######## block 1 ########
block_1/layers.png
Only two layers are drawn.
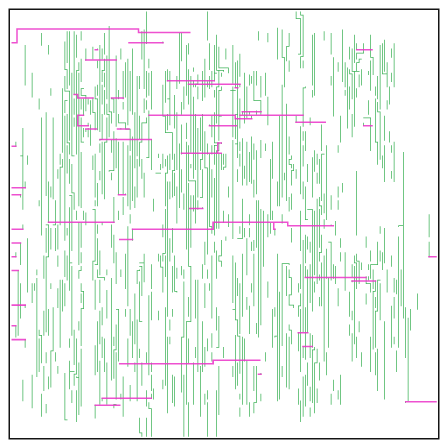
block_1/m1.png
The bar under the picture is 20 um long. Supply wires on this layer in grey.
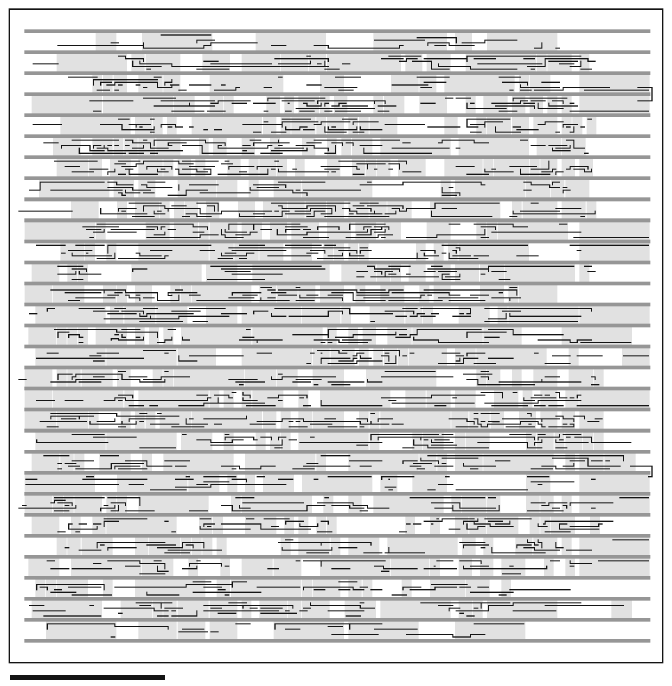
block_1/port_trees.png
The bar under the picture is 20 um long.
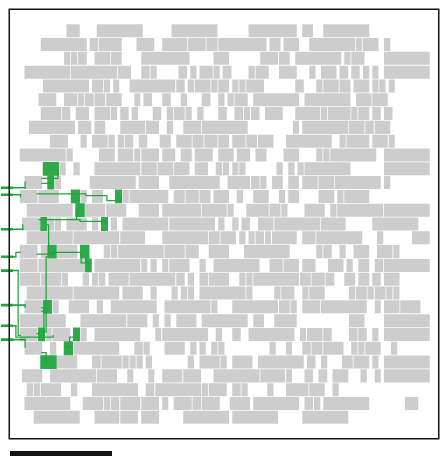
File: src/rtl/ir_nec_pkg.sv
// Shared NEC IR protocol definitions: FSM states and unit counts, also used by the receive path.
package ir_nec_pkg;

    typedef enum logic [2:0] {
        StIdle,
        StLeadMark,
        StLeadSpace,
        StRepSpace,
        StBitMark,
        StBitSpace,
        StStopMark,
        StGap
    } nec_state_e;

    localparam int unsigned LEAD_MARK_U  = 16;
    localparam int unsigned LEAD_SPACE_U = 8;
    localparam int unsigned REP_SPACE_U  = 4;
    localparam int unsigned BIT_MARK_U   = 1;
    localparam int unsigned ZERO_SPACE_U = 1;
    localparam int unsigned ONE_SPACE_U  = 3;
    localparam int unsigned STOP_U       = 1;
    localparam int unsigned FRAME_BITS   = 32;

    function automatic logic is_mark(nec_state_e s);
        return (s == StLeadMark) || (s == StBitMark) || (s == StStopMark);
    endfunction

endpackage

File: src/rtl/ir_nec_transmitter_if.sv
// Request/status bundle between a frame producer and the NEC transmitter.
interface ir_nec_transmitter_if;
    logic       start;
    logic       repeat_req;
    logic [7:0] addr;
    logic [7:0] cmd;
    logic       ready;
    logic       done;
    logic       ir_env;
    logic       ir_led;

    modport master (
        output start, repeat_req, addr, cmd,
        input  ready, done, ir_env, ir_led
    );

    modport slave (
        input  start, repeat_req, addr, cmd,
        output ready, done, ir_env, ir_led
    );
endinterface

File: src/rtl/ir_carrier_gen.sv
// Square-wave carrier that restarts high whenever enable rises and is 0 while enable is low.
module ir_carrier_gen #(
    parameter int unsigned CARRIER_HALF = 658
) (
    input  logic clk,
    input  logic reset,
    input  logic enable,
    output logic out
);

    localparam int unsigned CntW = (CARRIER_HALF > 1) ? $clog2(CARRIER_HALF) : 1;
    localparam logic [CntW-1:0] CntLast = CntW'(CARRIER_HALF - 1);

    logic [CntW-1:0] r_cnt;
    logic            r_phase;

    // Phase idles high so the first clock of every mark is already a carrier high.
    always_ff @(posedge clk or negedge reset) begin
        if (!reset) begin
            r_cnt   <= '0;
            r_phase <= 1'b1;
        end else if (!enable) begin
            r_cnt   <= '0;
            r_phase <= 1'b1;
        end else if (r_cnt == CntLast) begin
            r_cnt   <= '0;
            r_phase <= ~r_phase;
        end else begin
            r_cnt <= r_cnt + 1'b1;
        end
    end

    assign out = enable & r_phase;

endmodule

File: src/rtl/ir_nec_transmitter.sv
// NEC IR frame / repeat-code transmitter with active-low envelope and modulated LED drive.
module ir_nec_transmitter
    import ir_nec_pkg::*;
#(
    parameter int unsigned UNIT_CYCLES  = 28125,
    parameter int unsigned CARRIER_HALF = 658,
    parameter bit          CARRIER_EN   = 1'b1,
    parameter int unsigned GAP_UNITS    = 16
) (
    input  logic                  clk,
    input  logic                  reset,
    ir_nec_transmitter_if.slave   bus
);

    if (GAP_UNITS < 1 || GAP_UNITS > 127) begin : g_bad_gap
        $error("GAP_UNITS must be in 1..127");
    end
    if (UNIT_CYCLES < 1 || CARRIER_HALF < 1) begin : g_bad_timing
        $error("UNIT_CYCLES and CARRIER_HALF must be at least 1");
    end

    localparam int unsigned PreW = (UNIT_CYCLES > 1) ? $clog2(UNIT_CYCLES) : 1;
    localparam logic [PreW-1:0] PreLast = PreW'(UNIT_CYCLES - 1);

    nec_state_e      r_state, w_state_d;
    logic [PreW-1:0] r_pre, w_pre_d;
    logic [6:0]      r_units, w_units_d;
    logic [31:0]     r_shift, w_shift_d;
    logic [5:0]      r_bits, w_bits_d;
    logic            r_rep, w_rep_d;
    logic            r_ready, r_done, r_env;

    logic       w_tick, w_last, w_mark, w_carrier;
    logic [6:0] w_target;

    assign w_tick = (r_state != StIdle) && (r_pre == PreLast);
    assign w_last = w_tick && (r_units == w_target - 7'd1);

    always_comb begin
        w_target = 7'd1;
        unique case (r_state)
            StLeadMark:  w_target = 7'(LEAD_MARK_U);
            StLeadSpace: w_target = 7'(LEAD_SPACE_U);
            StRepSpace:  w_target = 7'(REP_SPACE_U);
            StBitMark:   w_target = 7'(BIT_MARK_U);
            StBitSpace:  w_target = r_shift[0] ? 7'(ONE_SPACE_U) : 7'(ZERO_SPACE_U);
            StStopMark:  w_target = 7'(STOP_U);
            StGap:       w_target = 7'(GAP_UNITS);
            default:     w_target = 7'd1;
        endcase
    end

    always_comb begin
        w_state_d = r_state;
        w_pre_d   = r_pre;
        w_units_d = r_units;
        w_shift_d = r_shift;
        w_bits_d  = r_bits;
        w_rep_d   = r_rep;
        if (r_state == StIdle) begin
            w_pre_d   = '0;
            w_units_d = '0;
            if (bus.start) begin
                w_state_d = StLeadMark;
                w_shift_d = {~bus.cmd, bus.cmd, ~bus.addr, bus.addr};
                w_bits_d  = '0;
                w_rep_d   = 1'b0;
            end else if (bus.repeat_req) begin
                w_state_d = StLeadMark;
                w_bits_d  = '0;
                w_rep_d   = 1'b1;
            end
        end else begin
            w_pre_d = w_tick ? '0 : r_pre + 1'b1;
            if (w_last) begin
                w_units_d = '0;
                unique case (r_state)
                    StLeadMark:  w_state_d = r_rep ? StRepSpace : StLeadSpace;
                    StLeadSpace: w_state_d = StBitMark;
                    StRepSpace:  w_state_d = StStopMark;
                    StBitMark:   w_state_d = StBitSpace;
                    StBitSpace: begin
                        w_shift_d = r_shift >> 1;
                        w_bits_d  = r_bits + 6'd1;
                        w_state_d = (r_bits == 6'(FRAME_BITS - 1)) ? StStopMark : StBitMark;
                    end
                    StStopMark:  w_state_d = StGap;
                    default:     w_state_d = StIdle;
                endcase
            end else if (w_tick) begin
                w_units_d = r_units + 7'd1;
            end
        end
    end

    // Outputs are registered from next-state values so they align with the state they describe.
    always_ff @(posedge clk or negedge reset) begin
        if (!reset) begin
            r_state <= StIdle;
            r_pre   <= '0;
            r_units <= '0;
            r_shift <= '0;
            r_bits  <= '0;
            r_rep   <= 1'b0;
            r_ready <= 1'b1;
            r_done  <= 1'b0;
            r_env   <= 1'b1;
        end else begin
            r_state <= w_state_d;
            r_pre   <= w_pre_d;
            r_units <= w_units_d;
            r_shift <= w_shift_d;
            r_bits  <= w_bits_d;
            r_rep   <= w_rep_d;
            r_ready <= (w_state_d == StIdle);
            r_done  <= (w_state_d == StStopMark) && (w_pre_d == PreLast);
            r_env   <= ~is_mark(w_state_d);
        end
    end

    assign w_mark = ~r_env;

    ir_carrier_gen #(
        .CARRIER_HALF (CARRIER_HALF)
    ) u_carrier (
        .clk    (clk),
        .reset  (reset),
        .enable (w_mark),
        .out    (w_carrier)
    );

    assign bus.ready  = r_ready;
    assign bus.done   = r_done;
    assign bus.ir_env = r_env;
    assign bus.ir_led = CARRIER_EN ? w_carrier : w_mark;

endmodule

File: src/flat_wrapper.sv
// flat-port wrapper written by rule: the top's interface ports become plain ports
module ir_nec_transmitter_flat import ir_nec_pkg::*;
#(
    parameter int unsigned UNIT_CYCLES  = 28125,
    parameter int unsigned CARRIER_HALF = 658,
    parameter bit          CARRIER_EN   = 1'b1,
    parameter int unsigned GAP_UNITS    = 16
)
  (clk, reset, bus_start, bus_repeat_req, bus_addr, bus_cmd, bus_ready, bus_done, bus_ir_env, bus_ir_led);
  ir_nec_transmitter_if bus_i ();
  input  logic clk;
  input  logic reset;
  input wire logic [$bits(bus_i.start)-1:0] bus_start;
  input wire logic [$bits(bus_i.repeat_req)-1:0] bus_repeat_req;
  input wire logic [$bits(bus_i.addr)-1:0] bus_addr;
  input wire logic [$bits(bus_i.cmd)-1:0] bus_cmd;
  output wire logic [$bits(bus_i.ready)-1:0] bus_ready;
  output wire logic [$bits(bus_i.done)-1:0] bus_done;
  output wire logic [$bits(bus_i.ir_env)-1:0] bus_ir_env;
  output wire logic [$bits(bus_i.ir_led)-1:0] bus_ir_led;
  assign bus_i.start = bus_start;
  assign bus_i.repeat_req = bus_repeat_req;
  assign bus_i.addr = bus_addr;
  assign bus_i.cmd = bus_cmd;
  assign bus_ready = bus_i.ready;
  assign bus_done = bus_i.done;
  assign bus_ir_env = bus_i.ir_env;
  assign bus_ir_led = bus_i.ir_led;
  ir_nec_transmitter #(.UNIT_CYCLES(UNIT_CYCLES), .CARRIER_HALF(CARRIER_HALF), .CARRIER_EN(CARRIER_EN), .GAP_UNITS(GAP_UNITS)) u_core (.clk(clk), .reset(reset), .bus(bus_i));
endmodule
File: config.mk
export PLATFORM = sky130hd
export DESIGN_NAME = ir_nec_transmitter_flat
export DESIGN_NICKNAME = d
export VERILOG_FILES = /design/src/rtl/ir_nec_pkg.sv /design/src/rtl/ir_nec_transmitter_if.sv /design/src/rtl/ir_carrier_gen.sv /design/src/rtl/ir_nec_transmitter.sv /design/src/flat_wrapper.sv
export SDC_FILE = /design/constraint.sdc
export NUM_CORES = 1
export LEC_CHECK = 0
export CAP_MARGIN = 20
export CORE_MARGIN = 1.5
export CORE_UTILIZATION = 64
export CTS_CLUSTER_SIZE = 12
export DETAILED_ROUTE_END_ITERATION = 16
export GPL_ROUTABILITY_DRIVEN = 0
export PLACE_DENSITY_LB_ADDON = 0.2
export SLEW_MARGIN = 20
export SYNTH_ARGS = -nofsm -noshare
export SYNTH_HDL_FRONTEND = slang
export SYNTH_SLANG_ARGS = --single-unit
File: constraint.sdc
create_clock -name clk -period 7.6 [get_ports clk]
set_clock_uncertainty 0.15 [all_clocks]
set_input_delay 1.52 -clock clk [delete_from_list [all_inputs] [get_ports clk]]
set_output_delay 1.52 -clock clk [all_outputs]
set_load 0.01 [all_outputs]
==> results_slide.txt <==
Implementation Results

Run status
  – Result of the run: finished clean

Drt
  – Length of the first detailed-routing pass in iterations: 5

STA
  – Fin worst setup slack: 3.384 ns
  – Hold WS: 0.3411 ns
  – Max transition margin: 31.89%
  – Number of hold violations in the final report: 0
  – RSZ-0062 raised after global routing: no

Setup path
  – Number of cells traversed by the worst register-to-register path: 10
  – Setup slack on the worst flop-to-flop path: 3.38 ns

Synthesis
  – Largest family of logic cells by area: simple AND/OR/NAND/NOR gates
  – Dominant register cell in the synthesized netlist: dfrtp_1
  – And-or/or-and share of the synthesized area: 9.755%
  – Cell type with the largest total area: dfrtp_1
  – Post-synthesis share of cell area spent on and, or, nand and nor gates: 23.53%

Clocking
  – Max Root-Sink Buffers: 2
  – Cell resize tally after clock tree synthesis: 0
  – Clock root buffer master: clkbuf_8

Global routing
  – Wire length of the first global-routing pass: 14.65 mm

Power
  – VDD IR max: 142.3 uV
  – Group drawing the most power: registers
  – Clk network pwr share: 39.5%
  – Power consumed by the clock network: 284 uW

Place
  – Half-perimeter wire length after detailed placement: 5.460 mm
  – Placed cell count: 541

Cells and area
  – Net count, final: 503
  – Area growth syn-to-layout: 10.97%
  – Fraction of area in clock buffers and inverters: 3.729%

Worst hold path
  – Cell depth of the worst min-delay path: 1
## Picture notes: block_1/layers.png
legend:
  magenta:
    layer: M3
    wire_length: 309 um
  green:
    layer: M2
    wire_length: 4140 um
aggregate global-route resource usage: 25.90%
via count: 3278
total detailed-routing wirelength: 8.386 mm

## Picture notes: block_1/m1.png
wire length on this layer: 3770 um
longest straight run: 25.3 um
main direction: horizontal
nets with wire on the layer: 453
share of all routed wire: 45%
routing usage on met1: 34.37%

## Picture notes: block_1/port_trees.png
legend:
  green:
    port: bus_cmd
    bits: 8
    direction: input
    end_cells: 16
    buffers: 8
    wire: 138 um
number of ports placed on the die boundary: 24
IO Port Bufs: 23


######## block 2 ########
block_2/congestion_map.png
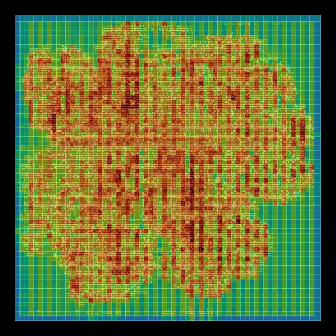
block_2/layers.png
Only two layers are drawn.
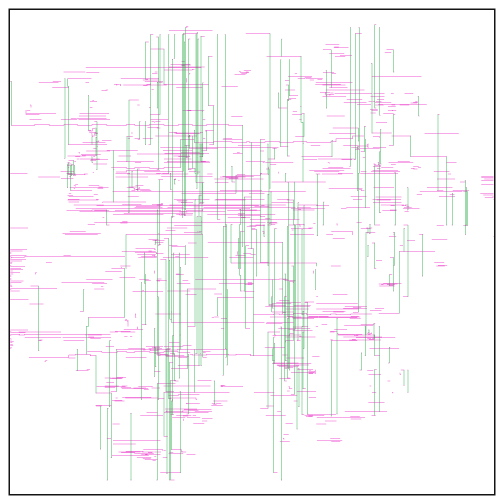
block_2/port_trees.png
The bar under the picture is 100 um long.
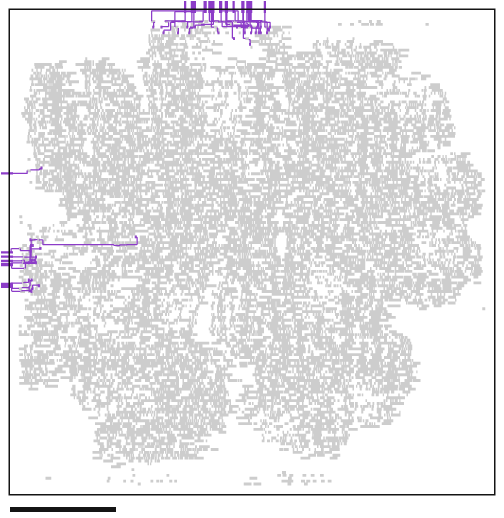
<file path="src/rtl/systolic_mm_engine.sv">
// rtl/systolic_mm_engine.sv - output-stationary signed ROWS x COLS matrix-multiply engine
// Skewed operand feed, stallable array, drain phase and row-serial result readout.
module systolic_mm_engine #(
    parameter int ROWS       = 4,
    parameter int COLS       = 4,
    parameter int DATA_WIDTH = 8,
    parameter int ACC_WIDTH  = 20,
    parameter int MAX_K      = 16,
    parameter int KW         = 5,
    parameter int RW         = 2
) (
    input  logic                       clk,
    input  logic                       reset,
    input  logic                       start,
    input  logic [KW-1:0]              k_len,
    output logic                       busy,
    input  logic                       in_valid,
    output logic                       in_ready,
    input  logic [ROWS*DATA_WIDTH-1:0] a_col,
    input  logic [COLS*DATA_WIDTH-1:0] b_row,
    output logic                       out_valid,
    input  logic                       out_ready,
    output logic [RW-1:0]              out_row_idx,
    output logic [COLS*ACC_WIDTH-1:0]  out_data,
    output logic                       done
);

    localparam int DRAIN_LEN = ROWS + COLS - 2;
    localparam int DCW       = (DRAIN_LEN > 1) ? $clog2(DRAIN_LEN) : 1;
    localparam logic [KW-1:0]  MAX_K_V    = KW'(MAX_K);
    localparam logic [DCW-1:0] DRAIN_LAST = DCW'((DRAIN_LEN > 0) ? DRAIN_LEN - 1 : 0);
    localparam logic [RW-1:0]  ROW_LAST   = RW'(ROWS - 1);

    typedef enum logic [1:0] {S_IDLE, S_STREAM, S_DRAIN, S_OUTPUT} state_t;

    state_t         state, state_nxt;
    logic [KW-1:0]  k_lat, beat_cnt, k_eff;
    logic [DCW-1:0] drain_cnt;
    logic [RW-1:0]  row_cnt;
    logic           beat, advance, clear, last_beat, drain_last, row_last;

    logic signed [DATA_WIDTH-1:0] a_src  [ROWS];
    logic signed [DATA_WIDTH-1:0] b_src  [COLS];
    logic signed [DATA_WIDTH-1:0] a_edge [ROWS];
    logic signed [DATA_WIDTH-1:0] b_edge [COLS];
    logic signed [DATA_WIDTH-1:0] a_fwd  [ROWS][COLS];
    logic signed [DATA_WIDTH-1:0] b_fwd  [ROWS][COLS];
    logic signed [ACC_WIDTH-1:0]  acc_w  [ROWS][COLS];

    assign k_eff      = (k_len > MAX_K_V) ? MAX_K_V : k_len;
    assign beat       = (state == S_STREAM) && in_valid;
    assign advance    = beat || (state == S_DRAIN);
    assign clear      = (state == S_IDLE) && start;
    assign last_beat  = beat && (beat_cnt == k_lat - KW'(1));
    assign drain_last = (drain_cnt == DRAIN_LAST);
    assign row_last   = (row_cnt == ROW_LAST);

    always_ff @(posedge clk or negedge reset) begin
        if (!reset) begin
            state <= S_IDLE;
        end else begin
            state <= state_nxt;
        end
    end

    always_comb begin
        state_nxt = state;
        busy      = (state != S_IDLE);
        in_ready  = (state == S_STREAM);
        out_valid = (state == S_OUTPUT);
        done      = 1'b0;
        case (state)
            S_IDLE: begin
                if (start) begin
                    state_nxt = (k_eff == '0) ? S_OUTPUT : S_STREAM;
                end
            end
            S_STREAM: begin
                if (last_beat) begin
                    state_nxt = (DRAIN_LEN == 0) ? S_OUTPUT : S_DRAIN;
                end
            end
            S_DRAIN: begin
                if (drain_last) begin
                    state_nxt = S_OUTPUT;
                end
            end
            S_OUTPUT: begin
                if (out_ready && row_last) begin
                    done      = 1'b1;
                    state_nxt = S_IDLE;
                end
            end
            default: state_nxt = S_IDLE;
        endcase
    end

    always_ff @(posedge clk or negedge reset) begin
        if (!reset) begin
            k_lat     <= '0;
            beat_cnt  <= '0;
            drain_cnt <= '0;
            row_cnt   <= '0;
        end else begin
            if (clear) begin
                k_lat     <= k_eff;
                beat_cnt  <= '0;
                drain_cnt <= '0;
                row_cnt   <= '0;
            end
            if (beat) begin
                beat_cnt <= beat_cnt + KW'(1);
            end
            if (state == S_DRAIN) begin
                drain_cnt <= drain_cnt + DCW'(1);
            end
            if ((state == S_OUTPUT) && out_ready) begin
                row_cnt <= row_last ? '0 : row_cnt + RW'(1);
            end
        end
    end

    // Zeros are injected once streaming ends so the drain flushes real data only.
    always_comb begin
        for (int i = 0; i < ROWS; i++) begin
            a_src[i] = (state == S_STREAM) ? a_col[i*DATA_WIDTH +: DATA_WIDTH] : '0;
        end
        for (int j = 0; j < COLS; j++) begin
            b_src[j] = (state == S_STREAM) ? b_row[j*DATA_WIDTH +: DATA_WIDTH] : '0;
        end
    end

    for (genvar gi = 0; gi < ROWS; gi++) begin : g_askew
        if (gi == 0) begin : g_pass
            assign a_edge[gi] = a_src[gi];
        end else begin : g_sr
            logic signed [DATA_WIDTH-1:0] sr [gi];
            always_ff @(posedge clk or negedge reset) begin
                if (!reset) begin
                    for (int n = 0; n < gi; n++) sr[n] <= '0;
                end else if (clear) begin
                    for (int n = 0; n < gi; n++) sr[n] <= '0;
                end else if (advance) begin
                    sr[0] <= a_src[gi];
                    for (int n = 1; n < gi; n++) sr[n] <= sr[n-1];
                end
            end
            assign a_edge[gi] = sr[gi-1];
        end
    end

    for (genvar gj = 0; gj < COLS; gj++) begin : g_bskew
        if (gj == 0) begin : g_pass
            assign b_edge[gj] = b_src[gj];
        end else begin : g_sr
            logic signed [DATA_WIDTH-1:0] sr [gj];
            always_ff @(posedge clk or negedge reset) begin
                if (!reset) begin
                    for (int n = 0; n < gj; n++) sr[n] <= '0;
                end else if (clear) begin
                    for (int n = 0; n < gj; n++) sr[n] <= '0;
                end else if (advance) begin
                    sr[0] <= b_src[gj];
                    for (int n = 1; n < gj; n++) sr[n] <= sr[n-1];
                end
            end
            assign b_edge[gj] = sr[gj-1];
        end
    end

    for (genvar gi = 0; gi < ROWS; gi++) begin : g_row
        for (genvar gj = 0; gj < COLS; gj++) begin : g_pe
            logic signed [DATA_WIDTH-1:0]   a_in, b_in, a_q, b_q;
            logic signed [2*DATA_WIDTH-1:0] prod;
            logic signed [ACC_WIDTH-1:0]    acc_q;

            if (gj == 0) begin : g_aedge
                assign a_in = a_edge[gi];
            end else begin : g_ainner
                assign a_in = a_fwd[gi][gj-1];
            end
            if (gi == 0) begin : g_bedge
                assign b_in = b_edge[gj];
            end else begin : g_binner
                assign b_in = b_fwd[gi-1][gj];
            end

            assign prod = a_in * b_in;

            // Sign-extended product; accumulation wraps modulo 2^ACC_WIDTH.
            always_ff @(posedge clk or negedge reset) begin
                if (!reset) begin
                    a_q   <= '0;
                    b_q   <= '0;
                    acc_q <= '0;
                end else if (clear) begin
                    a_q   <= '0;
                    b_q   <= '0;
                    acc_q <= '0;
                end else if (advance) begin
                    a_q   <= a_in;
                    b_q   <= b_in;
                    acc_q <= acc_q + ACC_WIDTH'(prod);
                end
            end

            assign a_fwd[gi][gj] = a_q;
            assign b_fwd[gi][gj] = b_q;
            assign acc_w[gi][gj] = acc_q;
        end
    end

    assign out_row_idx = row_cnt;

    always_comb begin
        out_data = '0;
        if (state == S_OUTPUT) begin
            for (int j = 0; j < COLS; j++) begin
                out_data[j*ACC_WIDTH +: ACC_WIDTH] = acc_w[row_cnt][j];
            end
        end
    end

endmodule

</file>
<file path="config.mk">
export PLATFORM = sky130hd
export DESIGN_NAME = systolic_mm_engine
export DESIGN_NICKNAME = d
export VERILOG_FILES = /design/src/rtl/systolic_mm_engine.sv
export SDC_FILE = /design/constraint.sdc
export NUM_CORES = 2
export LEC_CHECK = 0
export ABC_AREA = 1
export CORE_MARGIN = 8
export CORE_UTILIZATION = 45
export DETAILED_ROUTE_END_ITERATION = 8
export GPL_ROUTABILITY_DRIVEN = 1
export HOLD_SLACK_MARGIN = 0.02
export PLACE_DENSITY = 0.71
export SLEW_MARGIN = 20
export SYNTH_ARGS = -nofsm -noshare
export SYNTH_HDL_FRONTEND = slang
export SYNTH_SLANG_ARGS = --single-unit
export TNS_END_PERCENT = 1
</file>
<file path="constraint.sdc">
create_clock -name clk -period 5.3 [get_ports clk]
set_input_delay 1.59 -clock clk [delete_from_list [all_inputs] [get_ports clk]]
set_output_delay 1.59 -clock clk [all_outputs]
set_load 0.05 [all_outputs]
</file>
==> results_slide.txt <==
Implementation Results

Run status
  – Result of the run: finished clean

Setup path
  – Sequence of cells on the critical path: dlygate4sd2_1 -> nand2_1 -> inv_1 -> nand2_1 -> fa_1 -> fa_1 -> inv_2 -> fa_1 -> fa_1 -> fa_1 -> ha_4 -> nand2_4 -> inv_1 -> nand4_1 -> o211ai_1 -> nand2_1 -> nand2_1 -> nand2_1 -> nand3_1 -> nand2_1
  – Reg2Reg Capture Point: g_row[3].g_pe[1].acc_q[18]
  – Capturing element of the worst setup path: g_row[0].g_pe[0].acc_q[17]
  – Delay-heaviest family, CP: adder cells
  – CP dominant cell by count: nand2_1

Synthesis
  – Cell type with the largest total area: fa_1
  – Post-synthesis share of cell area spent on and, or, nand and nor gates: 15.03%
  – Dominant register cell in the synthesized netlist: dfrtp_1
  – Synthesized area divided by synthesized cell count: 7.942 um^2

Drt
  – Number of DRC violations after detailed routing: 0
  – Highest routing layer actually used: met5

Cells and area
  – Fraction of area in clock buffers and inverters: 2.989%
  – Combinational cell area excluding buffers and inverters: 59070 um^2
  – Registers with the most flip-flops: g_row.g_pe.acc_q (320), g_row.g_pe.a_q (96), g_row.g_pe.b_q (96)
  – Area growth syn-to-layout: 8.939%

Clocking
  – Clock root buffer master: clkbuf_16

Power
  – Power consumed by the clock network: 6090 uW
  – Int Power: 22910 uW

STA
  – Post-layout period usage of the worst path: 97.23%

Global routing
  – Wire length of the first global-routing pass: 406.9 mm

Worst hold path
  – Cell depth of the worst min-delay path: 2

Place
  – Placed cell count: 13550
About block_2/congestion_map.png:
routing usage on met1: 30.65%
utilization of the core after routing: 49.28%
met2 Usage GRT: 41.09%
detailed-route wire length per cell: 18.32 um

About block_2/layers.png:
legend:
  magenta:
    layer: M3
    wire_length: 13800 um
  green:
    layer: M4
    wire_length: 13700 um
via count: 70370
aggregate global-route resource usage: 24.06%
total detailed-routing wirelength: 251.1 mm

About block_2/port_trees.png:
legend:
  purple:
    port: b_row
    bits: 32
    direction: input
    end_cells: 40
    buffers: 33
    wire: 1220 um
number of ports placed on the die boundary: 160
IO Port Bufs: 159


######## block 3 ########
block_3/layers.png
Only two layers are drawn.
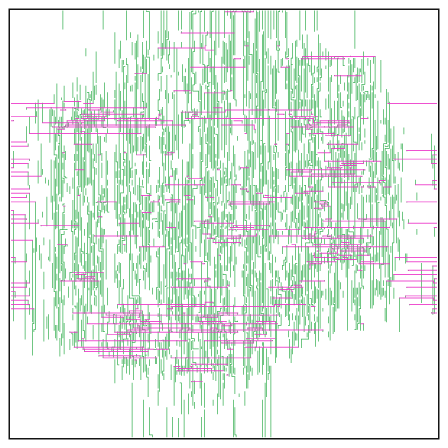
==> src/rtl/alu_seq.sv <==
// Registered ALU with architectural {Z,C,N,V} status and a valid/ready handshake.
// Define ALU_SEQ_MUL_EN to add the iterative shift-add multiply on opcode 1010.
module alu_seq #(
   parameter int unsigned WIDTH           = 32,
   parameter int unsigned MUL_CYCLES_LOG2 = 5
) (
   input  logic             clk,
   input  logic             rst_n,
   input  logic             in_valid,
   output logic             in_ready,
   input  logic [WIDTH-1:0] first,
   input  logic [WIDTH-1:0] second,
   input  logic [3:0]       exe_cmd,
   input  logic             set_flags,
   output logic             out_valid,
   output logic [WIDTH-1:0] alu_result,
   output logic [3:0]       status,
   output logic             cmd_err
);

   if ((WIDTH < 8) || ((64'd1 << MUL_CYCLES_LOG2) < 64'(WIDTH))) begin : g_bad_cfg
      $error("alu_seq: WIDTH must be >= 8 and 2**MUL_CYCLES_LOG2 >= WIDTH");
   end

   typedef enum logic [3:0] {
      OP_MOV = 4'b0001,
      OP_ADD = 4'b0010,
      OP_ADC = 4'b0011,
      OP_SUB = 4'b0100,
      OP_SBC = 4'b0101,
      OP_AND = 4'b0110,
      OP_ORR = 4'b0111,
      OP_EOR = 4'b1000,
      OP_MVN = 4'b1001,
      OP_MUL = 4'b1010
   } op_e;

   logic [WIDTH-1:0] result_q, result_d;
   logic [3:0]       status_q, status_d;
   logic             out_valid_q, out_valid_d;
   logic             cmd_err_q, cmd_err_d;

   logic [WIDTH:0]   ext_a, ext_b, wide;
   logic [WIDTH-1:0] alu_r;
   logic [3:0]       alu_flags;
   logic             alu_v, alu_illegal, mul_start, carry_in, accept;

   assign carry_in = status_q[2];
   assign accept   = in_valid & in_ready;

   // Single-cycle datapath; bit WIDTH of the widened result is the carry/borrow.
   always_comb begin
      ext_a       = {1'b0, first};
      ext_b       = {1'b0, second};
      wide        = '0;
      alu_v       = 1'b0;
      alu_illegal = 1'b0;
      mul_start   = 1'b0;
      case (exe_cmd)
         OP_MOV: wide = ext_b;
         OP_MVN: wide = {1'b0, ~second};
         OP_ADD, OP_ADC: begin
            wide  = ext_a + ext_b + {{WIDTH{1'b0}}, (exe_cmd == OP_ADC) & carry_in};
            alu_v = (first[WIDTH-1] == second[WIDTH-1]) && (wide[WIDTH-1] != first[WIDTH-1]);
         end
         OP_SUB, OP_SBC: begin
            wide  = ext_a - ext_b - {{WIDTH{1'b0}}, (exe_cmd == OP_SBC) & ~carry_in};
            alu_v = (first[WIDTH-1] != second[WIDTH-1]) && (wide[WIDTH-1] != first[WIDTH-1]);
         end
         OP_AND: wide = {1'b0, first & second};
         OP_ORR: wide = {1'b0, first | second};
         OP_EOR: wide = {1'b0, first ^ second};
`ifdef ALU_SEQ_MUL_EN
         OP_MUL: mul_start = 1'b1;
`endif
         default: alu_illegal = 1'b1;
      endcase
      alu_r     = wide[WIDTH-1:0];
      alu_flags = {alu_r == '0, wide[WIDTH], alu_r[WIDTH-1], alu_v};
   end

`ifdef ALU_SEQ_MUL_EN
   typedef enum logic {
      S_IDLE,
      S_MUL
   } state_e;

   state_e                     state_q, state_d;
   logic [MUL_CYCLES_LOG2-1:0] cnt_q, cnt_d;
   logic [WIDTH-1:0]           mcand_q, mcand_d;
   logic [WIDTH-1:0]           mplier_q, mplier_d;
   logic [WIDTH-1:0]           acc_q, acc_d;
   logic                       mul_sf_q, mul_sf_d;
   logic [WIDTH-1:0]           acc_step;

   assign in_ready = (state_q == S_IDLE);
`else
   assign in_ready = 1'b1;
`endif

   always_comb begin
      result_d    = result_q;
      status_d    = status_q;
      out_valid_d = 1'b0;
      cmd_err_d   = 1'b0;
`ifdef ALU_SEQ_MUL_EN
      state_d     = state_q;
      cnt_d       = cnt_q;
      mcand_d     = mcand_q;
      mplier_d    = mplier_q;
      acc_d       = acc_q;
      mul_sf_d    = mul_sf_q;
      acc_step    = '0;
`endif
      if (accept && !mul_start) begin
         out_valid_d = 1'b1;
         if (alu_illegal) begin
            result_d  = '0;
            cmd_err_d = 1'b1;
         end else begin
            result_d = alu_r;
            if (set_flags) status_d = alu_flags;
         end
      end
`ifdef ALU_SEQ_MUL_EN
      if (accept && mul_start) begin
         state_d  = S_MUL;
         cnt_d    = '0;
         mcand_d  = first;
         mplier_d = second;
         acc_d    = '0;
         mul_sf_d = set_flags;
      end
      // One conditional add per cycle; the final step writes the result directly.
      if (state_q == S_MUL) begin
         acc_step = acc_q + (mplier_q[0] ? mcand_q : '0);
         acc_d    = acc_step;
         mcand_d  = mcand_q << 1;
         mplier_d = mplier_q >> 1;
         cnt_d    = cnt_q + 1'b1;
         if (cnt_q == MUL_CYCLES_LOG2'(WIDTH - 1)) begin
            state_d     = S_IDLE;
            cnt_d       = '0;
            out_valid_d = 1'b1;
            result_d    = acc_step;
            if (mul_sf_q) status_d = {acc_step == '0, 1'b0, acc_step[WIDTH-1], 1'b0};
         end
      end
`endif
   end

   always_ff @(posedge clk or negedge rst_n) begin
      if (!rst_n) begin
         result_q    <= '0;
         status_q    <= '0;
         out_valid_q <= 1'b0;
         cmd_err_q   <= 1'b0;
      end else begin
         result_q    <= result_d;
         status_q    <= status_d;
         out_valid_q <= out_valid_d;
         cmd_err_q   <= cmd_err_d;
      end
   end

`ifdef ALU_SEQ_MUL_EN
   always_ff @(posedge clk or negedge rst_n) begin
      if (!rst_n) begin
         state_q  <= S_IDLE;
         cnt_q    <= '0;
         mcand_q  <= '0;
         mplier_q <= '0;
         acc_q    <= '0;
         mul_sf_q <= 1'b0;
      end else begin
         state_q  <= state_d;
         cnt_q    <= cnt_d;
         mcand_q  <= mcand_d;
         mplier_q <= mplier_d;
         acc_q    <= acc_d;
         mul_sf_q <= mul_sf_d;
      end
   end
`endif

   assign out_valid  = out_valid_q;
   assign alu_result = result_q;
   assign status     = status_q;
   assign cmd_err    = cmd_err_q;

endmodule

==> config.mk <==
export PLATFORM = sky130hd
export DESIGN_NAME = alu_seq
export DESIGN_NICKNAME = d
export VERILOG_FILES = /design/src/rtl/alu_seq.sv
export SDC_FILE = /design/constraint.sdc
export NUM_CORES = 1
export LEC_CHECK = 0
export CAP_MARGIN = 20
export CORE_MARGIN = 5
export CORE_UTILIZATION = 50
export DETAILED_ROUTE_END_ITERATION = 8
export PLACE_DENSITY = 0.86
export SLEW_MARGIN = 20
export SYNTH_ARGS = -nofsm -noshare
export SYNTH_HDL_FRONTEND = slang
export SYNTH_SLANG_ARGS = --single-unit
==> constraint.sdc <==
create_clock -name clk -period 7.45 [get_ports clk]
set_input_delay 1.49 -clock clk [delete_from_list [all_inputs] [get_ports clk]]
set_output_delay 1.49 -clock clk [all_outputs]
set_load 0.1 [all_outputs]
==> results_slide.txt <==
Implementation Results

Synthesis
  – Synthesized area divided by synthesized cell count: 7.285 um^2
  – Yosys xor share: 5.280%
  – Net count after synthesis: 1295

Clocking
  – Clock tree from TritonCTS: built
  – Clock slew at reported path FFs: 0.06 ns
  – Cell resize tally after clock tree synthesis: 0

Drt
  – Routed wire length on met2: 12.47 mm

Place
  – Placed cell count: 1369

Die
  – DIE WIDTH: 136.2 um

Run status
  – Result of the run: finished clean

Setup path
  – Setup crit end kind: flip-flop
  – Startpoint Class: input port

Run
  – Tool Warnings: 89

STA
  – Worst-margin pin slew: 1.222 ns
  – Number of hold violations in the final report: 0

Power
  – NetSw: 790.3 uW

Cells and area
  – Final antenna diode count: 0
About block_3/layers.png:
legend:
  magenta:
    layer: M3
    wire_length: 2310 um
  green:
    layer: M2
    wire_length: 12500 um
detailed-route wire length per cell: 19.35 um
aggregate global-route resource usage: 27.69%
total detailed-routing wirelength: 26.65 mm
via count: 8695


######## block 4 ########
block_4/m1.png
The bar under the picture is 20 um long. Supply wires on this layer in grey.
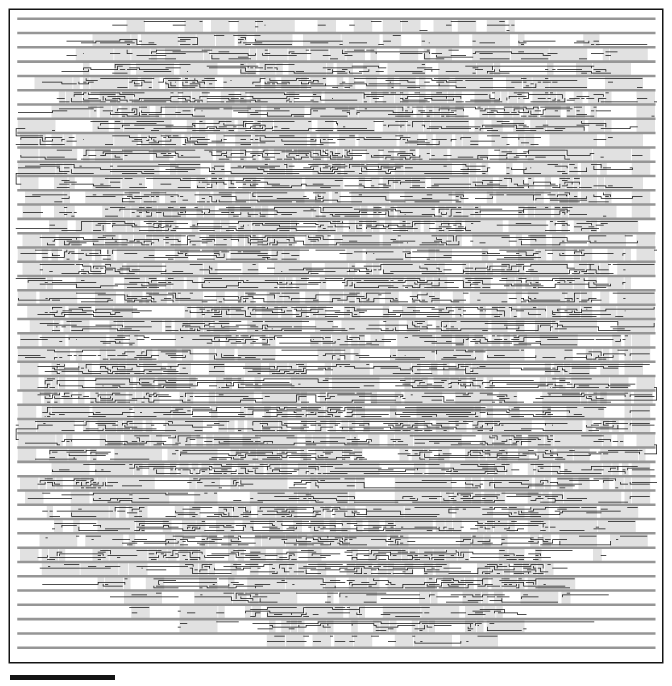
block_4/layers.png
Only two layers are drawn.
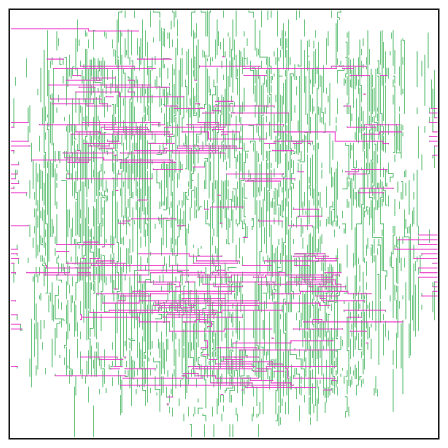
`config.mk`:
```
export PLATFORM = sky130hd
export DESIGN_NAME = irq_pulse_generator
export DESIGN_NICKNAME = d
export VERILOG_FILES = /design/src/rtl/irq_pulse_generator.sv
export SDC_FILE = /design/constraint.sdc
export NUM_CORES = 1
export LEC_CHECK = 0
export CORE_UTILIZATION = 58
export CTS_CLUSTER_SIZE = 40
export DETAILED_ROUTE_END_ITERATION = 8
export GPL_TIMING_DRIVEN = 0
export PLACE_DENSITY = 0.82
export SETUP_SLACK_MARGIN = 0.1
export SYNTH_ARGS = -nofsm -noshare
export SYNTH_HDL_FRONTEND = slang
export SYNTH_SLANG_ARGS = --single-unit
```
`constraint.sdc`:
```
create_clock -name clk -period 4.4 [get_ports clk]
set_input_delay 0.88 -clock clk [delete_from_list [all_inputs] [get_ports clk]]
set_output_delay 0.88 -clock clk [all_outputs]
set_load 0.005 [all_outputs]
```
`src/rtl/irq_pulse_generator.sv`:
```
// -----------------------------------------------------------------------------
// irq_pulse_generator
//
// Avalon-MM slave that raises programmable periodic interrupts. A single reload
// timer produces events; each event is handed round-robin to the next enabled
// IRQ channel, whose pending bit stays set until software write-1-clears it.
// Events that land on an already-pending channel are counted as missed.
//
// Register map (word addresses, unused bits read 0):
//   0 CONTROL      bit0 run, bits[8+NUM_IRQ-1:8] channel enable mask
//   1 PERIOD       reload value P (event interval is P+1 cycles)
//   2 STATUS       pending[NUM_IRQ-1:0] (W1C), rr_ptr in bits[19:16] (RO)
//   3 IRQ_COUNT    interrupts raised, any write clears
//   4 MISSED_COUNT events that hit a pending channel, any write clears
//
// Ports:
//   clk            system clock
//   reset_n        synchronous active-low reset
//   address        word address
//   read / write   bus strobes (never stalled)
//   writedata      write data
//   readdata       registered read data
//   readdatavalid  one-cycle pulse, one cycle after an accepted read
//   irq            level interrupt per channel (mirrors pending)
// -----------------------------------------------------------------------------
module irq_pulse_generator #(
  parameter int NUM_IRQ      = 4,
  parameter int PERIOD_WIDTH = 32
) (
  input  logic               clk,
  input  logic               reset_n,
  input  logic [2:0]         address,
  input  logic               read,
  input  logic               write,
  input  logic [31:0]        writedata,
  output logic [31:0]        readdata,
  output logic               readdatavalid,
  output logic [NUM_IRQ-1:0] irq
);

  localparam int PTR_W = (NUM_IRQ > 1) ? $clog2(NUM_IRQ) : 1;

  typedef enum logic [2:0] {
    ADDR_CONTROL      = 3'd0,
    ADDR_PERIOD       = 3'd1,
    ADDR_STATUS       = 3'd2,
    ADDR_IRQ_COUNT    = 3'd3,
    ADDR_MISSED_COUNT = 3'd4
  } reg_addr_e;

  // Architectural state
  logic                    run;
  logic                    run_d;
  logic [NUM_IRQ-1:0]      mask;
  logic [PERIOD_WIDTH-1:0] period;
  logic [PERIOD_WIDTH-1:0] counter;
  logic [NUM_IRQ-1:0]      pending;
  logic [PTR_W-1:0]        rr_ptr;
  logic [31:0]             irq_count;
  logic [31:0]             missed_count;

  // Write decodes
  logic wr_control;
  logic wr_period;
  logic wr_status;
  logic wr_irq_count;
  logic wr_missed_count;

  assign wr_control      = write && (address == ADDR_CONTROL);
  assign wr_period       = write && (address == ADDR_PERIOD);
  assign wr_status       = write && (address == ADDR_STATUS);
  assign wr_irq_count    = write && (address == ADDR_IRQ_COUNT);
  assign wr_missed_count = write && (address == ADDR_MISSED_COUNT);

  // Timer: the cycle in which run first reads 1 only loads P, so a stale
  // counter value of 0 can never fire a spurious event at start-up.
  logic timer_active;
  logic run_rise;
  logic evt;

  assign timer_active = run && run_d;
  assign run_rise     = run && !run_d;
  assign evt          = timer_active && (counter == '0);

  // Round-robin channel selection: first enabled channel at or after rr_ptr.
  logic [PTR_W-1:0] sel;
  logic             found;
  logic [PTR_W:0]   cand;
  logic [PTR_W:0]   ptr_inc;
  logic [PTR_W-1:0] next_ptr;

  // NOTE: every combinational output gets a default before any branch, so no
  // path leaves a signal unassigned and no latch is inferred.
  always_comb begin
    sel   = '0;
    found = 1'b0;
    cand  = '0;
    for (int k = 0; k < NUM_IRQ; k++) begin
      cand = {1'b0, rr_ptr} + (PTR_W+1)'(k);
      if (cand >= (PTR_W+1)'(NUM_IRQ)) cand = cand - (PTR_W+1)'(NUM_IRQ);
      if (!found && mask[cand[PTR_W-1:0]]) begin
        found = 1'b1;
        sel   = cand[PTR_W-1:0];
      end
    end
  end

  always_comb begin
    ptr_inc = {1'b0, sel} + (PTR_W+1)'(1);
    if (ptr_inc == (PTR_W+1)'(NUM_IRQ)) ptr_inc = '0;
    next_ptr = ptr_inc[PTR_W-1:0];
  end

  // Dispatch outcome. The event's set of pending[sel] overrides a W1C of the
  // same bit in the same cycle.
  logic               dispatch;
  logic               raise;
  logic               miss;
  logic [NUM_IRQ-1:0] set_vec;
  logic [NUM_IRQ-1:0] clr_vec;

  assign dispatch = evt && found;
  assign raise    = dispatch && !pending[sel];
  assign miss     = dispatch &&  pending[sel];
  assign clr_vec  = wr_status ? writedata[NUM_IRQ-1:0] : '0;

  always_comb begin
    set_vec = '0;
    if (dispatch) set_vec[sel] = 1'b1;
  end

  // Read mux sees pre-write state, so a simultaneous read+write returns the
  // old value.
  logic [31:0] rd_mux;

  always_comb begin
    rd_mux = '0;
    case (address)
      ADDR_CONTROL: begin
        rd_mux[0]            = run;
        rd_mux[8 +: NUM_IRQ] = mask;
      end
      ADDR_PERIOD:       rd_mux[PERIOD_WIDTH-1:0] = period;
      ADDR_STATUS: begin
        rd_mux[NUM_IRQ-1:0]  = pending;
        rd_mux[16 +: PTR_W]  = rr_ptr;
      end
      ADDR_IRQ_COUNT:    rd_mux = irq_count;
      ADDR_MISSED_COUNT: rd_mux = missed_count;
      default:           rd_mux = '0;
    endcase
  end

  // NOTE: state registers use non-blocking assignments so every flop samples
  // pre-edge values regardless of statement order.
  always_ff @(posedge clk) begin
    if (!reset_n) begin
      // NOTE: this block holds only plain registers (no memory arrays), so
      // every one of them is reset to 0, including the read-data register.
      run           <= 1'b0;
      run_d         <= 1'b0;
      mask          <= '0;
      period        <= '0;
      counter       <= '0;
      pending       <= '0;
      rr_ptr        <= '0;
      irq_count     <= '0;
      missed_count  <= '0;
      readdata      <= '0;
      readdatavalid <= 1'b0;
    end else begin
      run_d <= run;

      if (wr_control) begin
        run  <= writedata[0];
        mask <= writedata[8 +: NUM_IRQ];
      end

      if (wr_period) period <= writedata[PERIOD_WIDTH-1:0];

      if (run_rise || evt)   counter <= period;
      else if (timer_active) counter <= counter - PERIOD_WIDTH'(1);

      if (dispatch) rr_ptr <= next_ptr;

      pending <= (pending & ~clr_vec) | set_vec;

      // A clear and an increment in the same cycle leave the count at 1.
      irq_count    <= (wr_irq_count    ? 32'd0 : irq_count)    + 32'(raise);
      missed_count <= (wr_missed_count ? 32'd0 : missed_count) + 32'(miss);

      readdatavalid <= read;
      if (read) readdata <= rd_mux;
    end
  end

  assign irq = pending;

endmodule

```
==> results_slide.txt <==
Implementation Results

Run status
  – Result of the run: finished clean

Drt
  – Met1 layer wirelength in the final routing: 11.27 mm
  – Detailed route wirelength on metal3: 2.621 mm
  – Highest routing layer actually used: met4

Synthesis
  – Count of yosys warnings during synthesis: 0
  – Share of the synthesized area in the top cell type: 40.08%
  – Cell types with the highest counts after synthesis: dfxtp_1, nor2_1, nand2_1
  – Proportion of register bits with asynchronous set or reset after synthesis: 0%
  – Fa+ha+maj area frac: 1.593%

STA
  – Worst-margin pin slew: 0.9352 ns
  – Post-route minimum period: 4.047 ns
  – Fin worst setup slack: 0.3535 ns

Cells and area
  – Flop area: 3463 um^2
  – Fillers: 1184
  – Sequential share of cell area: 33.84%

Global routing
  – Wire length of the first global-routing pass: 40.72 mm

Worst hold path
  – Worst hold endpoint: period[0]
  – Path category of the worst min-delay check: reg -> reg

Power
  – Power share of the sequential group: 46.3%

Run
  – Max-capacitance violation count: 0

Setup path
  – Delay-heaviest family, CP: simple AND/OR/NAND/NOR gates

Clocking
  – Clock tree from TritonCTS: built
  – Cell resize tally after clock tree synthesis: 0
  – TritonCTS buffer count: 17
About block_4/m1.png:
nets with wire on the layer: 1142
wire length on this layer: 11300 um
longest straight run: 46.0 um
main direction: horizontal
share of all routed wire: 43%
via count: 8684
total detailed-routing wirelength: 26.29 mm
routing usage on met1: 48.64%

About block_4/layers.png:
legend:
  green:
    layer: M2
    wire_length: 11400 um
  magenta:
    layer: M3
    wire_length: 2620 um
aggregate global-route resource usage: 35.28%
detailed-route wire length per cell: 19.01 um


######## block 5 ########
block_5/congestion_map.png
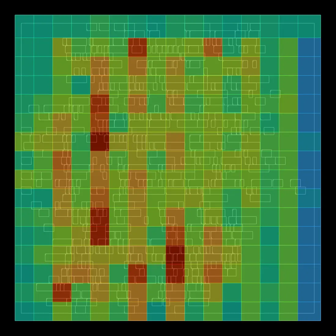
block_5/port_trees.png
The bar under the picture is 20 um long.
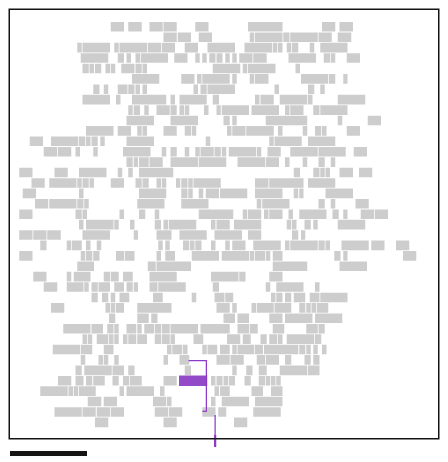
`config.mk`:
```
export PLATFORM = sky130hd
export DESIGN_NAME = vector_sequencer_flat
export DESIGN_NICKNAME = d
export VERILOG_FILES = /design/src/rtl/vector_pkg.sv /design/src/rtl/vector_sequencer_if.sv /design/src/rtl/vector_sequencer.sv /design/src/flat_wrapper.sv
export SDC_FILE = /design/constraint.sdc
export NUM_CORES = 1
export LEC_CHECK = 0
export CAP_MARGIN = 0
export CORE_MARGIN = 2
export CORE_UTILIZATION = 30
export DETAILED_ROUTE_END_ITERATION = 6
export PLACE_DENSITY = 0.54
export SLEW_MARGIN = 0
export SYNTH_ARGS = -nofsm -noshare
export SYNTH_HDL_FRONTEND = slang
export SYNTH_SLANG_ARGS = --single-unit
```
`constraint.sdc`:
```
create_clock -name clk -period 2.6 [get_ports clk]
set_input_delay 0.52 -clock clk [delete_from_list [all_inputs] [get_ports clk]]
set_output_delay 0.52 -clock clk [all_outputs]
set_load 0.005 [all_outputs]
```
`src/rtl/vector_pkg.sv`:
```
`default_nettype none
// ============================================================================
// Module  : vector_pkg
// Brief   : Shared opcode encoding and display-list entry geometry.
// Revision: 1.0 - initial release
// ============================================================================
package vector_pkg;

    localparam int OP_W = 2;

    typedef enum logic [OP_W-1:0] {
        OP_NOP  = 2'b00,
        OP_MOVE = 2'b01,
        OP_DRAW = 2'b10,
        OP_END  = 2'b11
    } opcode_t;

    // Entry layout is {opcode, x, y}
    function automatic int entry_width(input int out_width);
        return OP_W + 2 * out_width;
    endfunction

    localparam int ENTRY_W = OP_W + 2 * 8;

endpackage
`default_nettype wire

```
`src/rtl/vector_sequencer_if.sv`:
```
`default_nettype none
// ============================================================================
// Module  : vector_sequencer_if
// Brief   : Display-list read bus and line-drawer command bus.
// Revision: 1.0 - initial release
// ============================================================================
interface vector_sequencer_if #(
    parameter int OUT_WIDTH  = 8,
    parameter int ADDR_WIDTH = 6
);
    import vector_pkg::*;

    logic [ADDR_WIDTH-1:0]               list_addr;
    logic [entry_width(OUT_WIDTH)-1:0]   list_data;
    logic [OUT_WIDTH-1:0]                x_start;
    logic [OUT_WIDTH-1:0]                y_start;
    logic [OUT_WIDTH-1:0]                x_end;
    logic [OUT_WIDTH-1:0]                y_end;
    logic                                pos;
    logic                                draw;
    logic                                draw_done;

    modport master (
        output list_addr, x_start, y_start, x_end, y_end, pos, draw,
        input  list_data, draw_done
    );

    modport slave (
        input  list_addr, x_start, y_start, x_end, y_end, pos, draw,
        output list_data, draw_done
    );

endinterface
`default_nettype wire

```
`src/rtl/vector_sequencer.sv`:
```
`default_nettype none
// ============================================================================
// Module  : vector_sequencer
// Brief   : Walks a display list and issues MOVE/DRAW commands to a line drawer.
// Revision: 1.0 - initial release
// ============================================================================
module vector_sequencer
    import vector_pkg::*;
#(
    parameter int OUT_WIDTH  = 8,
    parameter int ADDR_WIDTH = 6,
    parameter int FRAME_MIN  = 0,
    parameter int FRAME_MAX  = 255,
    parameter int POS_WAIT   = 2,
    parameter int TIMEOUT    = 1024
) (
    input  logic clk,
    input  logic rst,
    input  logic enabled,
    input  logic frame_start,
    output logic busy,
    output logic frame_done,
    output logic err,
    vector_sequencer_if.master bus
);

    localparam logic [2:0] S_IDLE       = 3'd0;
    localparam logic [2:0] S_FETCH      = 3'd1;
    localparam logic [2:0] S_DECODE     = 3'd2;
    localparam logic [2:0] S_ISSUE_POS  = 3'd3;
    localparam logic [2:0] S_WAIT_POS   = 3'd4;
    localparam logic [2:0] S_ISSUE_DRAW = 3'd5;
    localparam logic [2:0] S_WAIT_DRAW  = 3'd6;
    localparam logic [2:0] S_FINISH     = 3'd7;

    localparam int c_entry_w = entry_width(OUT_WIDTH);
    localparam int c_tmax    = (TIMEOUT > POS_WAIT) ? TIMEOUT : POS_WAIT;
    localparam int c_timer_w = (c_tmax > 1) ? $clog2(c_tmax) : 1;
    localparam logic [OUT_WIDTH-1:0]  c_min       = OUT_WIDTH'(FRAME_MIN);
    localparam logic [ADDR_WIDTH-1:0] c_last_addr = '1;

    logic [2:0]            r_state;
    logic [ADDR_WIDTH-1:0] r_addr;
    logic [c_timer_w-1:0]  r_timer;
    logic                  r_err;
    logic [OUT_WIDTH-1:0]  r_cur_x, r_cur_y;
    logic [OUT_WIDTH-1:0]  r_ent_x, r_ent_y;
    logic [OUT_WIDTH-1:0]  r_xs, r_ys, r_xe, r_ye;

    logic [OP_W-1:0]       w_op;
    logic [OUT_WIDTH-1:0]  w_x, w_y;
    logic                  w_last;
    logic                  w_pos_last;
    logic                  w_timeout;

    function automatic logic [OUT_WIDTH-1:0] clamp(input logic [OUT_WIDTH-1:0] v);
        logic [31:0] w_v;
        w_v = 32'(v);
        if (w_v < 32'(FRAME_MIN)) return OUT_WIDTH'(FRAME_MIN);
        if (w_v > 32'(FRAME_MAX)) return OUT_WIDTH'(FRAME_MAX);
        return v;
    endfunction

    assign w_op       = bus.list_data[c_entry_w-1 -: OP_W];
    assign w_x        = bus.list_data[2*OUT_WIDTH-1 -: OUT_WIDTH];
    assign w_y        = bus.list_data[OUT_WIDTH-1:0];
    // The last address finishes the frame instead of wrapping to 0
    assign w_last     = (r_addr == c_last_addr);
    assign w_pos_last = (POS_WAIT <= 1) || (r_timer == c_timer_w'(POS_WAIT - 1));
    assign w_timeout  = (r_timer == c_timer_w'(TIMEOUT - 1));

    always_ff @(posedge clk) begin
        if (rst) begin
            r_state <= S_IDLE;
            r_addr  <= '0;
            r_timer <= '0;
            r_err   <= 1'b0;
            r_cur_x <= c_min;
            r_cur_y <= c_min;
            r_ent_x <= c_min;
            r_ent_y <= c_min;
            r_xs    <= c_min;
            r_ys    <= c_min;
            r_xe    <= c_min;
            r_ye    <= c_min;
        end else begin
            case (r_state)
                S_IDLE: begin
                    if (frame_start && enabled) begin
                        r_state <= S_FETCH;
                        r_addr  <= '0;
                        r_err   <= 1'b0;
                    end
                end
                S_FETCH: r_state <= S_DECODE;
                S_DECODE: begin
                    r_ent_x <= clamp(w_x);
                    r_ent_y <= clamp(w_y);
                    case (opcode_t'(w_op))
                        OP_NOP: begin
                            if (w_last) begin
                                r_state <= S_FINISH;
                            end else begin
                                r_addr  <= r_addr + ADDR_WIDTH'(1);
                                r_state <= S_FETCH;
                            end
                        end
                        OP_MOVE: begin
                            r_xe    <= clamp(w_x);
                            r_ye    <= clamp(w_y);
                            r_state <= S_ISSUE_POS;
                        end
                        OP_DRAW: begin
                            r_xs    <= r_cur_x;
                            r_ys    <= r_cur_y;
                            r_xe    <= clamp(w_x);
                            r_ye    <= clamp(w_y);
                            r_state <= S_ISSUE_DRAW;
                        end
                        default: r_state <= S_FINISH;
                    endcase
                end
                S_ISSUE_POS: begin
                    r_timer <= '0;
                    r_state <= S_WAIT_POS;
                end
                S_WAIT_POS: begin
                    if (w_pos_last) begin
                        r_cur_x <= r_ent_x;
                        r_cur_y <= r_ent_y;
                        if (w_last) begin
                            r_state <= S_FINISH;
                        end else begin
                            r_addr  <= r_addr + ADDR_WIDTH'(1);
                            r_state <= S_FETCH;
                        end
                    end else begin
                        r_timer <= r_timer + c_timer_w'(1);
                    end
                end
                S_ISSUE_DRAW: begin
                    r_timer <= '0;
                    r_state <= S_WAIT_DRAW;
                end
                S_WAIT_DRAW: begin
                    // A timed-out line is treated as drawn so the frame still completes
                    if (bus.draw_done || w_timeout) begin
                        if (!bus.draw_done) r_err <= 1'b1;
                        r_cur_x <= r_ent_x;
                        r_cur_y <= r_ent_y;
                        if (w_last) begin
                            r_state <= S_FINISH;
                        end else begin
                            r_addr  <= r_addr + ADDR_WIDTH'(1);
                            r_state <= S_FETCH;
                        end
                    end else begin
                        r_timer <= r_timer + c_timer_w'(1);
                    end
                end
                S_FINISH: r_state <= S_IDLE;
                default:  r_state <= S_IDLE;
            endcase
        end
    end

    assign bus.list_addr = r_addr;
    assign bus.x_start   = r_xs;
    assign bus.y_start   = r_ys;
    assign bus.x_end     = r_xe;
    assign bus.y_end     = r_ye;
    assign bus.pos       = (r_state == S_ISSUE_POS);
    assign bus.draw      = (r_state == S_ISSUE_DRAW);
    assign busy          = (r_state != S_IDLE);
    assign frame_done    = (r_state == S_FINISH);
    assign err           = r_err;

endmodule
`default_nettype wire
```
`src/flat_wrapper.sv`:
```
// flat-port wrapper written by rule: the top's interface ports become plain ports
module vector_sequencer_flat import vector_pkg::*;
#(
    parameter int OUT_WIDTH  = 8,
    parameter int ADDR_WIDTH = 6,
    parameter int FRAME_MIN  = 0,
    parameter int FRAME_MAX  = 255,
    parameter int POS_WAIT   = 2,
    parameter int TIMEOUT    = 1024
)
  (clk, rst, enabled, frame_start, busy, frame_done, err, bus_list_addr, bus_x_start, bus_y_start, bus_x_end, bus_y_end, bus_pos, bus_draw, bus_list_data, bus_draw_done);
  vector_sequencer_if #(.OUT_WIDTH(OUT_WIDTH), .ADDR_WIDTH(ADDR_WIDTH)) bus_i ();
  input  logic clk;
  input  logic rst;
  input  logic enabled;
  input  logic frame_start;
  output logic busy;
  output logic frame_done;
  output logic err;
  output wire logic [$bits(bus_i.list_addr)-1:0] bus_list_addr;
  output wire logic [$bits(bus_i.x_start)-1:0] bus_x_start;
  output wire logic [$bits(bus_i.y_start)-1:0] bus_y_start;
  output wire logic [$bits(bus_i.x_end)-1:0] bus_x_end;
  output wire logic [$bits(bus_i.y_end)-1:0] bus_y_end;
  output wire logic [$bits(bus_i.pos)-1:0] bus_pos;
  output wire logic [$bits(bus_i.draw)-1:0] bus_draw;
  input wire logic [$bits(bus_i.list_data)-1:0] bus_list_data;
  input wire logic [$bits(bus_i.draw_done)-1:0] bus_draw_done;
  assign bus_list_addr = bus_i.list_addr;
  assign bus_x_start = bus_i.x_start;
  assign bus_y_start = bus_i.y_start;
  assign bus_x_end = bus_i.x_end;
  assign bus_y_end = bus_i.y_end;
  assign bus_pos = bus_i.pos;
  assign bus_draw = bus_i.draw;
  assign bus_i.list_data = bus_list_data;
  assign bus_i.draw_done = bus_draw_done;
  vector_sequencer #(.OUT_WIDTH(OUT_WIDTH), .ADDR_WIDTH(ADDR_WIDTH), .FRAME_MIN(FRAME_MIN), .FRAME_MAX(FRAME_MAX), .POS_WAIT(POS_WAIT), .TIMEOUT(TIMEOUT)) u_core (.clk(clk), .rst(rst), .enabled(enabled), .frame_start(frame_start), .busy(busy), .frame_done(frame_done), .err(err), .bus(bus_i));
endmodule
```
==> results_slide.txt <==
Implementation Results

Power
  – Group drawing the most power: clock
  – Final Total Pwr: 2723 uW
  – Clk network pwr share: 48.1%

Cells and area
  – Sequential share of cell area: 36.75%
  – Inverters: 8

Worst hold path
  – Path category of the worst min-delay check: reg -> reg

Drt
  – Count of nets left with antenna violations after detail routing: 0
  – Routed wire length on met2: 3.638 mm

STA
  – Hold WS: 0.4506 ns

Synthesis
  – Cell type with the largest total area: dfxtp_1
  – Cell types with the highest counts after synthesis: nand2_1, dfxtp_1, a21oi_1
  – Count of state elements after synthesis: 84
  – Largest family of logic cells by area: simple AND/OR/NAND/NOR gates
  – Synthesized cell area: 3488 um^2

Die
  – Die Span Y: 111.8 um

Global routing
  – Most Used Layer, Global Route: met2

Setup path
  – Critical-path top delay cell: dfxtp_1
  – Critical path's largest stage delay: 0.59 ns

Run status
  – Result of the run: finished clean

Place
  – Placed cell count: 621
## Picture notes: block_5/congestion_map.png
aggregate global-route resource usage: 14.55%
routing usage on met1: 20.72%
grt met3 use: 2.613%
detailed-route wire length per cell: 13.55 um

## Picture notes: block_5/port_trees.png
legend:
  purple:
    port: err
    bits: 1
    direction: output
    end_cells: 1
    buffers: 1
    wire: 24.4 um
number of ports placed on the die boundary: 66
IO Port Bufs: 65


######## block 6 ########
File: src/rtl/pa_risc_fetch_unit_if.sv
// Fetch-stage bundle: control inputs, instruction-ROM port and IF/ID outputs.
// Ports: LE/hz_stall/br_taken/br_target in, imem_addr out / imem_data in,
//        PC pair, IF/ID instruction, PC, valid and fetch counter out.
interface pa_risc_fetch_unit_if #(
    parameter int IMEM_AW = 9
);
    logic               LE;
    logic               hz_stall;
    logic               br_taken;
    logic [31:0]        br_target;
    logic [IMEM_AW-1:0] imem_addr;
    logic [31:0]        imem_data;
    logic [31:0]        PCFrontOut;
    logic [31:0]        PCBackOut;
    logic [31:0]        InstructionOut;
    logic [31:0]        if_id_pc;
    logic               if_id_valid;
    logic [31:0]        fetch_count;

    // master: the fetch unit itself
    modport master (
        input  LE, hz_stall, br_taken, br_target, imem_data,
        output imem_addr, PCFrontOut, PCBackOut, InstructionOut,
               if_id_pc, if_id_valid, fetch_count
    );

    // slave: pipeline control, EX stage and instruction ROM around it
    modport slave (
        output LE, hz_stall, br_taken, br_target, imem_data,
        input  imem_addr, PCFrontOut, PCBackOut, InstructionOut,
               if_id_pc, if_id_valid, fetch_count
    );
endinterface

File: src/rtl/pa_risc_fetch_unit.sv
// Purpose: PA-RISC IF stage: front/back PC pair, ROM address, IF/ID register.
// Latency: word at imem_addr appears on InstructionOut one clock edge later.
// Backpressure: LE=0 freezes everything; hz_stall holds PC pair and IF/ID.
// Ports: clk, reset (async active-high), fif (master side of the fetch bundle:
//        control in, ROM address/data, PC pair, IF/ID instr/pc/valid, count).
module pa_risc_fetch_unit #(
    parameter logic [31:0] RESET_PC = 32'h0000_0000,
    parameter int          IMEM_AW  = 9,
    parameter logic [31:0] NOP_WORD = 32'h0000_0000
) (
    input  logic                 clk,
    input  logic                 reset,
    pa_risc_fetch_unit_if.master fif
);
    logic [31:0] pc_front_q, pc_front_d;
    logic [31:0] pc_back_q,  pc_back_d;
    logic [31:0] instr_q,    instr_d;
    logic [31:0] id_pc_q,    id_pc_d;
    logic        id_vld_q,   id_vld_d;
    logic [31:0] count_q,    count_d;
    logic [31:0] tgt_word;

    // Targets are forced word-aligned; low bits are simply dropped.
    assign tgt_word = fif.br_target & ~32'd3;

    always_comb begin
        pc_front_d = pc_front_q;
        pc_back_d  = pc_back_q;
        instr_d    = instr_q;
        id_pc_d    = id_pc_q;
        id_vld_d   = id_vld_q;
        count_d    = count_q;
        if (fif.LE) begin
            if (fif.br_taken) begin
                pc_front_d = tgt_word;
                pc_back_d  = tgt_word + 32'd4;
                // The word now in IF follows the delay slot and is squashed.
                // Under a stall the delay slot is still in IF/ID, so keep it.
                if (!fif.hz_stall) begin
                    instr_d  = NOP_WORD;
                    id_vld_d = 1'b0;
                end
            end else if (!fif.hz_stall) begin
                instr_d    = fif.imem_data;
                id_pc_d    = pc_front_q;
                id_vld_d   = 1'b1;
                pc_front_d = pc_back_q;
                pc_back_d  = pc_back_q + 32'd4;
                count_d    = count_q + 32'd1;
            end
        end
    end

    always_ff @(posedge clk or posedge reset) begin
        if (reset) begin
            pc_front_q <= RESET_PC;
            pc_back_q  <= RESET_PC + 32'd4;
            instr_q    <= NOP_WORD;
            id_pc_q    <= 32'd0;
            id_vld_q   <= 1'b0;
            count_q    <= 32'd0;
        end else begin
            pc_front_q <= pc_front_d;
            pc_back_q  <= pc_back_d;
            instr_q    <= instr_d;
            id_pc_q    <= id_pc_d;
            id_vld_q   <= id_vld_d;
            count_q    <= count_d;
        end
    end

    assign fif.imem_addr      = pc_front_q[IMEM_AW-1:0];
    assign fif.PCFrontOut     = pc_front_q;
    assign fif.PCBackOut      = pc_back_q;
    assign fif.InstructionOut = instr_q;
    assign fif.if_id_pc       = id_pc_q;
    assign fif.if_id_valid    = id_vld_q;
    assign fif.fetch_count    = count_q;
endmodule

File: src/flat_wrapper.sv
// flat-port wrapper written by rule: the top's interface ports become plain ports
module pa_risc_fetch_unit_flat 
#(
    parameter logic [31:0] RESET_PC = 32'h0000_0000,
    parameter int          IMEM_AW  = 9,
    parameter logic [31:0] NOP_WORD = 32'h0000_0000
)
  (clk, reset, fif_LE, fif_hz_stall, fif_br_taken, fif_br_target, fif_imem_data, fif_imem_addr, fif_PCFrontOut, fif_PCBackOut, fif_InstructionOut, fif_if_id_pc, fif_if_id_valid, fif_fetch_count);
  pa_risc_fetch_unit_if #(.IMEM_AW(IMEM_AW)) fif_i ();
  input  logic clk;
  input  logic reset;
  input wire logic [$bits(fif_i.LE)-1:0] fif_LE;
  input wire logic [$bits(fif_i.hz_stall)-1:0] fif_hz_stall;
  input wire logic [$bits(fif_i.br_taken)-1:0] fif_br_taken;
  input wire logic [$bits(fif_i.br_target)-1:0] fif_br_target;
  input wire logic [$bits(fif_i.imem_data)-1:0] fif_imem_data;
  output wire logic [$bits(fif_i.imem_addr)-1:0] fif_imem_addr;
  output wire logic [$bits(fif_i.PCFrontOut)-1:0] fif_PCFrontOut;
  output wire logic [$bits(fif_i.PCBackOut)-1:0] fif_PCBackOut;
  output wire logic [$bits(fif_i.InstructionOut)-1:0] fif_InstructionOut;
  output wire logic [$bits(fif_i.if_id_pc)-1:0] fif_if_id_pc;
  output wire logic [$bits(fif_i.if_id_valid)-1:0] fif_if_id_valid;
  output wire logic [$bits(fif_i.fetch_count)-1:0] fif_fetch_count;
  assign fif_i.LE = fif_LE;
  assign fif_i.hz_stall = fif_hz_stall;
  assign fif_i.br_taken = fif_br_taken;
  assign fif_i.br_target = fif_br_target;
  assign fif_i.imem_data = fif_imem_data;
  assign fif_imem_addr = fif_i.imem_addr;
  assign fif_PCFrontOut = fif_i.PCFrontOut;
  assign fif_PCBackOut = fif_i.PCBackOut;
  assign fif_InstructionOut = fif_i.InstructionOut;
  assign fif_if_id_pc = fif_i.if_id_pc;
  assign fif_if_id_valid = fif_i.if_id_valid;
  assign fif_fetch_count = fif_i.fetch_count;
  pa_risc_fetch_unit #(.RESET_PC(RESET_PC), .IMEM_AW(IMEM_AW), .NOP_WORD(NOP_WORD)) u_core (.clk(clk), .reset(reset), .fif(fif_i));
endmodule
File: config.mk
export PLATFORM = sky130hd
export DESIGN_NAME = pa_risc_fetch_unit_flat
export DESIGN_NICKNAME = d
export VERILOG_FILES = /design/src/rtl/pa_risc_fetch_unit_if.sv /design/src/rtl/pa_risc_fetch_unit.sv /design/src/flat_wrapper.sv
export SDC_FILE = /design/constraint.sdc
export NUM_CORES = 1
export LEC_CHECK = 0
export ABC_AREA = 1
export CAP_MARGIN = 20
export CORE_MARGIN = 2
export CORE_UTILIZATION = 51
export CTS_CLUSTER_SIZE = 28
export DETAILED_ROUTE_END_ITERATION = 8
export GPL_ROUTABILITY_DRIVEN = 0
export PLACE_DENSITY = 0.86
export SLEW_MARGIN = 10
export SYNTH_ARGS = -nofsm -noshare
export SYNTH_HDL_FRONTEND = slang
export SYNTH_SLANG_ARGS = --single-unit
File: constraint.sdc
create_clock -name clk -period 9.9 [get_ports clk]
set_clock_uncertainty 0.05 [all_clocks]
set_input_delay 1.98 -clock clk [delete_from_list [all_inputs] [get_ports clk]]
set_output_delay 1.98 -clock clk [all_outputs]
set_load 0.02 [all_outputs]
block_6/m1.png
The bar under the picture is 50 um long. Supply wires on this layer in grey.
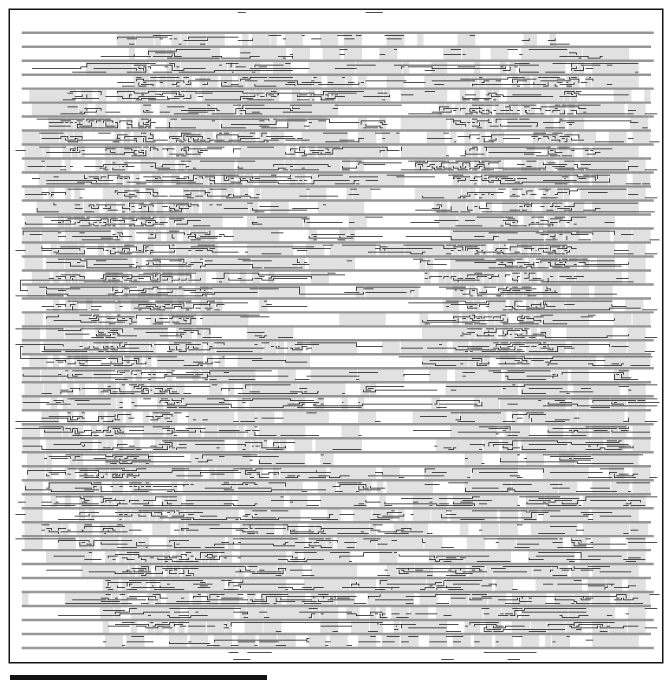
main direction: horizontal
longest straight run: 33.6 um
share of all routed wire: 42%
routing usage on met1: 33.68%
total detailed-routing wirelength: 20.98 mm
via count: 7072

block_6/congestion_map.png
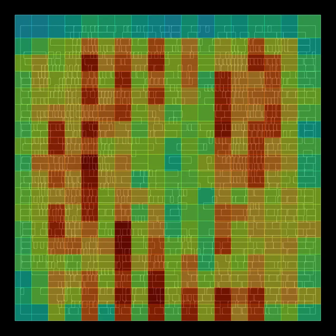
utilization of the core after routing: 72.10%
grt met3 use: 5.272%
detailed-route wire length per cell: 15.49 um

block_6/port_trees.png
The bar under the picture is 50 um long.
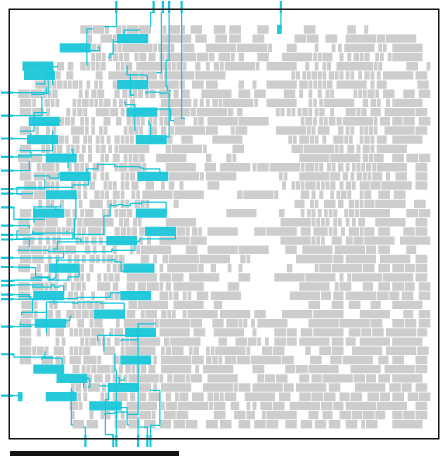
legend:
  cyan:
    port: fif_PCBackOut
    bits: 32
    direction: output
    end_cells: 32
    buffers: 30
    wire: 1160 um
number of ports placed on the die boundary: 239
IO Port Bufs: 228

==> results_slide.txt <==
Implementation Results

Synthesis
  – Sequential element share of the synthesized area: 50.44%
  – Cell count after synthesis: 947
  – Count of state elements after synthesis: 155

Drt
  – Count of nets left with antenna violations after detail routing: 0
  – Highest routing layer actually used: met4

Cells and area
  – Inverters: 92
  – Fillers: 1102
  – Leading cell types in the layout, fill and taps excluded: nand2_1, clkdlybuf4s50_1, dfrtp_1
  – Area growth syn-to-layout: 37.25%

Run status
  – Result of the run: finished clean

STA
  – Number of hold violations in the final report: 0
  – Worst-margin pin slew: 0.9753 ns
  – Max transition margin: 34.89%

Setup path
  – Critical-path top delay cell: nand2_2
  – Max Fanout on Critical Path: 51
  – Startpoint Class: input port
  – Critical path's largest stage delay: 0.51 ns

Power
  – Group drawing the most power: registers
  – Share of total power consumed by net switching: 31.81%

Die
  – Die Outline Area: 16080 um^2

Place
  – Placed cell count: 1323

######## block 7 ########
block_7/port_trees.png
The bar under the picture is 20 um long.
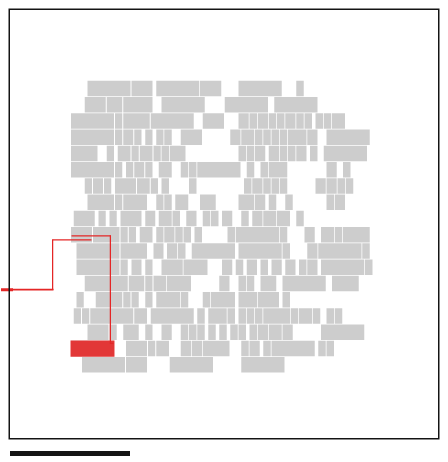
--- src/rtl/sequence_generator_if.sv ---
// Bus bundle between the sequence generator and its consumer.
// The corrupt request exists only when SEQGEN_CORRUPT_EN is defined.
interface sequence_generator_if;
  logic       start;
  logic       abort;
`ifdef SEQGEN_CORRUPT_EN
  logic       corrupt;
`endif
  logic [2:0] data_out;
  logic       data_valid;
  logic       frame_last;
  logic       busy;
  logic       done;

  modport master (
`ifdef SEQGEN_CORRUPT_EN
    output corrupt,
`endif
    output start, abort,
    input  data_out, data_valid, frame_last, busy, done
  );

  modport slave (
`ifdef SEQGEN_CORRUPT_EN
    input  corrupt,
`endif
    input  start, abort,
    output data_out, data_valid, frame_last, busy, done
  );
endinterface

--- src/rtl/sequence_generator.sv ---
// Sends bursts of the 8-term pattern 1,5,6,0,6,6,3,5 on a 3-bit bus with optional gaps.
// Define SEQGEN_CORRUPT_EN to add a per-frame request that turns term 7 into 3'b100.
module sequence_generator #(
  parameter int unsigned NUM_FRAMES = 1,
  parameter int unsigned GAP_CYCLES = 0,
  parameter logic [2:0]  IDLE_VALUE = 3'b111
) (
  input logic           clk,
  input logic           reset_n,
  sequence_generator_if.slave bus
);

  typedef enum logic [1:0] {IDLE, SEND, GAP, DONE} state_t;

  // Term 0 sits in the least significant slice.
  localparam logic [23:0] TERMS       = {3'b101, 3'b011, 3'b110, 3'b110,
                                         3'b000, 3'b110, 3'b101, 3'b001};
  localparam logic [7:0]  FRAMES_INIT = 8'(NUM_FRAMES);
  localparam bit          HAS_GAP     = (GAP_CYCLES != 0);
  localparam logic [7:0]  GAP_LAST    = HAS_GAP ? 8'(GAP_CYCLES - 1) : 8'd0;

  logic [2:0] term_rom [8];

  generate
    for (genvar gi = 0; gi < 8; gi++) begin : g_term_rom
      assign term_rom[gi] = TERMS[gi*3 +: 3];
    end
  endgenerate

  state_t     state_reg,       state_next;
  logic [2:0] term_idx_reg,    term_idx_next;
  logic [7:0] frames_left_reg, frames_left_next;
  logic [7:0] gap_cnt_reg,     gap_cnt_next;
  logic       start_pend_reg,  start_pend_next;
  logic       corrupt_reg,     corrupt_next;
  logic [2:0] data_out_reg,    data_out_next;
  logic       data_valid_reg,  data_valid_next;
  logic       frame_last_reg,  frame_last_next;
  logic       busy_reg,        busy_next;
  logic       done_reg,        done_next;
  logic       corrupt_in;

`ifdef SEQGEN_CORRUPT_EN
  assign corrupt_in = bus.corrupt;
`else
  assign corrupt_in = 1'b0;
`endif

  // A start captured in IDLE waits one cycle before term 0 is loaded.
  always_comb begin
    state_next       = state_reg;
    term_idx_next    = term_idx_reg;
    frames_left_next = frames_left_reg;
    gap_cnt_next     = gap_cnt_reg;
    corrupt_next     = corrupt_reg;
    start_pend_next  = 1'b0;

    case (state_reg)
      IDLE: begin
        if (start_pend_reg) begin
          state_next       = SEND;
          term_idx_next    = 3'd0;
          frames_left_next = FRAMES_INIT;
          corrupt_next     = corrupt_in;
        end else begin
          start_pend_next = bus.start;
        end
      end
      SEND: begin
        if (bus.abort) begin
          state_next = IDLE;
        end else if (term_idx_reg == 3'd7) begin
          term_idx_next = 3'd0;
          if (frames_left_reg > 8'd1) begin
            frames_left_next = frames_left_reg - 8'd1;
            if (HAS_GAP) begin
              state_next   = GAP;
              gap_cnt_next = GAP_LAST;
            end else begin
              corrupt_next = corrupt_in;
            end
          end else begin
            state_next = DONE;
          end
        end else begin
          term_idx_next = term_idx_reg + 3'd1;
        end
      end
      GAP: begin
        if (bus.abort) begin
          state_next = IDLE;
        end else if (gap_cnt_reg == 8'd0) begin
          state_next    = SEND;
          term_idx_next = 3'd0;
          corrupt_next  = corrupt_in;
        end else begin
          gap_cnt_next = gap_cnt_reg - 8'd1;
        end
      end
      DONE: state_next = IDLE;
      default: state_next = IDLE;
    endcase

    // Outputs are decoded from the next state so they land in registers.
    data_valid_next = (state_next == SEND);
    frame_last_next = (state_next == SEND) && (term_idx_next == 3'd7);
    busy_next       = (state_next == SEND) || (state_next == GAP);
    done_next       = (state_next == DONE);
    data_out_next   = IDLE_VALUE;
    if (state_next == SEND) begin
      data_out_next = (frame_last_next && corrupt_next) ? 3'b100 : term_rom[term_idx_next];
    end
  end

  always_ff @(posedge clk) begin
    if (!reset_n) begin
      state_reg       <= IDLE;
      term_idx_reg    <= 3'd0;
      frames_left_reg <= 8'd0;
      gap_cnt_reg     <= 8'd0;
      start_pend_reg  <= 1'b0;
      corrupt_reg     <= 1'b0;
      data_out_reg    <= IDLE_VALUE;
      data_valid_reg  <= 1'b0;
      frame_last_reg  <= 1'b0;
      busy_reg        <= 1'b0;
      done_reg        <= 1'b0;
    end else begin
      state_reg       <= state_next;
      term_idx_reg    <= term_idx_next;
      frames_left_reg <= frames_left_next;
      gap_cnt_reg     <= gap_cnt_next;
      start_pend_reg  <= start_pend_next;
      corrupt_reg     <= corrupt_next;
      data_out_reg    <= data_out_next;
      data_valid_reg  <= data_valid_next;
      frame_last_reg  <= frame_last_next;
      busy_reg        <= busy_next;
      done_reg        <= done_next;
    end
  end

  assign bus.data_out   = data_out_reg;
  assign bus.data_valid = data_valid_reg;
  assign bus.frame_last = frame_last_reg;
  assign bus.busy       = busy_reg;
  assign bus.done       = done_reg;

endmodule

--- src/flat_wrapper.sv ---
// flat-port wrapper written by rule: the top's interface ports become plain ports
module sequence_generator_flat 
#(
  parameter int unsigned NUM_FRAMES = 1,
  parameter int unsigned GAP_CYCLES = 0,
  parameter logic [2:0]  IDLE_VALUE = 3'b111
)
  (clk, reset_n, bus_start, bus_abort, bus_data_out, bus_data_valid, bus_frame_last, bus_busy, bus_done);
  sequence_generator_if bus_i ();
  input logic clk;
  input logic reset_n;
  input wire logic [$bits(bus_i.start)-1:0] bus_start;
  input wire logic [$bits(bus_i.abort)-1:0] bus_abort;
  output wire logic [$bits(bus_i.data_out)-1:0] bus_data_out;
  output wire logic [$bits(bus_i.data_valid)-1:0] bus_data_valid;
  output wire logic [$bits(bus_i.frame_last)-1:0] bus_frame_last;
  output wire logic [$bits(bus_i.busy)-1:0] bus_busy;
  output wire logic [$bits(bus_i.done)-1:0] bus_done;
  assign bus_i.start = bus_start;
  assign bus_i.abort = bus_abort;
  assign bus_data_out = bus_i.data_out;
  assign bus_data_valid = bus_i.data_valid;
  assign bus_frame_last = bus_i.frame_last;
  assign bus_busy = bus_i.busy;
  assign bus_done = bus_i.done;
  sequence_generator #(.NUM_FRAMES(NUM_FRAMES), .GAP_CYCLES(GAP_CYCLES), .IDLE_VALUE(IDLE_VALUE)) u_core (.clk(clk), .reset_n(reset_n), .bus(bus_i));
endmodule
--- config.mk ---
export PLATFORM = sky130hd
export DESIGN_NAME = sequence_generator_flat
export DESIGN_NICKNAME = d
export VERILOG_FILES = /design/src/rtl/sequence_generator_if.sv /design/src/rtl/sequence_generator.sv /design/src/flat_wrapper.sv
export SDC_FILE = /design/constraint.sdc
export NUM_CORES = 1
export LEC_CHECK = 0
export ABC_AREA = 1
export CORE_MARGIN = 10
export CORE_UTILIZATION = 60
export DETAILED_ROUTE_END_ITERATION = 10
export PLACE_DENSITY = 0.81
export SLEW_MARGIN = 20
export SYNTH_ARGS = -nofsm -noshare
export SYNTH_HDL_FRONTEND = slang
export SYNTH_SLANG_ARGS = --single-unit
--- constraint.sdc ---
create_clock -name clk -period 5.3 [get_ports clk]
set_clock_uncertainty 0.2 [all_clocks]
set_input_delay 0.53 -clock clk [delete_from_list [all_inputs] [get_ports clk]]
set_output_delay 0.53 -clock clk [all_outputs]
set_load 0.05 [all_outputs]
==> results_slide.txt <==
Implementation Results

Power
  – Int Power: 311.1 uW

Drt
  – Detailed-route wire length per cell: 12.03 um
  – Via-to-Cell Ratio: 5.200
  – Total detailed-routing wirelength: 3.247 mm
  – Via count: 1404

Synthesis
  – Chip area from the yosys synthesis statistics: 1598 um^2
  – Sequential element share of the synthesized area: 37.59%
  – Fa+ha+maj area frac: 7.048%

Cells and area
  – Number of clock buffers in the layout: 7
  – Final antenna diode count: 0
  – Utilization of the core after routing: 71.47%

Setup path
  – CP dominant cell by count: inv_1
  – Worst setup path start: u_core.gap_cnt_reg[0]
  – Number of cells traversed by the worst register-to-register path: 14

STA
  – Post-route minimum period: 2.223 ns
  – TNS Setup: 0 ns
  – Fin worst setup slack: 3.077 ns

Die
  – Number of tap instances: 30

Run status
  – Result of the run: finished clean
Notes on block_7/port_trees.png above:
legend:
  red:
    port: bus_busy
    bits: 1
    direction: output
    end_cells: 1
    buffers: 1
    wire: 46.4 um
number of ports placed on the die boundary: 11
IO Port Bufs: 10


######## block 8 ########
File: src/rtl/sseg_pkg.sv
// Shared definitions for the multiplexed seven-segment display driver.
// FSM encoding, width helper and output polarity constants.
package sseg_pkg;

    typedef enum logic {
        ST_IDLE = 1'b0,
        ST_RUN  = 1'b1
    } state_t;

    localparam bit POL_ACTIVE_HIGH = 1'b0;
    localparam bit POL_ACTIVE_LOW  = 1'b1;

    // $clog2 returns 0 for a single digit; an index still needs one bit.
    function automatic int clog2_min1(input int n);
        return (n <= 1) ? 1 : $clog2(n);
    endfunction

endpackage

File: src/rtl/sseg_pwm_slot.sv
// Per-slot phase counter and PWM compare for one digit slot of 2**BRIGHT_W ticks.
// The first DEAD_TICKS phases of every slot are forced dark to stop ghosting.
module sseg_pwm_slot
    import sseg_pkg::*;
#(
    parameter int BRIGHT_W   = 8,
    parameter int DEAD_TICKS = 2
) (
    input  logic                clk_i,
    input  logic                async_rst_i,
    input  logic                clr_i,
    input  logic                tick_i,
    input  logic [BRIGHT_W-1:0] brightness_i,
    output logic                lit_o,
    output logic                slot_end_o
);

    localparam logic [BRIGHT_W-1:0] PHASE_MAX = '1;
    localparam logic [BRIGHT_W:0]   DEAD      = (BRIGHT_W+1)'(DEAD_TICKS);

    logic [BRIGHT_W-1:0] phase_q;
    logic [BRIGHT_W:0]   phase_ext;

    always_ff @(posedge clk_i or posedge async_rst_i) begin
        if (async_rst_i) begin
            phase_q <= '0;
        end else if (clr_i) begin
            phase_q <= '0;
        end else if (tick_i) begin
            phase_q <= (phase_q == PHASE_MAX) ? '0 : phase_q + 1'b1;
        end
    end

    // Extra bit keeps the subtraction and compare free of wrap-around.
    always_comb begin
        phase_ext  = {1'b0, phase_q};
        lit_o      = (phase_ext >= DEAD) && ((phase_ext - DEAD) < {1'b0, brightness_i});
        slot_end_o = tick_i & ~clr_i & (phase_q == PHASE_MAX);
    end

endmodule

File: src/rtl/sseg_mux_ctrl.sv
// Multiplexed seven-segment driver: digit scan, PWM brightness, dead time, frame shadowing.
// Optional blink feature is built when SSEG_MUX_BLINK_EN is defined.
module sseg_mux_ctrl
    import sseg_pkg::*;
#(
    parameter int N_DIGITS       = 8,
    parameter int N_SEGS         = 8,
    parameter int DIV_W          = 16,
    parameter int BRIGHT_W       = 8,
    parameter int DEAD_TICKS     = 2,
    parameter bit SEG_ACTIVE_LOW = POL_ACTIVE_HIGH,
    parameter bit SEL_ACTIVE_LOW = POL_ACTIVE_HIGH
) (
    input  logic                             clk_i,
    input  logic                             async_rst_i,
    input  logic                             rst_i,
    input  logic                             enable_i,
    input  logic [DIV_W-1:0]                 clk_div_i,
    input  logic [N_DIGITS*BRIGHT_W-1:0]     brightness_i,
    input  logic [N_DIGITS*N_SEGS-1:0]       segments_i,
`ifdef SSEG_MUX_BLINK_EN
    input  logic [N_DIGITS-1:0]              blink_mask_i,
    input  logic [7:0]                       blink_div_i,
`endif
    output logic [N_SEGS-1:0]                seg_o,
    output logic [N_DIGITS-1:0]              seg_sel_o,
    output logic [clog2_min1(N_DIGITS)-1:0]  digit_o,
    output logic                             sync_o
);

    localparam int                DIG_W    = clog2_min1(N_DIGITS);
    localparam logic [DIG_W-1:0]  DIG_LAST = DIG_W'(N_DIGITS - 1);
    localparam logic [N_SEGS-1:0] SEG_POL  = {N_SEGS{SEG_ACTIVE_LOW}};
    localparam logic [N_DIGITS-1:0] SEL_POL = {N_DIGITS{SEL_ACTIVE_LOW}};

    state_t                        state_q, state_d;
    logic [DIV_W-1:0]              div_cnt_q;
    logic [DIG_W-1:0]              digit_q;
    logic                          first_q;
    logic [N_DIGITS*N_SEGS-1:0]    seg_shadow_q;
    logic [N_DIGITS*BRIGHT_W-1:0]  bright_shadow_q;

    logic                run, clr, tick, lit, slot_end, wrap, load, show, blink_dark;
    logic [N_SEGS-1:0]   cur_seg, seg_raw;
    logic [BRIGHT_W-1:0] cur_bright;
    logic [N_DIGITS-1:0] sel_raw;

    always_ff @(posedge clk_i or posedge async_rst_i) begin
        if (async_rst_i) state_q <= ST_IDLE;
        else             state_q <= state_d;
    end

    always_comb begin
        state_d = state_q;
        case (state_q)
            ST_IDLE: if (enable_i)  state_d = ST_RUN;
            ST_RUN:  if (!enable_i) state_d = ST_IDLE;
            default:                state_d = ST_IDLE;
        endcase
        if (rst_i) state_d = ST_IDLE;
    end

    // clr covers both resets and the RUN -> IDLE exit: everything restarts at digit 0.
    always_comb begin
        run        = (state_q == ST_RUN);
        clr        = rst_i | ~enable_i;
        tick       = run & (div_cnt_q == '0);
        wrap       = slot_end & (digit_q == DIG_LAST);
        load       = tick & ~clr & (first_q | wrap);
        show       = run & ~clr;
        cur_seg    = seg_shadow_q[int'(digit_q)*N_SEGS +: N_SEGS];
        cur_bright = bright_shadow_q[int'(digit_q)*BRIGHT_W +: BRIGHT_W];
        seg_raw    = (show & lit & ~blink_dark) ? cur_seg : '0;
        sel_raw    = show ? (N_DIGITS'(1) << digit_q) : '0;
    end

    always_ff @(posedge clk_i or posedge async_rst_i) begin
        if (async_rst_i) begin
            div_cnt_q <= '0;
            digit_q   <= '0;
            first_q   <= 1'b0;
        end else if (clr) begin
            div_cnt_q <= '0;
            digit_q   <= '0;
            first_q   <= 1'b0;
        end else begin
            if (state_q == ST_IDLE) first_q <= 1'b1;
            else if (tick)          first_q <= 1'b0;
            if (tick)     div_cnt_q <= clk_div_i;
            else if (run) div_cnt_q <= div_cnt_q - 1'b1;
            if (slot_end) digit_q <= (digit_q == DIG_LAST) ? '0 : digit_q + 1'b1;
        end
    end

    always_ff @(posedge clk_i or posedge async_rst_i) begin
        if (async_rst_i) begin
            seg_shadow_q    <= '0;
            bright_shadow_q <= '0;
        end else if (rst_i) begin
            seg_shadow_q    <= '0;
            bright_shadow_q <= '0;
        end else if (load) begin
            seg_shadow_q    <= segments_i;
            bright_shadow_q <= brightness_i;
        end
    end

    sseg_pwm_slot #(
        .BRIGHT_W   (BRIGHT_W),
        .DEAD_TICKS (DEAD_TICKS)
    ) u_pwm_slot (
        .clk_i        (clk_i),
        .async_rst_i  (async_rst_i),
        .clr_i        (clr),
        .tick_i       (tick),
        .brightness_i (cur_bright),
        .lit_o        (lit),
        .slot_end_o   (slot_end)
    );

`ifdef SSEG_MUX_BLINK_EN
    logic [N_DIGITS-1:0] mask_shadow_q;
    logic [7:0]          frame_cnt_q;
    logic                blink_phase_q;

    always_ff @(posedge clk_i or posedge async_rst_i) begin
        if (async_rst_i) begin
            mask_shadow_q <= '0;
        end else if (rst_i) begin
            mask_shadow_q <= '0;
        end else if (load) begin
            mask_shadow_q <= blink_mask_i;
        end
    end

    always_ff @(posedge clk_i or posedge async_rst_i) begin
        if (async_rst_i) begin
            frame_cnt_q   <= '0;
            blink_phase_q <= 1'b0;
        end else if (clr) begin
            frame_cnt_q   <= '0;
            blink_phase_q <= 1'b0;
        end else if (wrap) begin
            if (frame_cnt_q == blink_div_i) begin
                frame_cnt_q   <= '0;
                blink_phase_q <= ~blink_phase_q;
            end else begin
                frame_cnt_q <= frame_cnt_q + 1'b1;
            end
        end
    end

    assign blink_dark = blink_phase_q & mask_shadow_q[digit_q];
`else
    assign blink_dark = 1'b0;
`endif

    always_ff @(posedge clk_i or posedge async_rst_i) begin
        if (async_rst_i) begin
            seg_o     <= SEG_POL;
            seg_sel_o <= SEL_POL;
            digit_o   <= '0;
            sync_o    <= 1'b0;
        end else begin
            seg_o     <= seg_raw ^ SEG_POL;
            seg_sel_o <= sel_raw ^ SEL_POL;
            digit_o   <= show ? digit_q : '0;
            sync_o    <= wrap;
        end
    end

endmodule

File: config.mk
export PLATFORM = sky130hd
export DESIGN_NAME = sseg_mux_ctrl
export DESIGN_NICKNAME = d
export VERILOG_FILES = /design/src/rtl/sseg_pkg.sv /design/src/rtl/sseg_pwm_slot.sv /design/src/rtl/sseg_mux_ctrl.sv
export SDC_FILE = /design/constraint.sdc
export NUM_CORES = 1
export LEC_CHECK = 0
export CAP_MARGIN = 0
export CORE_MARGIN = 2
export CORE_UTILIZATION = 50
export DETAILED_ROUTE_END_ITERATION = 10
export GPL_ROUTABILITY_DRIVEN = 1
export GPL_TIMING_DRIVEN = 1
export PLACE_DENSITY = 0.77
export SETUP_SLACK_MARGIN = 0.02
export SLEW_MARGIN = 20
export SYNTH_ARGS = -nofsm -noshare
export SYNTH_HDL_FRONTEND = slang
export SYNTH_SLANG_ARGS = --single-unit
File: constraint.sdc
create_clock -name clk_i -period 13.9 [get_ports clk_i]
set_input_delay 2.78 -clock clk_i [delete_from_list [all_inputs] [get_ports clk_i]]
set_output_delay 2.78 -clock clk_i [all_outputs]
set_load 0.005 [all_outputs]
block_8/port_trees.png
The bar under the picture is 50 um long.
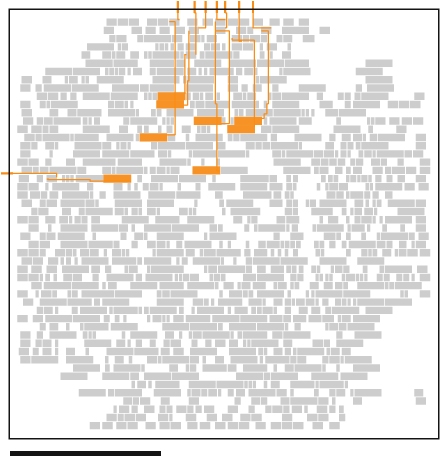
legend:
  orange:
    port: seg_o
    bits: 8
    direction: output
    end_cells: 8
    buffers: 8
    wire: 346 um
number of ports placed on the die boundary: 168
IO Port Bufs: 167

block_8/ff_map.png
The bar under the picture is 50 um long.
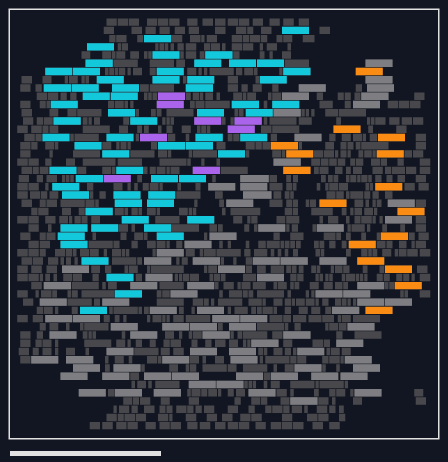
legend:
  purple:
    netlist_name: seg_o
    sequential_cells: 8
    where: north
  cyan:
    netlist_name: seg_shadow_q
    sequential_cells: 64
  orange:
    netlist_name: div_cnt_q
    sequential_cells: 16
    where: east
utilization of the core after routing: 62.65%
sequential share of cell area: 38.07%
Flop area: 4432 um^2
flip-flop and latch power: 525 uW

==> results_slide.txt <==
Implementation Results

Global routing
  – Wire length of the first global-routing pass: 38.61 mm
  – Aggregate global-route resource usage: 24.76%
  – Routing usage on met1: 35.79%
  – Total overflow reported by the global router: 0

Place
  – Final RePlAce weighted congestion: 0.9402

Setup path
  – CP dominant cell by count: buf_4

Cells and area
  – Leading cell types in the layout, fill and taps excluded: nand2_1, dfrtp_1, clkdlybuf4s50_1
  – Net count, final: 1214

Drt
  – Met1 layer wirelength in the final routing: 10.68 mm
  – Detailed route wirelength on metal3: 1.483 mm

STA
  – Hold WS: 0.5158 ns
  – Fin worst setup slack: 8.213 ns

Run status
  – Result of the run: finished clean

Run
  – Max-capacitance violation count: 0

Die
  – Number of tap instances: 234

Synthesis
  – Proportion of register bits with asynchronous set or reset after synthesis: 100.0%
  – And-or/or-and share of the synthesized area: 15.75%

######## block 9 ########
block_9/layers.png
Only two layers are drawn.
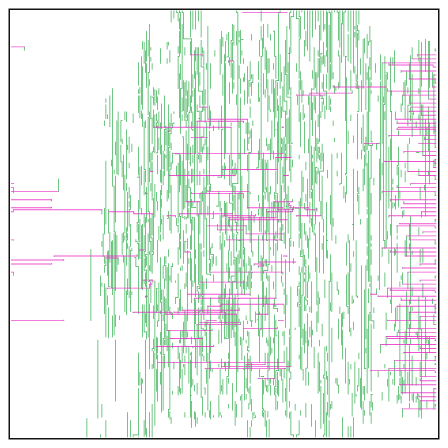
block_9/ff_map.png
The bar under the picture is 50 um long.
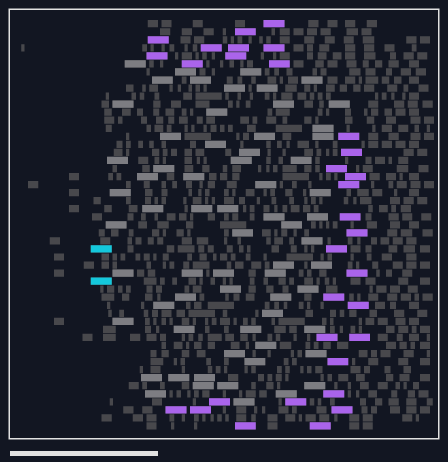
--- src/rtl/pc_unit.sv ---
// Fetch PC generator: priority redirect select, stall hold with one pending redirect, trap/epc.
// Latency: 1 cycle from request to new pc; stall freezes pc and defers the winning redirect.
// Optional misaligned-target trap enabled by PC_MISALIGN_TRAP_EN.
module pc_unit #(
    parameter int               XLEN      = 32,
    parameter logic [XLEN-1:0]  RESET_VEC = 32'h0000_0000,
    parameter logic [XLEN-1:0]  TRAP_VEC  = 32'h0000_0100
) (
    input  logic            clk,
    input  logic            rst,
    input  logic            stall,
    input  logic            trap,
    input  logic            mret,
    input  logic            branch_taken,
    input  logic            jalr,
    input  logic            jal,
    input  logic [XLEN-1:0] branch_target,
    input  logic [XLEN-1:0] jalr_target,
    input  logic [XLEN-1:0] jal_target,
    output logic [XLEN-1:0] pc,
    output logic            pc_valid,
    output logic [XLEN-1:0] epc,
    output logic            redirect,
    output logic            misaligned
);

    typedef enum logic [1:0] {BOOT, RUN, HOLD, HOLD_PEND} state_t;

    state_t          state, state_n;
    logic [XLEN-1:0] pend, pend_n;
    logic            pend_mis, pend_mis_n;
    logic [XLEN-1:0] pc_n, epc_n;
    logic            redirect_n, misaligned_n;

    logic [XLEN-1:0] jalr_clr, raw_tgt, tgt, win_tgt, seq_pc;
    logic            tgt_req, tgt_mis, eff_trap, any_redir;

    always_comb begin
        jalr_clr = jalr_target & ~XLEN'(1);
        if (branch_taken)
            raw_tgt = branch_target;
        else if (jalr)
            raw_tgt = jalr_clr;
        else
            raw_tgt = jal_target;
        tgt_req = branch_taken | jalr | jal;
`ifdef PC_MISALIGN_TRAP_EN
        tgt     = raw_tgt;
        tgt_mis = tgt_req & (|raw_tgt[1:0]);
`else
        tgt     = raw_tgt & ~XLEN'(3);
        tgt_mis = 1'b0;
`endif
        // A misaligned target only matters when it actually wins over mret.
        eff_trap  = trap | (~mret & tgt_mis);
        any_redir = trap | mret | tgt_req;
        if (eff_trap)
            win_tgt = TRAP_VEC;
        else if (mret)
            win_tgt = epc;
        else
            win_tgt = tgt;
        seq_pc = pc + XLEN'(4);
    end

    always_ff @(posedge clk) begin
        if (rst)
            state <= BOOT;
        else
            state <= state_n;
    end

    always_comb begin
        state_n = state;
        case (state)
            BOOT:      state_n = RUN;
            RUN, HOLD: state_n = stall ? (any_redir ? HOLD_PEND : HOLD) : RUN;
            HOLD_PEND: state_n = stall ? HOLD_PEND : RUN;
            default:   state_n = BOOT;
        endcase
    end

    always_comb begin
        pc_valid = (state != BOOT);
    end

    always_comb begin
        pc_n         = pc;
        epc_n        = epc;
        pend_n       = pend;
        pend_mis_n   = pend_mis;
        redirect_n   = 1'b0;
        misaligned_n = 1'b0;
        case (state)
            RUN, HOLD: begin
                if (!stall) begin
                    if (any_redir) begin
                        pc_n         = win_tgt;
                        redirect_n   = 1'b1;
                        misaligned_n = eff_trap & ~trap;
                        if (eff_trap)
                            epc_n = pc;
                    end else begin
                        pc_n = seq_pc;
                    end
                end else if (any_redir) begin
                    pend_n     = win_tgt;
                    pend_mis_n = eff_trap & ~trap;
                    if (eff_trap)
                        epc_n = pc;
                end
            end
            HOLD_PEND: begin
                if (trap) begin
                    epc_n      = pc;
                    pend_mis_n = 1'b0;
                    if (stall) begin
                        pend_n = TRAP_VEC;
                    end else begin
                        pc_n       = TRAP_VEC;
                        redirect_n = 1'b1;
                        pend_n     = '0;
                    end
                end else if (!stall) begin
                    pc_n         = pend;
                    redirect_n   = 1'b1;
                    misaligned_n = pend_mis;
                    pend_n       = '0;
                    pend_mis_n   = 1'b0;
                end
            end
            default: ;
        endcase
    end

    always_ff @(posedge clk) begin
        if (rst) begin
            pc         <= RESET_VEC;
            epc        <= '0;
            pend       <= '0;
            pend_mis   <= 1'b0;
            redirect   <= 1'b0;
            misaligned <= 1'b0;
        end else begin
            pc         <= pc_n;
            epc        <= epc_n;
            pend       <= pend_n;
            pend_mis   <= pend_mis_n;
            redirect   <= redirect_n;
            misaligned <= misaligned_n;
        end
    end

endmodule

--- config.mk ---
export PLATFORM = sky130hd
export DESIGN_NAME = pc_unit
export DESIGN_NICKNAME = d
export VERILOG_FILES = /design/src/rtl/pc_unit.sv
export SDC_FILE = /design/constraint.sdc
export NUM_CORES = 1
export LEC_CHECK = 0
export CAP_MARGIN = 0
export CELL_PAD_IN_SITES_DETAIL_PLACEMENT = 1
export CELL_PAD_IN_SITES_GLOBAL_PLACEMENT = 2
export CORE_UTILIZATION = 28
export DETAILED_ROUTE_END_ITERATION = 8
export PLACE_DENSITY = 0.9
export SYNTH_ARGS = -nofsm -noshare
export SYNTH_HDL_FRONTEND = slang
export SYNTH_SLANG_ARGS = --single-unit
--- constraint.sdc ---
create_clock -name clk -period 3.5 [get_ports clk]
set_input_delay 0.35 -clock clk [delete_from_list [all_inputs] [get_ports clk]]
set_output_delay 0.35 -clock clk [all_outputs]
set_load 0.02 [all_outputs]
==> results_slide.txt <==
Implementation Results

Run status
  – Result of the run: finished clean

Power
  – Power per cell area: 353.2 nW/um^2
  – Final Total Pwr: 2791 uW
  – Int Power: 1972 uW
  – NetSw: 818.5 uW
  – VDD IR max: 242.6 uV
  – Power consumed by the clock network: 1010 uW

Synthesis
  – Chip area from the yosys synthesis statistics: 5703 um^2
  – Cell count listed in synth_stat.txt: 760
  – Sequential element share of the synthesized area: 34.75%
  – Cell count after synthesis: 760
  – Most popular library cell in the synthesized design by count: nand2_1
  – Cell types with the highest counts after synthesis: nand2_1, dfxtp_1, a21oi_1
  – Proportion of register bits with asynchronous set or reset after synthesis: 0%

Setup path
  – Stages on worst setup path: 7
  – Max Fanout on Critical Path: 25
  – Setup crit end kind: flip-flop

Drt
  – Detailed route wirelength on metal3: 1.839 mm

Die
  – DIE WIDTH: 144.7 um

Worst hold path
  – Worst hold endpoint: pend[11]

Global routing
  – Met2 Usage GRT: 35.68%
About block_9/layers.png:
legend:
  magenta:
    layer: M3
    wire_length: 1840 um
  green:
    layer: M2
    wire_length: 10600 um
total detailed-routing wirelength: 24.30 mm
aggregate global-route resource usage: 22.78%
via count: 6409

About block_9/ff_map.png:
legend:
  purple:
    netlist_name: epc
    sequential_cells: 32
  cyan:
    netlist_name: state
    sequential_cells: 2
not coloured: 65
sequential share of cell area: 25.09%
flip-flop and latch power: 1200 uW
utilization of the core after routing: 40.07%
Flop area: 1982 um^2


######## block 10 ########
block_10/congestion_map.png
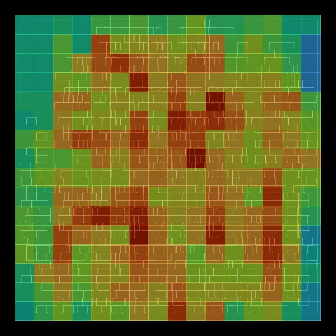
block_10/layers.png
Only two layers are drawn.
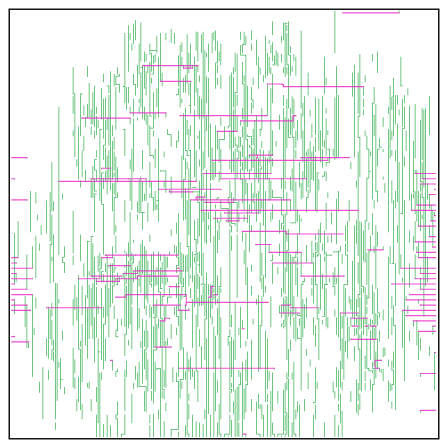
[config.mk]
export PLATFORM = sky130hd
export DESIGN_NAME = program_loader
export DESIGN_NICKNAME = d
export VERILOG_FILES = /design/src/rtl/program_loader_pkg.sv /design/src/rtl/program_loader_rx_timeout.sv /design/src/rtl/program_loader.sv
export SDC_FILE = /design/constraint.sdc
export NUM_CORES = 1
export LEC_CHECK = 0
export CAP_MARGIN = 20
export CORE_UTILIZATION = 50
export CTS_CLUSTER_SIZE = 10
export DETAILED_ROUTE_END_ITERATION = 8
export PLACE_DENSITY = 0.76
export REMOVE_ABC_BUFFERS = 1
export SLEW_MARGIN = 20
export SYNTH_ARGS = -nofsm -noshare
export SYNTH_HDL_FRONTEND = slang
export SYNTH_SLANG_ARGS = --single-unit
[constraint.sdc]
create_clock -name i_clk -period 4 [get_ports i_clk]
set_input_delay 0.6 -clock i_clk [delete_from_list [all_inputs] [get_ports i_clk]]
set_output_delay 0.6 -clock i_clk [all_outputs]
set_load 0.02 [all_outputs]
[src/rtl/program_loader_pkg.sv]
`default_nettype none
// ============================================================================
//  Module      : program_loader_pkg
//  Description : Shared state encodings and framing constants for the
//                program loader.
//  Revision    : 1.0 - initial release
// ============================================================================
package program_loader_pkg;

    // Loader sequencer states
    typedef enum logic [2:0] {
        ST_IDLE   = 3'd0,
        ST_RUN    = 3'd1,
        ST_LEN_H  = 3'd2,
        ST_LEN_L  = 3'd3,
        ST_DATA_H = 3'd4,
        ST_DATA_L = 3'd5,
        ST_CSUM   = 3'd6,
        ST_ERR    = 3'd7
    } state_t;

    // Start-of-frame byte
    localparam logic [7:0] LOADER_MAGIC = 8'hA5;

    // True while a frame is being received (header through checksum)
    function automatic logic in_frame(input state_t s);
        return (s inside {ST_LEN_H, ST_LEN_L, ST_DATA_H, ST_DATA_L, ST_CSUM});
    endfunction

endpackage
`default_nettype wire

[src/rtl/program_loader_rx_timeout.sv]
`default_nettype none
// ============================================================================
//  Module      : program_loader_rx_timeout
//  Description : Idle-cycle counter. Counts enabled cycles without a clear and
//                pulses o_timeout on the TIMEOUT_CYCLES-th such cycle, unless
//                a clear arrives in that same cycle.
//  Revision    : 1.0 - initial release
// ============================================================================
module program_loader_rx_timeout #(
    parameter int TIMEOUT_CYCLES = 1000000
) (
    input  logic i_clk,
    input  logic i_rst,
    input  logic i_en,
    input  logic i_clr,
    output logic o_timeout
);

    localparam int             CW   = $clog2(TIMEOUT_CYCLES + 1);
    localparam logic [CW-1:0]  LAST = CW'(TIMEOUT_CYCLES - 1);

    logic [CW-1:0] cnt_q;

    // cnt_q holds the number of idle cycles already elapsed, so the current
    // idle cycle is the last allowed one when cnt_q == LAST
    assign o_timeout = i_en && !i_clr && (cnt_q == LAST);

    // Idle counter: restarts on every byte and whenever no frame is active
    always_ff @(posedge i_clk or posedge i_rst) begin
        if (i_rst) begin
            cnt_q <= '0;
        end else if (!i_en || i_clr) begin
            cnt_q <= '0;
        end else if (cnt_q != LAST) begin
            cnt_q <= cnt_q + 1'b1;
        end
    end

endmodule
`default_nettype wire

[src/rtl/program_loader.sv]
`default_nettype none
// ============================================================================
//  Module      : program_loader
//  Description : Boot/reload sequencer. Receives a framed program image over a
//                byte stream, writes it as 16-bit words into RAM and holds the
//                core in reset meanwhile. Otherwise passes core writes through.
//  Revision    : 1.0 - initial release
// ============================================================================
module program_loader
    import program_loader_pkg::*;
#(
    parameter logic [15:0] LOAD_BASE      = 16'h0000,
    parameter int          BOOT_WAIT      = 1,
    parameter int          TIMEOUT_CYCLES = 1000000
) (
    input  logic        i_clk,
    input  logic        i_rst,
    input  logic [7:0]  i_rx_data,
    input  logic        i_rx_valid,
    output logic        o_rx_ready,
    input  logic [15:0] i_core_waddr,
    input  logic [15:0] i_core_wdata,
    input  logic        i_core_wstrobe,
    output logic [15:0] o_mem_waddr,
    output logic [15:0] o_mem_wdata,
    output logic        o_mem_we,
    output logic        o_core_rst,
    output logic        o_busy,
    output logic        o_error,
    output logic [15:0] o_words_loaded
);

    localparam state_t RESET_STATE = (BOOT_WAIT != 0) ? ST_IDLE : ST_RUN;

    state_t      state_q, state_d;
    logic [7:0]  len_h_q, len_h_d;
    logic [15:0] rem_q,   rem_d;
    logic [7:0]  hi_q,    hi_d;
    logic [7:0]  acc_q,   acc_d;
    logic [15:0] words_q, words_d;
    logic        we_q,    we_d;
    logic [15:0] waddr_q, waddr_d;
    logic [15:0] wdata_q, wdata_d;

    logic        take;
    logic        timeout;
    logic [15:0] len_full;

    // No backpressure: every byte presented outside reset is consumed
    assign o_rx_ready = !i_rst;
    assign take       = i_rx_valid && o_rx_ready;
    assign len_full   = {len_h_q, i_rx_data};

    assign o_busy         = in_frame(state_q);
    assign o_error        = (state_q == ST_ERR);
    assign o_core_rst     = (state_q != ST_RUN);
    assign o_words_loaded = words_q;

    program_loader_rx_timeout #(
        .TIMEOUT_CYCLES (TIMEOUT_CYCLES)
    ) u_rx_timeout (
        .i_clk     (i_clk),
        .i_rst     (i_rst),
        .i_en      (o_busy),
        .i_clr     (take),
        .o_timeout (timeout)
    );

    // Frame parser: next state, word assembly, checksum and write request
    always_comb begin
        state_d = state_q;
        len_h_d = len_h_q;
        rem_d   = rem_q;
        hi_d    = hi_q;
        acc_d   = acc_q;
        words_d = words_q;
        we_d    = 1'b0;
        waddr_d = waddr_q;
        wdata_d = wdata_q;
        if (take) begin
            case (state_q)
                ST_IDLE, ST_RUN, ST_ERR: begin
                    if (i_rx_data == LOADER_MAGIC) begin
                        state_d = ST_LEN_H;
                        words_d = '0;
                        acc_d   = '0;
                    end
                end
                ST_LEN_H: begin
                    len_h_d = i_rx_data;
                    state_d = ST_LEN_L;
                end
                ST_LEN_L: begin
                    rem_d   = len_full;
                    state_d = (len_full == 16'd0) ? ST_CSUM : ST_DATA_H;
                end
                ST_DATA_H: begin
                    hi_d    = i_rx_data;
                    acc_d   = acc_q ^ i_rx_data;
                    state_d = ST_DATA_L;
                end
                ST_DATA_L: begin
                    acc_d   = acc_q ^ i_rx_data;
                    we_d    = 1'b1;
                    waddr_d = LOAD_BASE + words_q;
                    wdata_d = {hi_q, i_rx_data};
                    words_d = words_q + 16'd1;
                    rem_d   = rem_q - 16'd1;
                    state_d = (rem_q == 16'd1) ? ST_CSUM : ST_DATA_H;
                end
                ST_CSUM: begin
                    state_d = (i_rx_data == acc_q) ? ST_RUN : ST_ERR;
                end
                default: state_d = RESET_STATE;
            endcase
        end else if (timeout) begin
            state_d = ST_ERR;
        end
    end

    // Loader state registers; reset abandons any frame in progress
    always_ff @(posedge i_clk or posedge i_rst) begin
        if (i_rst) begin
            state_q <= RESET_STATE;
            len_h_q <= '0;
            rem_q   <= '0;
            hi_q    <= '0;
            acc_q   <= '0;
            words_q <= '0;
            we_q    <= 1'b0;
            waddr_q <= '0;
            wdata_q <= '0;
        end else begin
            state_q <= state_d;
            len_h_q <= len_h_d;
            rem_q   <= rem_d;
            hi_q    <= hi_d;
            acc_q   <= acc_d;
            words_q <= words_d;
            we_q    <= we_d;
            waddr_q <= waddr_d;
            wdata_q <= wdata_d;
        end
    end

    // RAM port mux: loader owns the port whenever the core is held in reset
    always_comb begin
        o_mem_waddr = i_core_waddr;
        o_mem_wdata = i_core_wdata;
        o_mem_we    = i_core_wstrobe;
        if (o_core_rst) begin
            o_mem_waddr = waddr_q;
            o_mem_wdata = wdata_q;
            o_mem_we    = we_q;
        end
    end

endmodule
`default_nettype wire

==> results_slide.txt <==
Implementation Results

Run status
  – Result of the run: finished clean

Setup path
  – Endpoint required time on the critical path: 3.40 ns
  – CP Buf/Inv Count: 2
  – Delay-heaviest family, CP: buffers and inverters
  – Sequence of cells on the critical path: nor3b_2 -> buf_4 -> mux2_2 -> clkdlybuf4s50_1

Cells and area
  – Number of clock buffers in the layout: 14
  – Non-clock buffer contribution to total cell area: 14.40%
  – Leading cell types in the layout, fill and taps excluded: dfrtp_1, clkdlybuf4s50_1, mux2_2

Synthesis
  – Post-synthesis share of cell area spent on and, or, nand and nor gates: 17.00%
  – Number of enable flip-flop cells: 0

Die
  – Number of ports placed on the die boundary: 97

Power
  – Group drawing the most power: combinational cells
  – Part of the total power dissipated in combinational logic: 42.1%
  – Power consumed by the clock network: 952 uW
  – Lkg Pwr: 0.003053 uW

Clocking
  – Cell resize tally after clock tree synthesis: 0
  – Clock root buffer master: clkbuf_16
  – Total number of H-tree levels: 3

Drt
  – Length of the first detailed-routing pass in iterations: 5
  – Number of DRC violations after detailed routing: 0

STA
  – Setup Skew: 0.007364 ns
Notes on block_10/congestion_map.png above:
met2 Usage GRT: 42.61%
aggregate global-route resource usage: 25.28%
Most Used Layer, Global Route: met2
utilization of the core after routing: 64.12%

Notes on block_10/layers.png above:
legend:
  magenta:
    layer: M3
    wire_length: 859 um
  green:
    layer: M2
    wire_length: 7410 um
detailed-route wire length per cell: 18.41 um
total detailed-routing wirelength: 14.97 mm
via count: 4890


######## block 11 ########
--- config.mk ---
export PLATFORM = sky130hd
export DESIGN_NAME = dca_matrix_load2mreg_multi_flat
export DESIGN_NICKNAME = d
export VERILOG_FILES = /design/src/rtl/dca_matrix_load2mreg_multi_if.sv /design/src/rtl/dca_matrix_load2mreg_multi.sv /design/src/flat_wrapper.sv
export SDC_FILE = /design/constraint.sdc
export NUM_CORES = 1
export LEC_CHECK = 0
export ABC_AREA = 1
export CORE_AREA = 2 2 611 613
export DETAILED_ROUTE_END_ITERATION = 7
export DIE_AREA = 0 0 613 615
export PLACE_DENSITY = 0.3
export SLEW_MARGIN = 40
export SYNTH_ARGS = -nofsm -noshare
export SYNTH_HDL_FRONTEND = slang
export SYNTH_SLANG_ARGS = --single-unit
--- constraint.sdc ---
create_clock -name clk -period 2.8 [get_ports clk]
set_input_delay 0.42 -clock clk [delete_from_list [all_inputs] [get_ports clk]]
set_output_delay 0.42 -clock clk [all_outputs]
set_load 0.03 [all_outputs]
--- src/rtl/dca_matrix_load2mreg_multi_if.sv ---
// dca_matrix_load2mreg_multi_if: control, row-load, matrix-write and release signals of the multi-channel loader
interface dca_matrix_load2mreg_multi_if #(
    parameter int NUM_CHANNEL   = 3,
    parameter int BW_TENSOR_ROW = 256
);
    logic                                   clear;
    logic                                   enable;
    logic                                   busy;
    logic [NUM_CHANNEL-1:0]                 load_tensor_row_wvalid;
    logic [NUM_CHANNEL-1:0]                 load_tensor_row_wlast;
    logic [NUM_CHANNEL-1:0]                 load_tensor_row_wready;
    logic [NUM_CHANNEL*BW_TENSOR_ROW-1:0]   load_tensor_row_wdata;
    logic [NUM_CHANNEL-1:0]                 mreg_move_wenable;
    logic [NUM_CHANNEL*BW_TENSOR_ROW-1:0]   mreg_move_wdata_list1d;
    logic [NUM_CHANNEL-1:0]                 loadreg_rready;
    logic [NUM_CHANNEL-1:0]                 loadreg_rrequest;
    logic                                   loadreg_all_rready;
    logic                                   loadreg_all_rrequest;
    logic [NUM_CHANNEL-1:0]                 overflow_error;

    modport master (
        output clear, enable, load_tensor_row_wvalid, load_tensor_row_wlast, load_tensor_row_wdata,
               loadreg_rrequest, loadreg_all_rrequest,
        input  busy, load_tensor_row_wready, mreg_move_wenable, mreg_move_wdata_list1d,
               loadreg_rready, loadreg_all_rready, overflow_error
    );

    modport slave (
        input  clear, enable, load_tensor_row_wvalid, load_tensor_row_wlast, load_tensor_row_wdata,
               loadreg_rrequest, loadreg_all_rrequest,
        output busy, load_tensor_row_wready, mreg_move_wenable, mreg_move_wdata_list1d,
               loadreg_rready, loadreg_all_rready, overflow_error
    );
endinterface

--- src/rtl/dca_matrix_load2mreg_multi.sv ---
// dca_matrix_load2mreg_multi: per-channel tensor-row loader that fills, zero-pads and hands off matrix registers
module dca_matrix_load2mreg_multi #(
    parameter int MATRIX_SIZE   = 8,
    parameter int BW_TENSOR_ROW = 256,
    parameter int NUM_CHANNEL   = 3,
    parameter bit ZERO_PAD      = 1
) (
    input logic                        clk,
    input logic                        rstnn,
    dca_matrix_load2mreg_multi_if.slave bus
);
    localparam int            CW   = $clog2(MATRIX_SIZE + 1);
    localparam logic [CW-1:0] LAST = CW'(MATRIX_SIZE);

    typedef enum logic [1:0] {FILL, PAD, FULL} state_e;

    state_e                               state_q [NUM_CHANNEL];
    state_e                               state_d [NUM_CHANNEL];
    logic [CW-1:0]                        cnt_q   [NUM_CHANNEL];
    logic [CW-1:0]                        cnt_d   [NUM_CHANNEL];
    logic [CW-1:0]                        cnt_inc [NUM_CHANNEL];
    logic [NUM_CHANNEL-1:0]               ovf_q, ovf_d;
    logic [NUM_CHANNEL-1:0]               wready, acc, wenable, rready, busy_ch;
    logic [NUM_CHANNEL*BW_TENSOR_ROW-1:0] wdata;
    logic                                 all_rready, go;

    assign go = bus.enable & ~bus.clear & rstnn;

    // handshake outputs and next-state of every channel; clear beats enable, enable beats everything else
    always_comb begin
        for (int k = 0; k < NUM_CHANNEL; k++)
            rready[k] = (state_q[k] == FULL) && !bus.clear;
        all_rready = &rready;
        for (int k = 0; k < NUM_CHANNEL; k++) begin
            wready[k]  = go && (state_q[k] == FILL);
            acc[k]     = wready[k] & bus.load_tensor_row_wvalid[k];
            wenable[k] = acc[k] | (go && (state_q[k] == PAD));
            wdata[k*BW_TENSOR_ROW +: BW_TENSOR_ROW] = acc[k] ? bus.load_tensor_row_wdata[k*BW_TENSOR_ROW +: BW_TENSOR_ROW] : '0;
            busy_ch[k] = !bus.clear && ((state_q[k] == PAD) || ((state_q[k] == FILL) && (cnt_q[k] != '0)));
            cnt_inc[k] = cnt_q[k] + CW'(1);
            state_d[k] = state_q[k];
            cnt_d[k]   = cnt_q[k];
            ovf_d[k]   = ovf_q[k];
            if (bus.clear) begin
                state_d[k] = FILL;
                cnt_d[k]   = '0;
                ovf_d[k]   = 1'b0;
            end else if (bus.enable) begin
                if (acc[k]) begin
                    cnt_d[k] = cnt_inc[k];
                    if (cnt_inc[k] == LAST) begin
                        state_d[k] = FULL;
                        ovf_d[k]   = ovf_q[k] | ~bus.load_tensor_row_wlast[k];
                    end else if (bus.load_tensor_row_wlast[k]) begin
                        state_d[k] = ZERO_PAD ? PAD : FULL;
                    end
                end else if (state_q[k] == PAD) begin
                    cnt_d[k] = cnt_inc[k];
                    if (cnt_inc[k] == LAST)
                        state_d[k] = FULL;
                end else if ((state_q[k] == FULL) && (bus.loadreg_rrequest[k] || (bus.loadreg_all_rrequest && all_rready))) begin
                    state_d[k] = FILL;
                    cnt_d[k]   = '0;
                end
            end
        end
    end

    // channel state registers, reset discards any partial matrix
    always_ff @(posedge clk or negedge rstnn) begin
        if (!rstnn) begin
            for (int k = 0; k < NUM_CHANNEL; k++) begin
                state_q[k] <= FILL;
                cnt_q[k]   <= '0;
            end
            ovf_q <= '0;
        end else begin
            for (int k = 0; k < NUM_CHANNEL; k++) begin
                state_q[k] <= state_d[k];
                cnt_q[k]   <= cnt_d[k];
            end
            ovf_q <= ovf_d;
        end
    end

    assign bus.load_tensor_row_wready = wready;
    assign bus.mreg_move_wenable      = wenable;
    assign bus.mreg_move_wdata_list1d = wdata;
    assign bus.loadreg_rready         = rready;
    assign bus.loadreg_all_rready     = all_rready;
    assign bus.overflow_error         = ovf_q;
    assign bus.busy                   = |busy_ch;
endmodule

--- src/flat_wrapper.sv ---
// flat-port wrapper written by rule: the top's interface ports become plain ports
module dca_matrix_load2mreg_multi_flat 
#(
    parameter int MATRIX_SIZE   = 8,
    parameter int BW_TENSOR_ROW = 256,
    parameter int NUM_CHANNEL   = 3,
    parameter bit ZERO_PAD      = 1
)
  (clk, rstnn, bus_clear, bus_enable, bus_load_tensor_row_wvalid, bus_load_tensor_row_wlast, bus_load_tensor_row_wdata, bus_loadreg_rrequest, bus_loadreg_all_rrequest, bus_busy, bus_load_tensor_row_wready, bus_mreg_move_wenable, bus_mreg_move_wdata_list1d, bus_loadreg_rready, bus_loadreg_all_rready, bus_overflow_error);
  dca_matrix_load2mreg_multi_if #(.NUM_CHANNEL(NUM_CHANNEL), .BW_TENSOR_ROW(BW_TENSOR_ROW)) bus_i ();
  input logic clk;
  input logic rstnn;
  input wire logic [$bits(bus_i.clear)-1:0] bus_clear;
  input wire logic [$bits(bus_i.enable)-1:0] bus_enable;
  input wire logic [$bits(bus_i.load_tensor_row_wvalid)-1:0] bus_load_tensor_row_wvalid;
  input wire logic [$bits(bus_i.load_tensor_row_wlast)-1:0] bus_load_tensor_row_wlast;
  input wire logic [$bits(bus_i.load_tensor_row_wdata)-1:0] bus_load_tensor_row_wdata;
  input wire logic [$bits(bus_i.loadreg_rrequest)-1:0] bus_loadreg_rrequest;
  input wire logic [$bits(bus_i.loadreg_all_rrequest)-1:0] bus_loadreg_all_rrequest;
  output wire logic [$bits(bus_i.busy)-1:0] bus_busy;
  output wire logic [$bits(bus_i.load_tensor_row_wready)-1:0] bus_load_tensor_row_wready;
  output wire logic [$bits(bus_i.mreg_move_wenable)-1:0] bus_mreg_move_wenable;
  output wire logic [$bits(bus_i.mreg_move_wdata_list1d)-1:0] bus_mreg_move_wdata_list1d;
  output wire logic [$bits(bus_i.loadreg_rready)-1:0] bus_loadreg_rready;
  output wire logic [$bits(bus_i.loadreg_all_rready)-1:0] bus_loadreg_all_rready;
  output wire logic [$bits(bus_i.overflow_error)-1:0] bus_overflow_error;
  assign bus_i.clear = bus_clear;
  assign bus_i.enable = bus_enable;
  assign bus_i.load_tensor_row_wvalid = bus_load_tensor_row_wvalid;
  assign bus_i.load_tensor_row_wlast = bus_load_tensor_row_wlast;
  assign bus_i.load_tensor_row_wdata = bus_load_tensor_row_wdata;
  assign bus_i.loadreg_rrequest = bus_loadreg_rrequest;
  assign bus_i.loadreg_all_rrequest = bus_loadreg_all_rrequest;
  assign bus_busy = bus_i.busy;
  assign bus_load_tensor_row_wready = bus_i.load_tensor_row_wready;
  assign bus_mreg_move_wenable = bus_i.mreg_move_wenable;
  assign bus_mreg_move_wdata_list1d = bus_i.mreg_move_wdata_list1d;
  assign bus_loadreg_rready = bus_i.loadreg_rready;
  assign bus_loadreg_all_rready = bus_i.loadreg_all_rready;
  assign bus_overflow_error = bus_i.overflow_error;
  dca_matrix_load2mreg_multi #(.MATRIX_SIZE(MATRIX_SIZE), .BW_TENSOR_ROW(BW_TENSOR_ROW), .NUM_CHANNEL(NUM_CHANNEL), .ZERO_PAD(ZERO_PAD)) u_core (.clk(clk), .rstnn(rstnn), .bus(bus_i));
endmodule
block_11/ff_map.png
The bar under the picture is 200 um long.
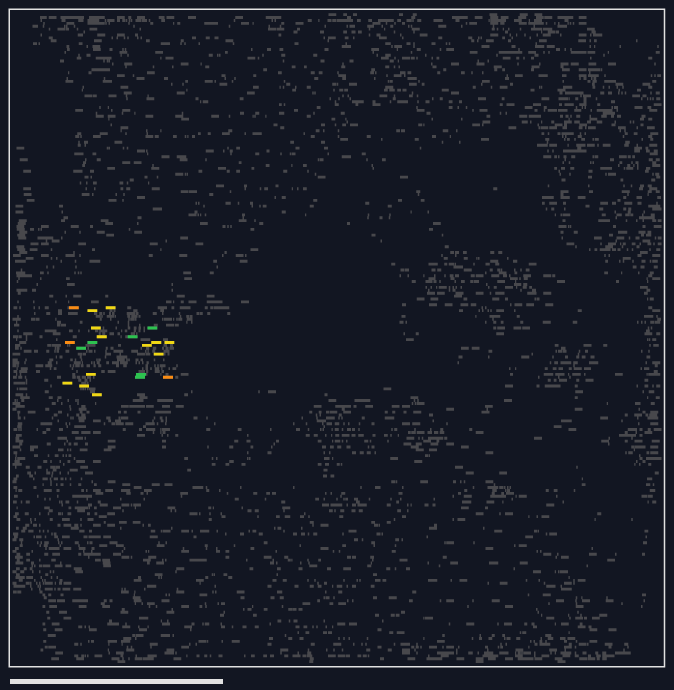
legend:
  yellow:
    netlist_name: u_core.cnt_q
    sequential_cells: 12
    where: west
  green:
    netlist_name: u_core.state_q
    sequential_cells: 6
    where: west
  orange:
    netlist_name: u_core.bus.overflow_error
    sequential_cells: 3
sequential share of cell area: 1.338%
Flop area: 525.5 um^2

block_11/congestion_map.png
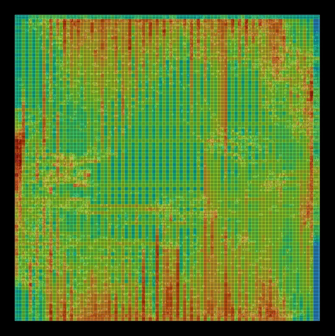
routing usage on met1: 18.11%
met2 Usage GRT: 30.89%
Most Used Layer, Global Route: met2
grt met3 use: 3.908%

==> results_slide.txt <==
Implementation Results

Run status
  – Result of the run: finished clean

Synthesis
  – Yosys xor share: 0.1133%
  – And-or/or-and share of the synthesized area: 1.796%
  – Number of library cell types mapped by synthesis: 29
  – Cell types with the highest counts after synthesis: inv_1, nor2_1, buf_2
  – Largest family of logic cells by area: simple AND/OR/NAND/NOR gates
  – Number of enable flip-flop cells: 0

STA
  – Highest clock frequency the design can meet: 0.3688 GHz
  – Total count of max-transition violations in the final report: 0
  – Worst-margin pin slew: 0.7401 ns

Clocking
  – Clock tree from TritonCTS: built
  – Cell resize tally after clock tree synthesis: 21
  – Max Root-Sink Buffers: 2
  – Total number of H-tree levels: 1

Cells and area
  – Fillers: 43010
  – Utilization of the core after routing: 10.59%

Setup path
  – Critical-path top delay cell: buf_4
  – Critical path type: in -> out
  – Endpoint required time on the critical path: 2.38 ns
  – Capturing element of the worst setup path: bus_mreg_move_wdata_list1d[257]
  – Sequence of cells on the critical path: clkdlybuf4s15_2 -> nand2_1 -> nor2_4 -> buf_4 -> nand3_4 -> buf_12 -> buf_4 -> nor2_2 -> buf_4 -> buf_12

Power
  – Power share of the sequential group: 6.7%
  – Power consumed by the clock network: 329 uW

Global routing
  – Wire length of the first global-routing pass: 358.5 mm

Die
  – Area inside the core boundary: 370800 um^2

Place
  – Half-perimeter wire length after detailed placement: 300.6 mm


==> layout pictures side by side <==
Congestion heat map.
(a)
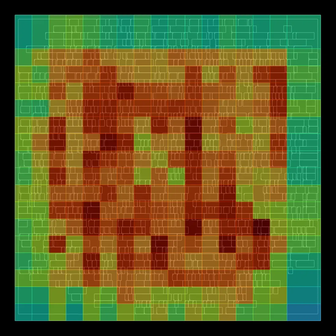
(b)
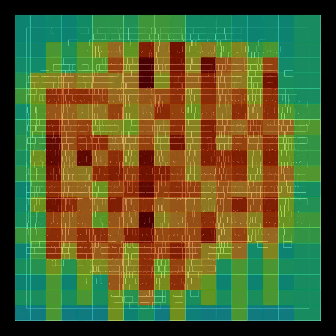
(c)
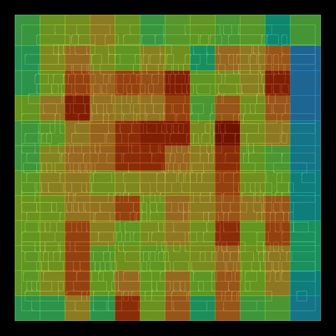
(d)
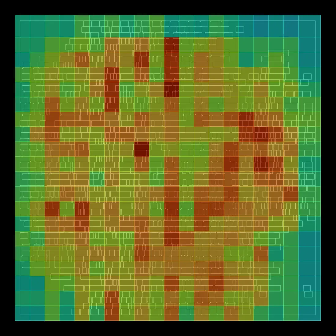
(e)
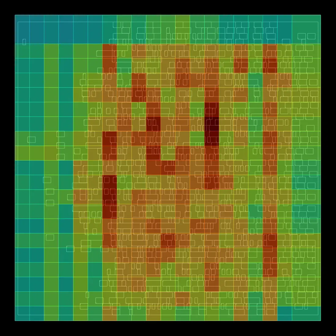
Of these, least wire per cell: (c)
Of these, highest track usage: (a)
(b) comes from block 3.
(d) comes from block 8.
(c) comes from block 1.
(e) comes from block 9.
(a) comes from block 4.


==> notes/layouts.md <==
Pictures saved along the way, in no particular order.

Register map, names as in the netlist.
image #1
The bar under the picture is 50 um long.
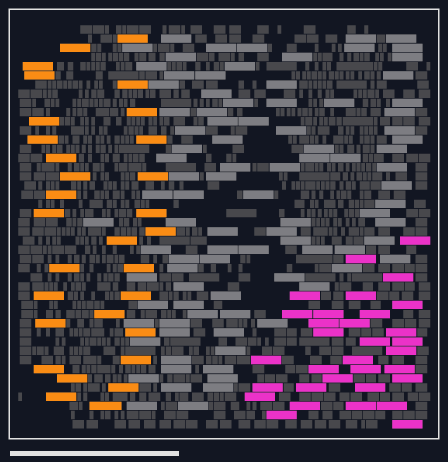
image #2
The bar under the picture is 20 um long.
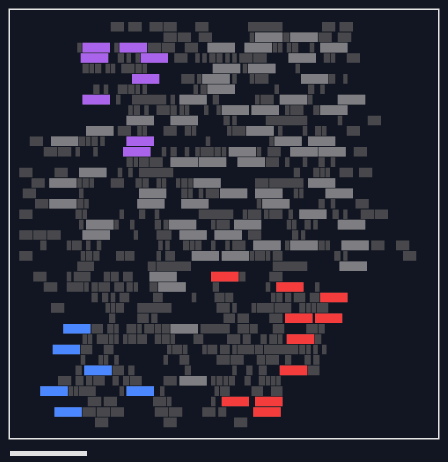
image #3
The bar under the picture is 20 um long.
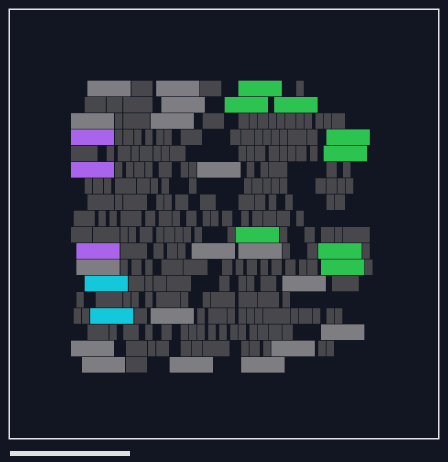
image #4
The bar under the picture is 100 um long.
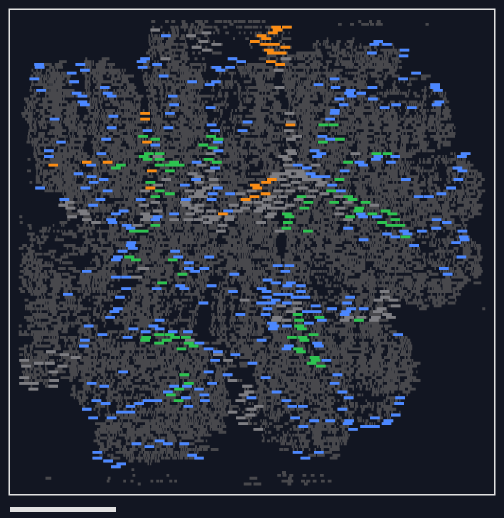
image #5
The bar under the picture is 50 um long.
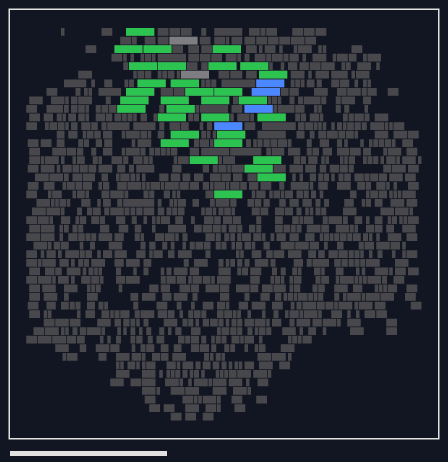
image #6
The bar under the picture is 20 um long.
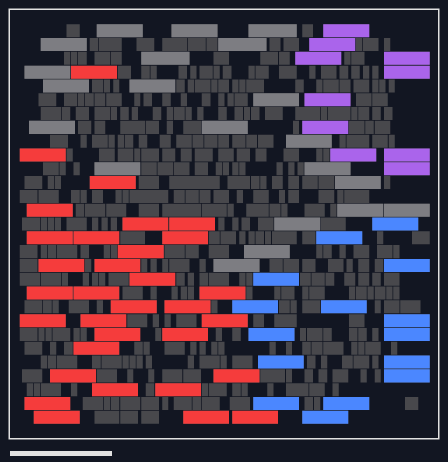
| picture | from |
|---|---|
| image #5 | block 3 |
| image #6 | block 1 |
| image #3 | block 7 |
| image #2 | block 5 |
| image #1 | block 6 |
| image #4 | block 2 |

Key to image #4:
legend:
  blue:
    netlist_name: g_row.g_pe.acc_q
    sequential_cells: 320
    where: widely spread
  green:
    netlist_name: g_row.g_pe.b_q
    sequential_cells: 96
  orange:
    netlist_name: g_bskew.g_sr.sr
    sequential_cells: 32
    where: north

Power and IR drop assume default switching activity.
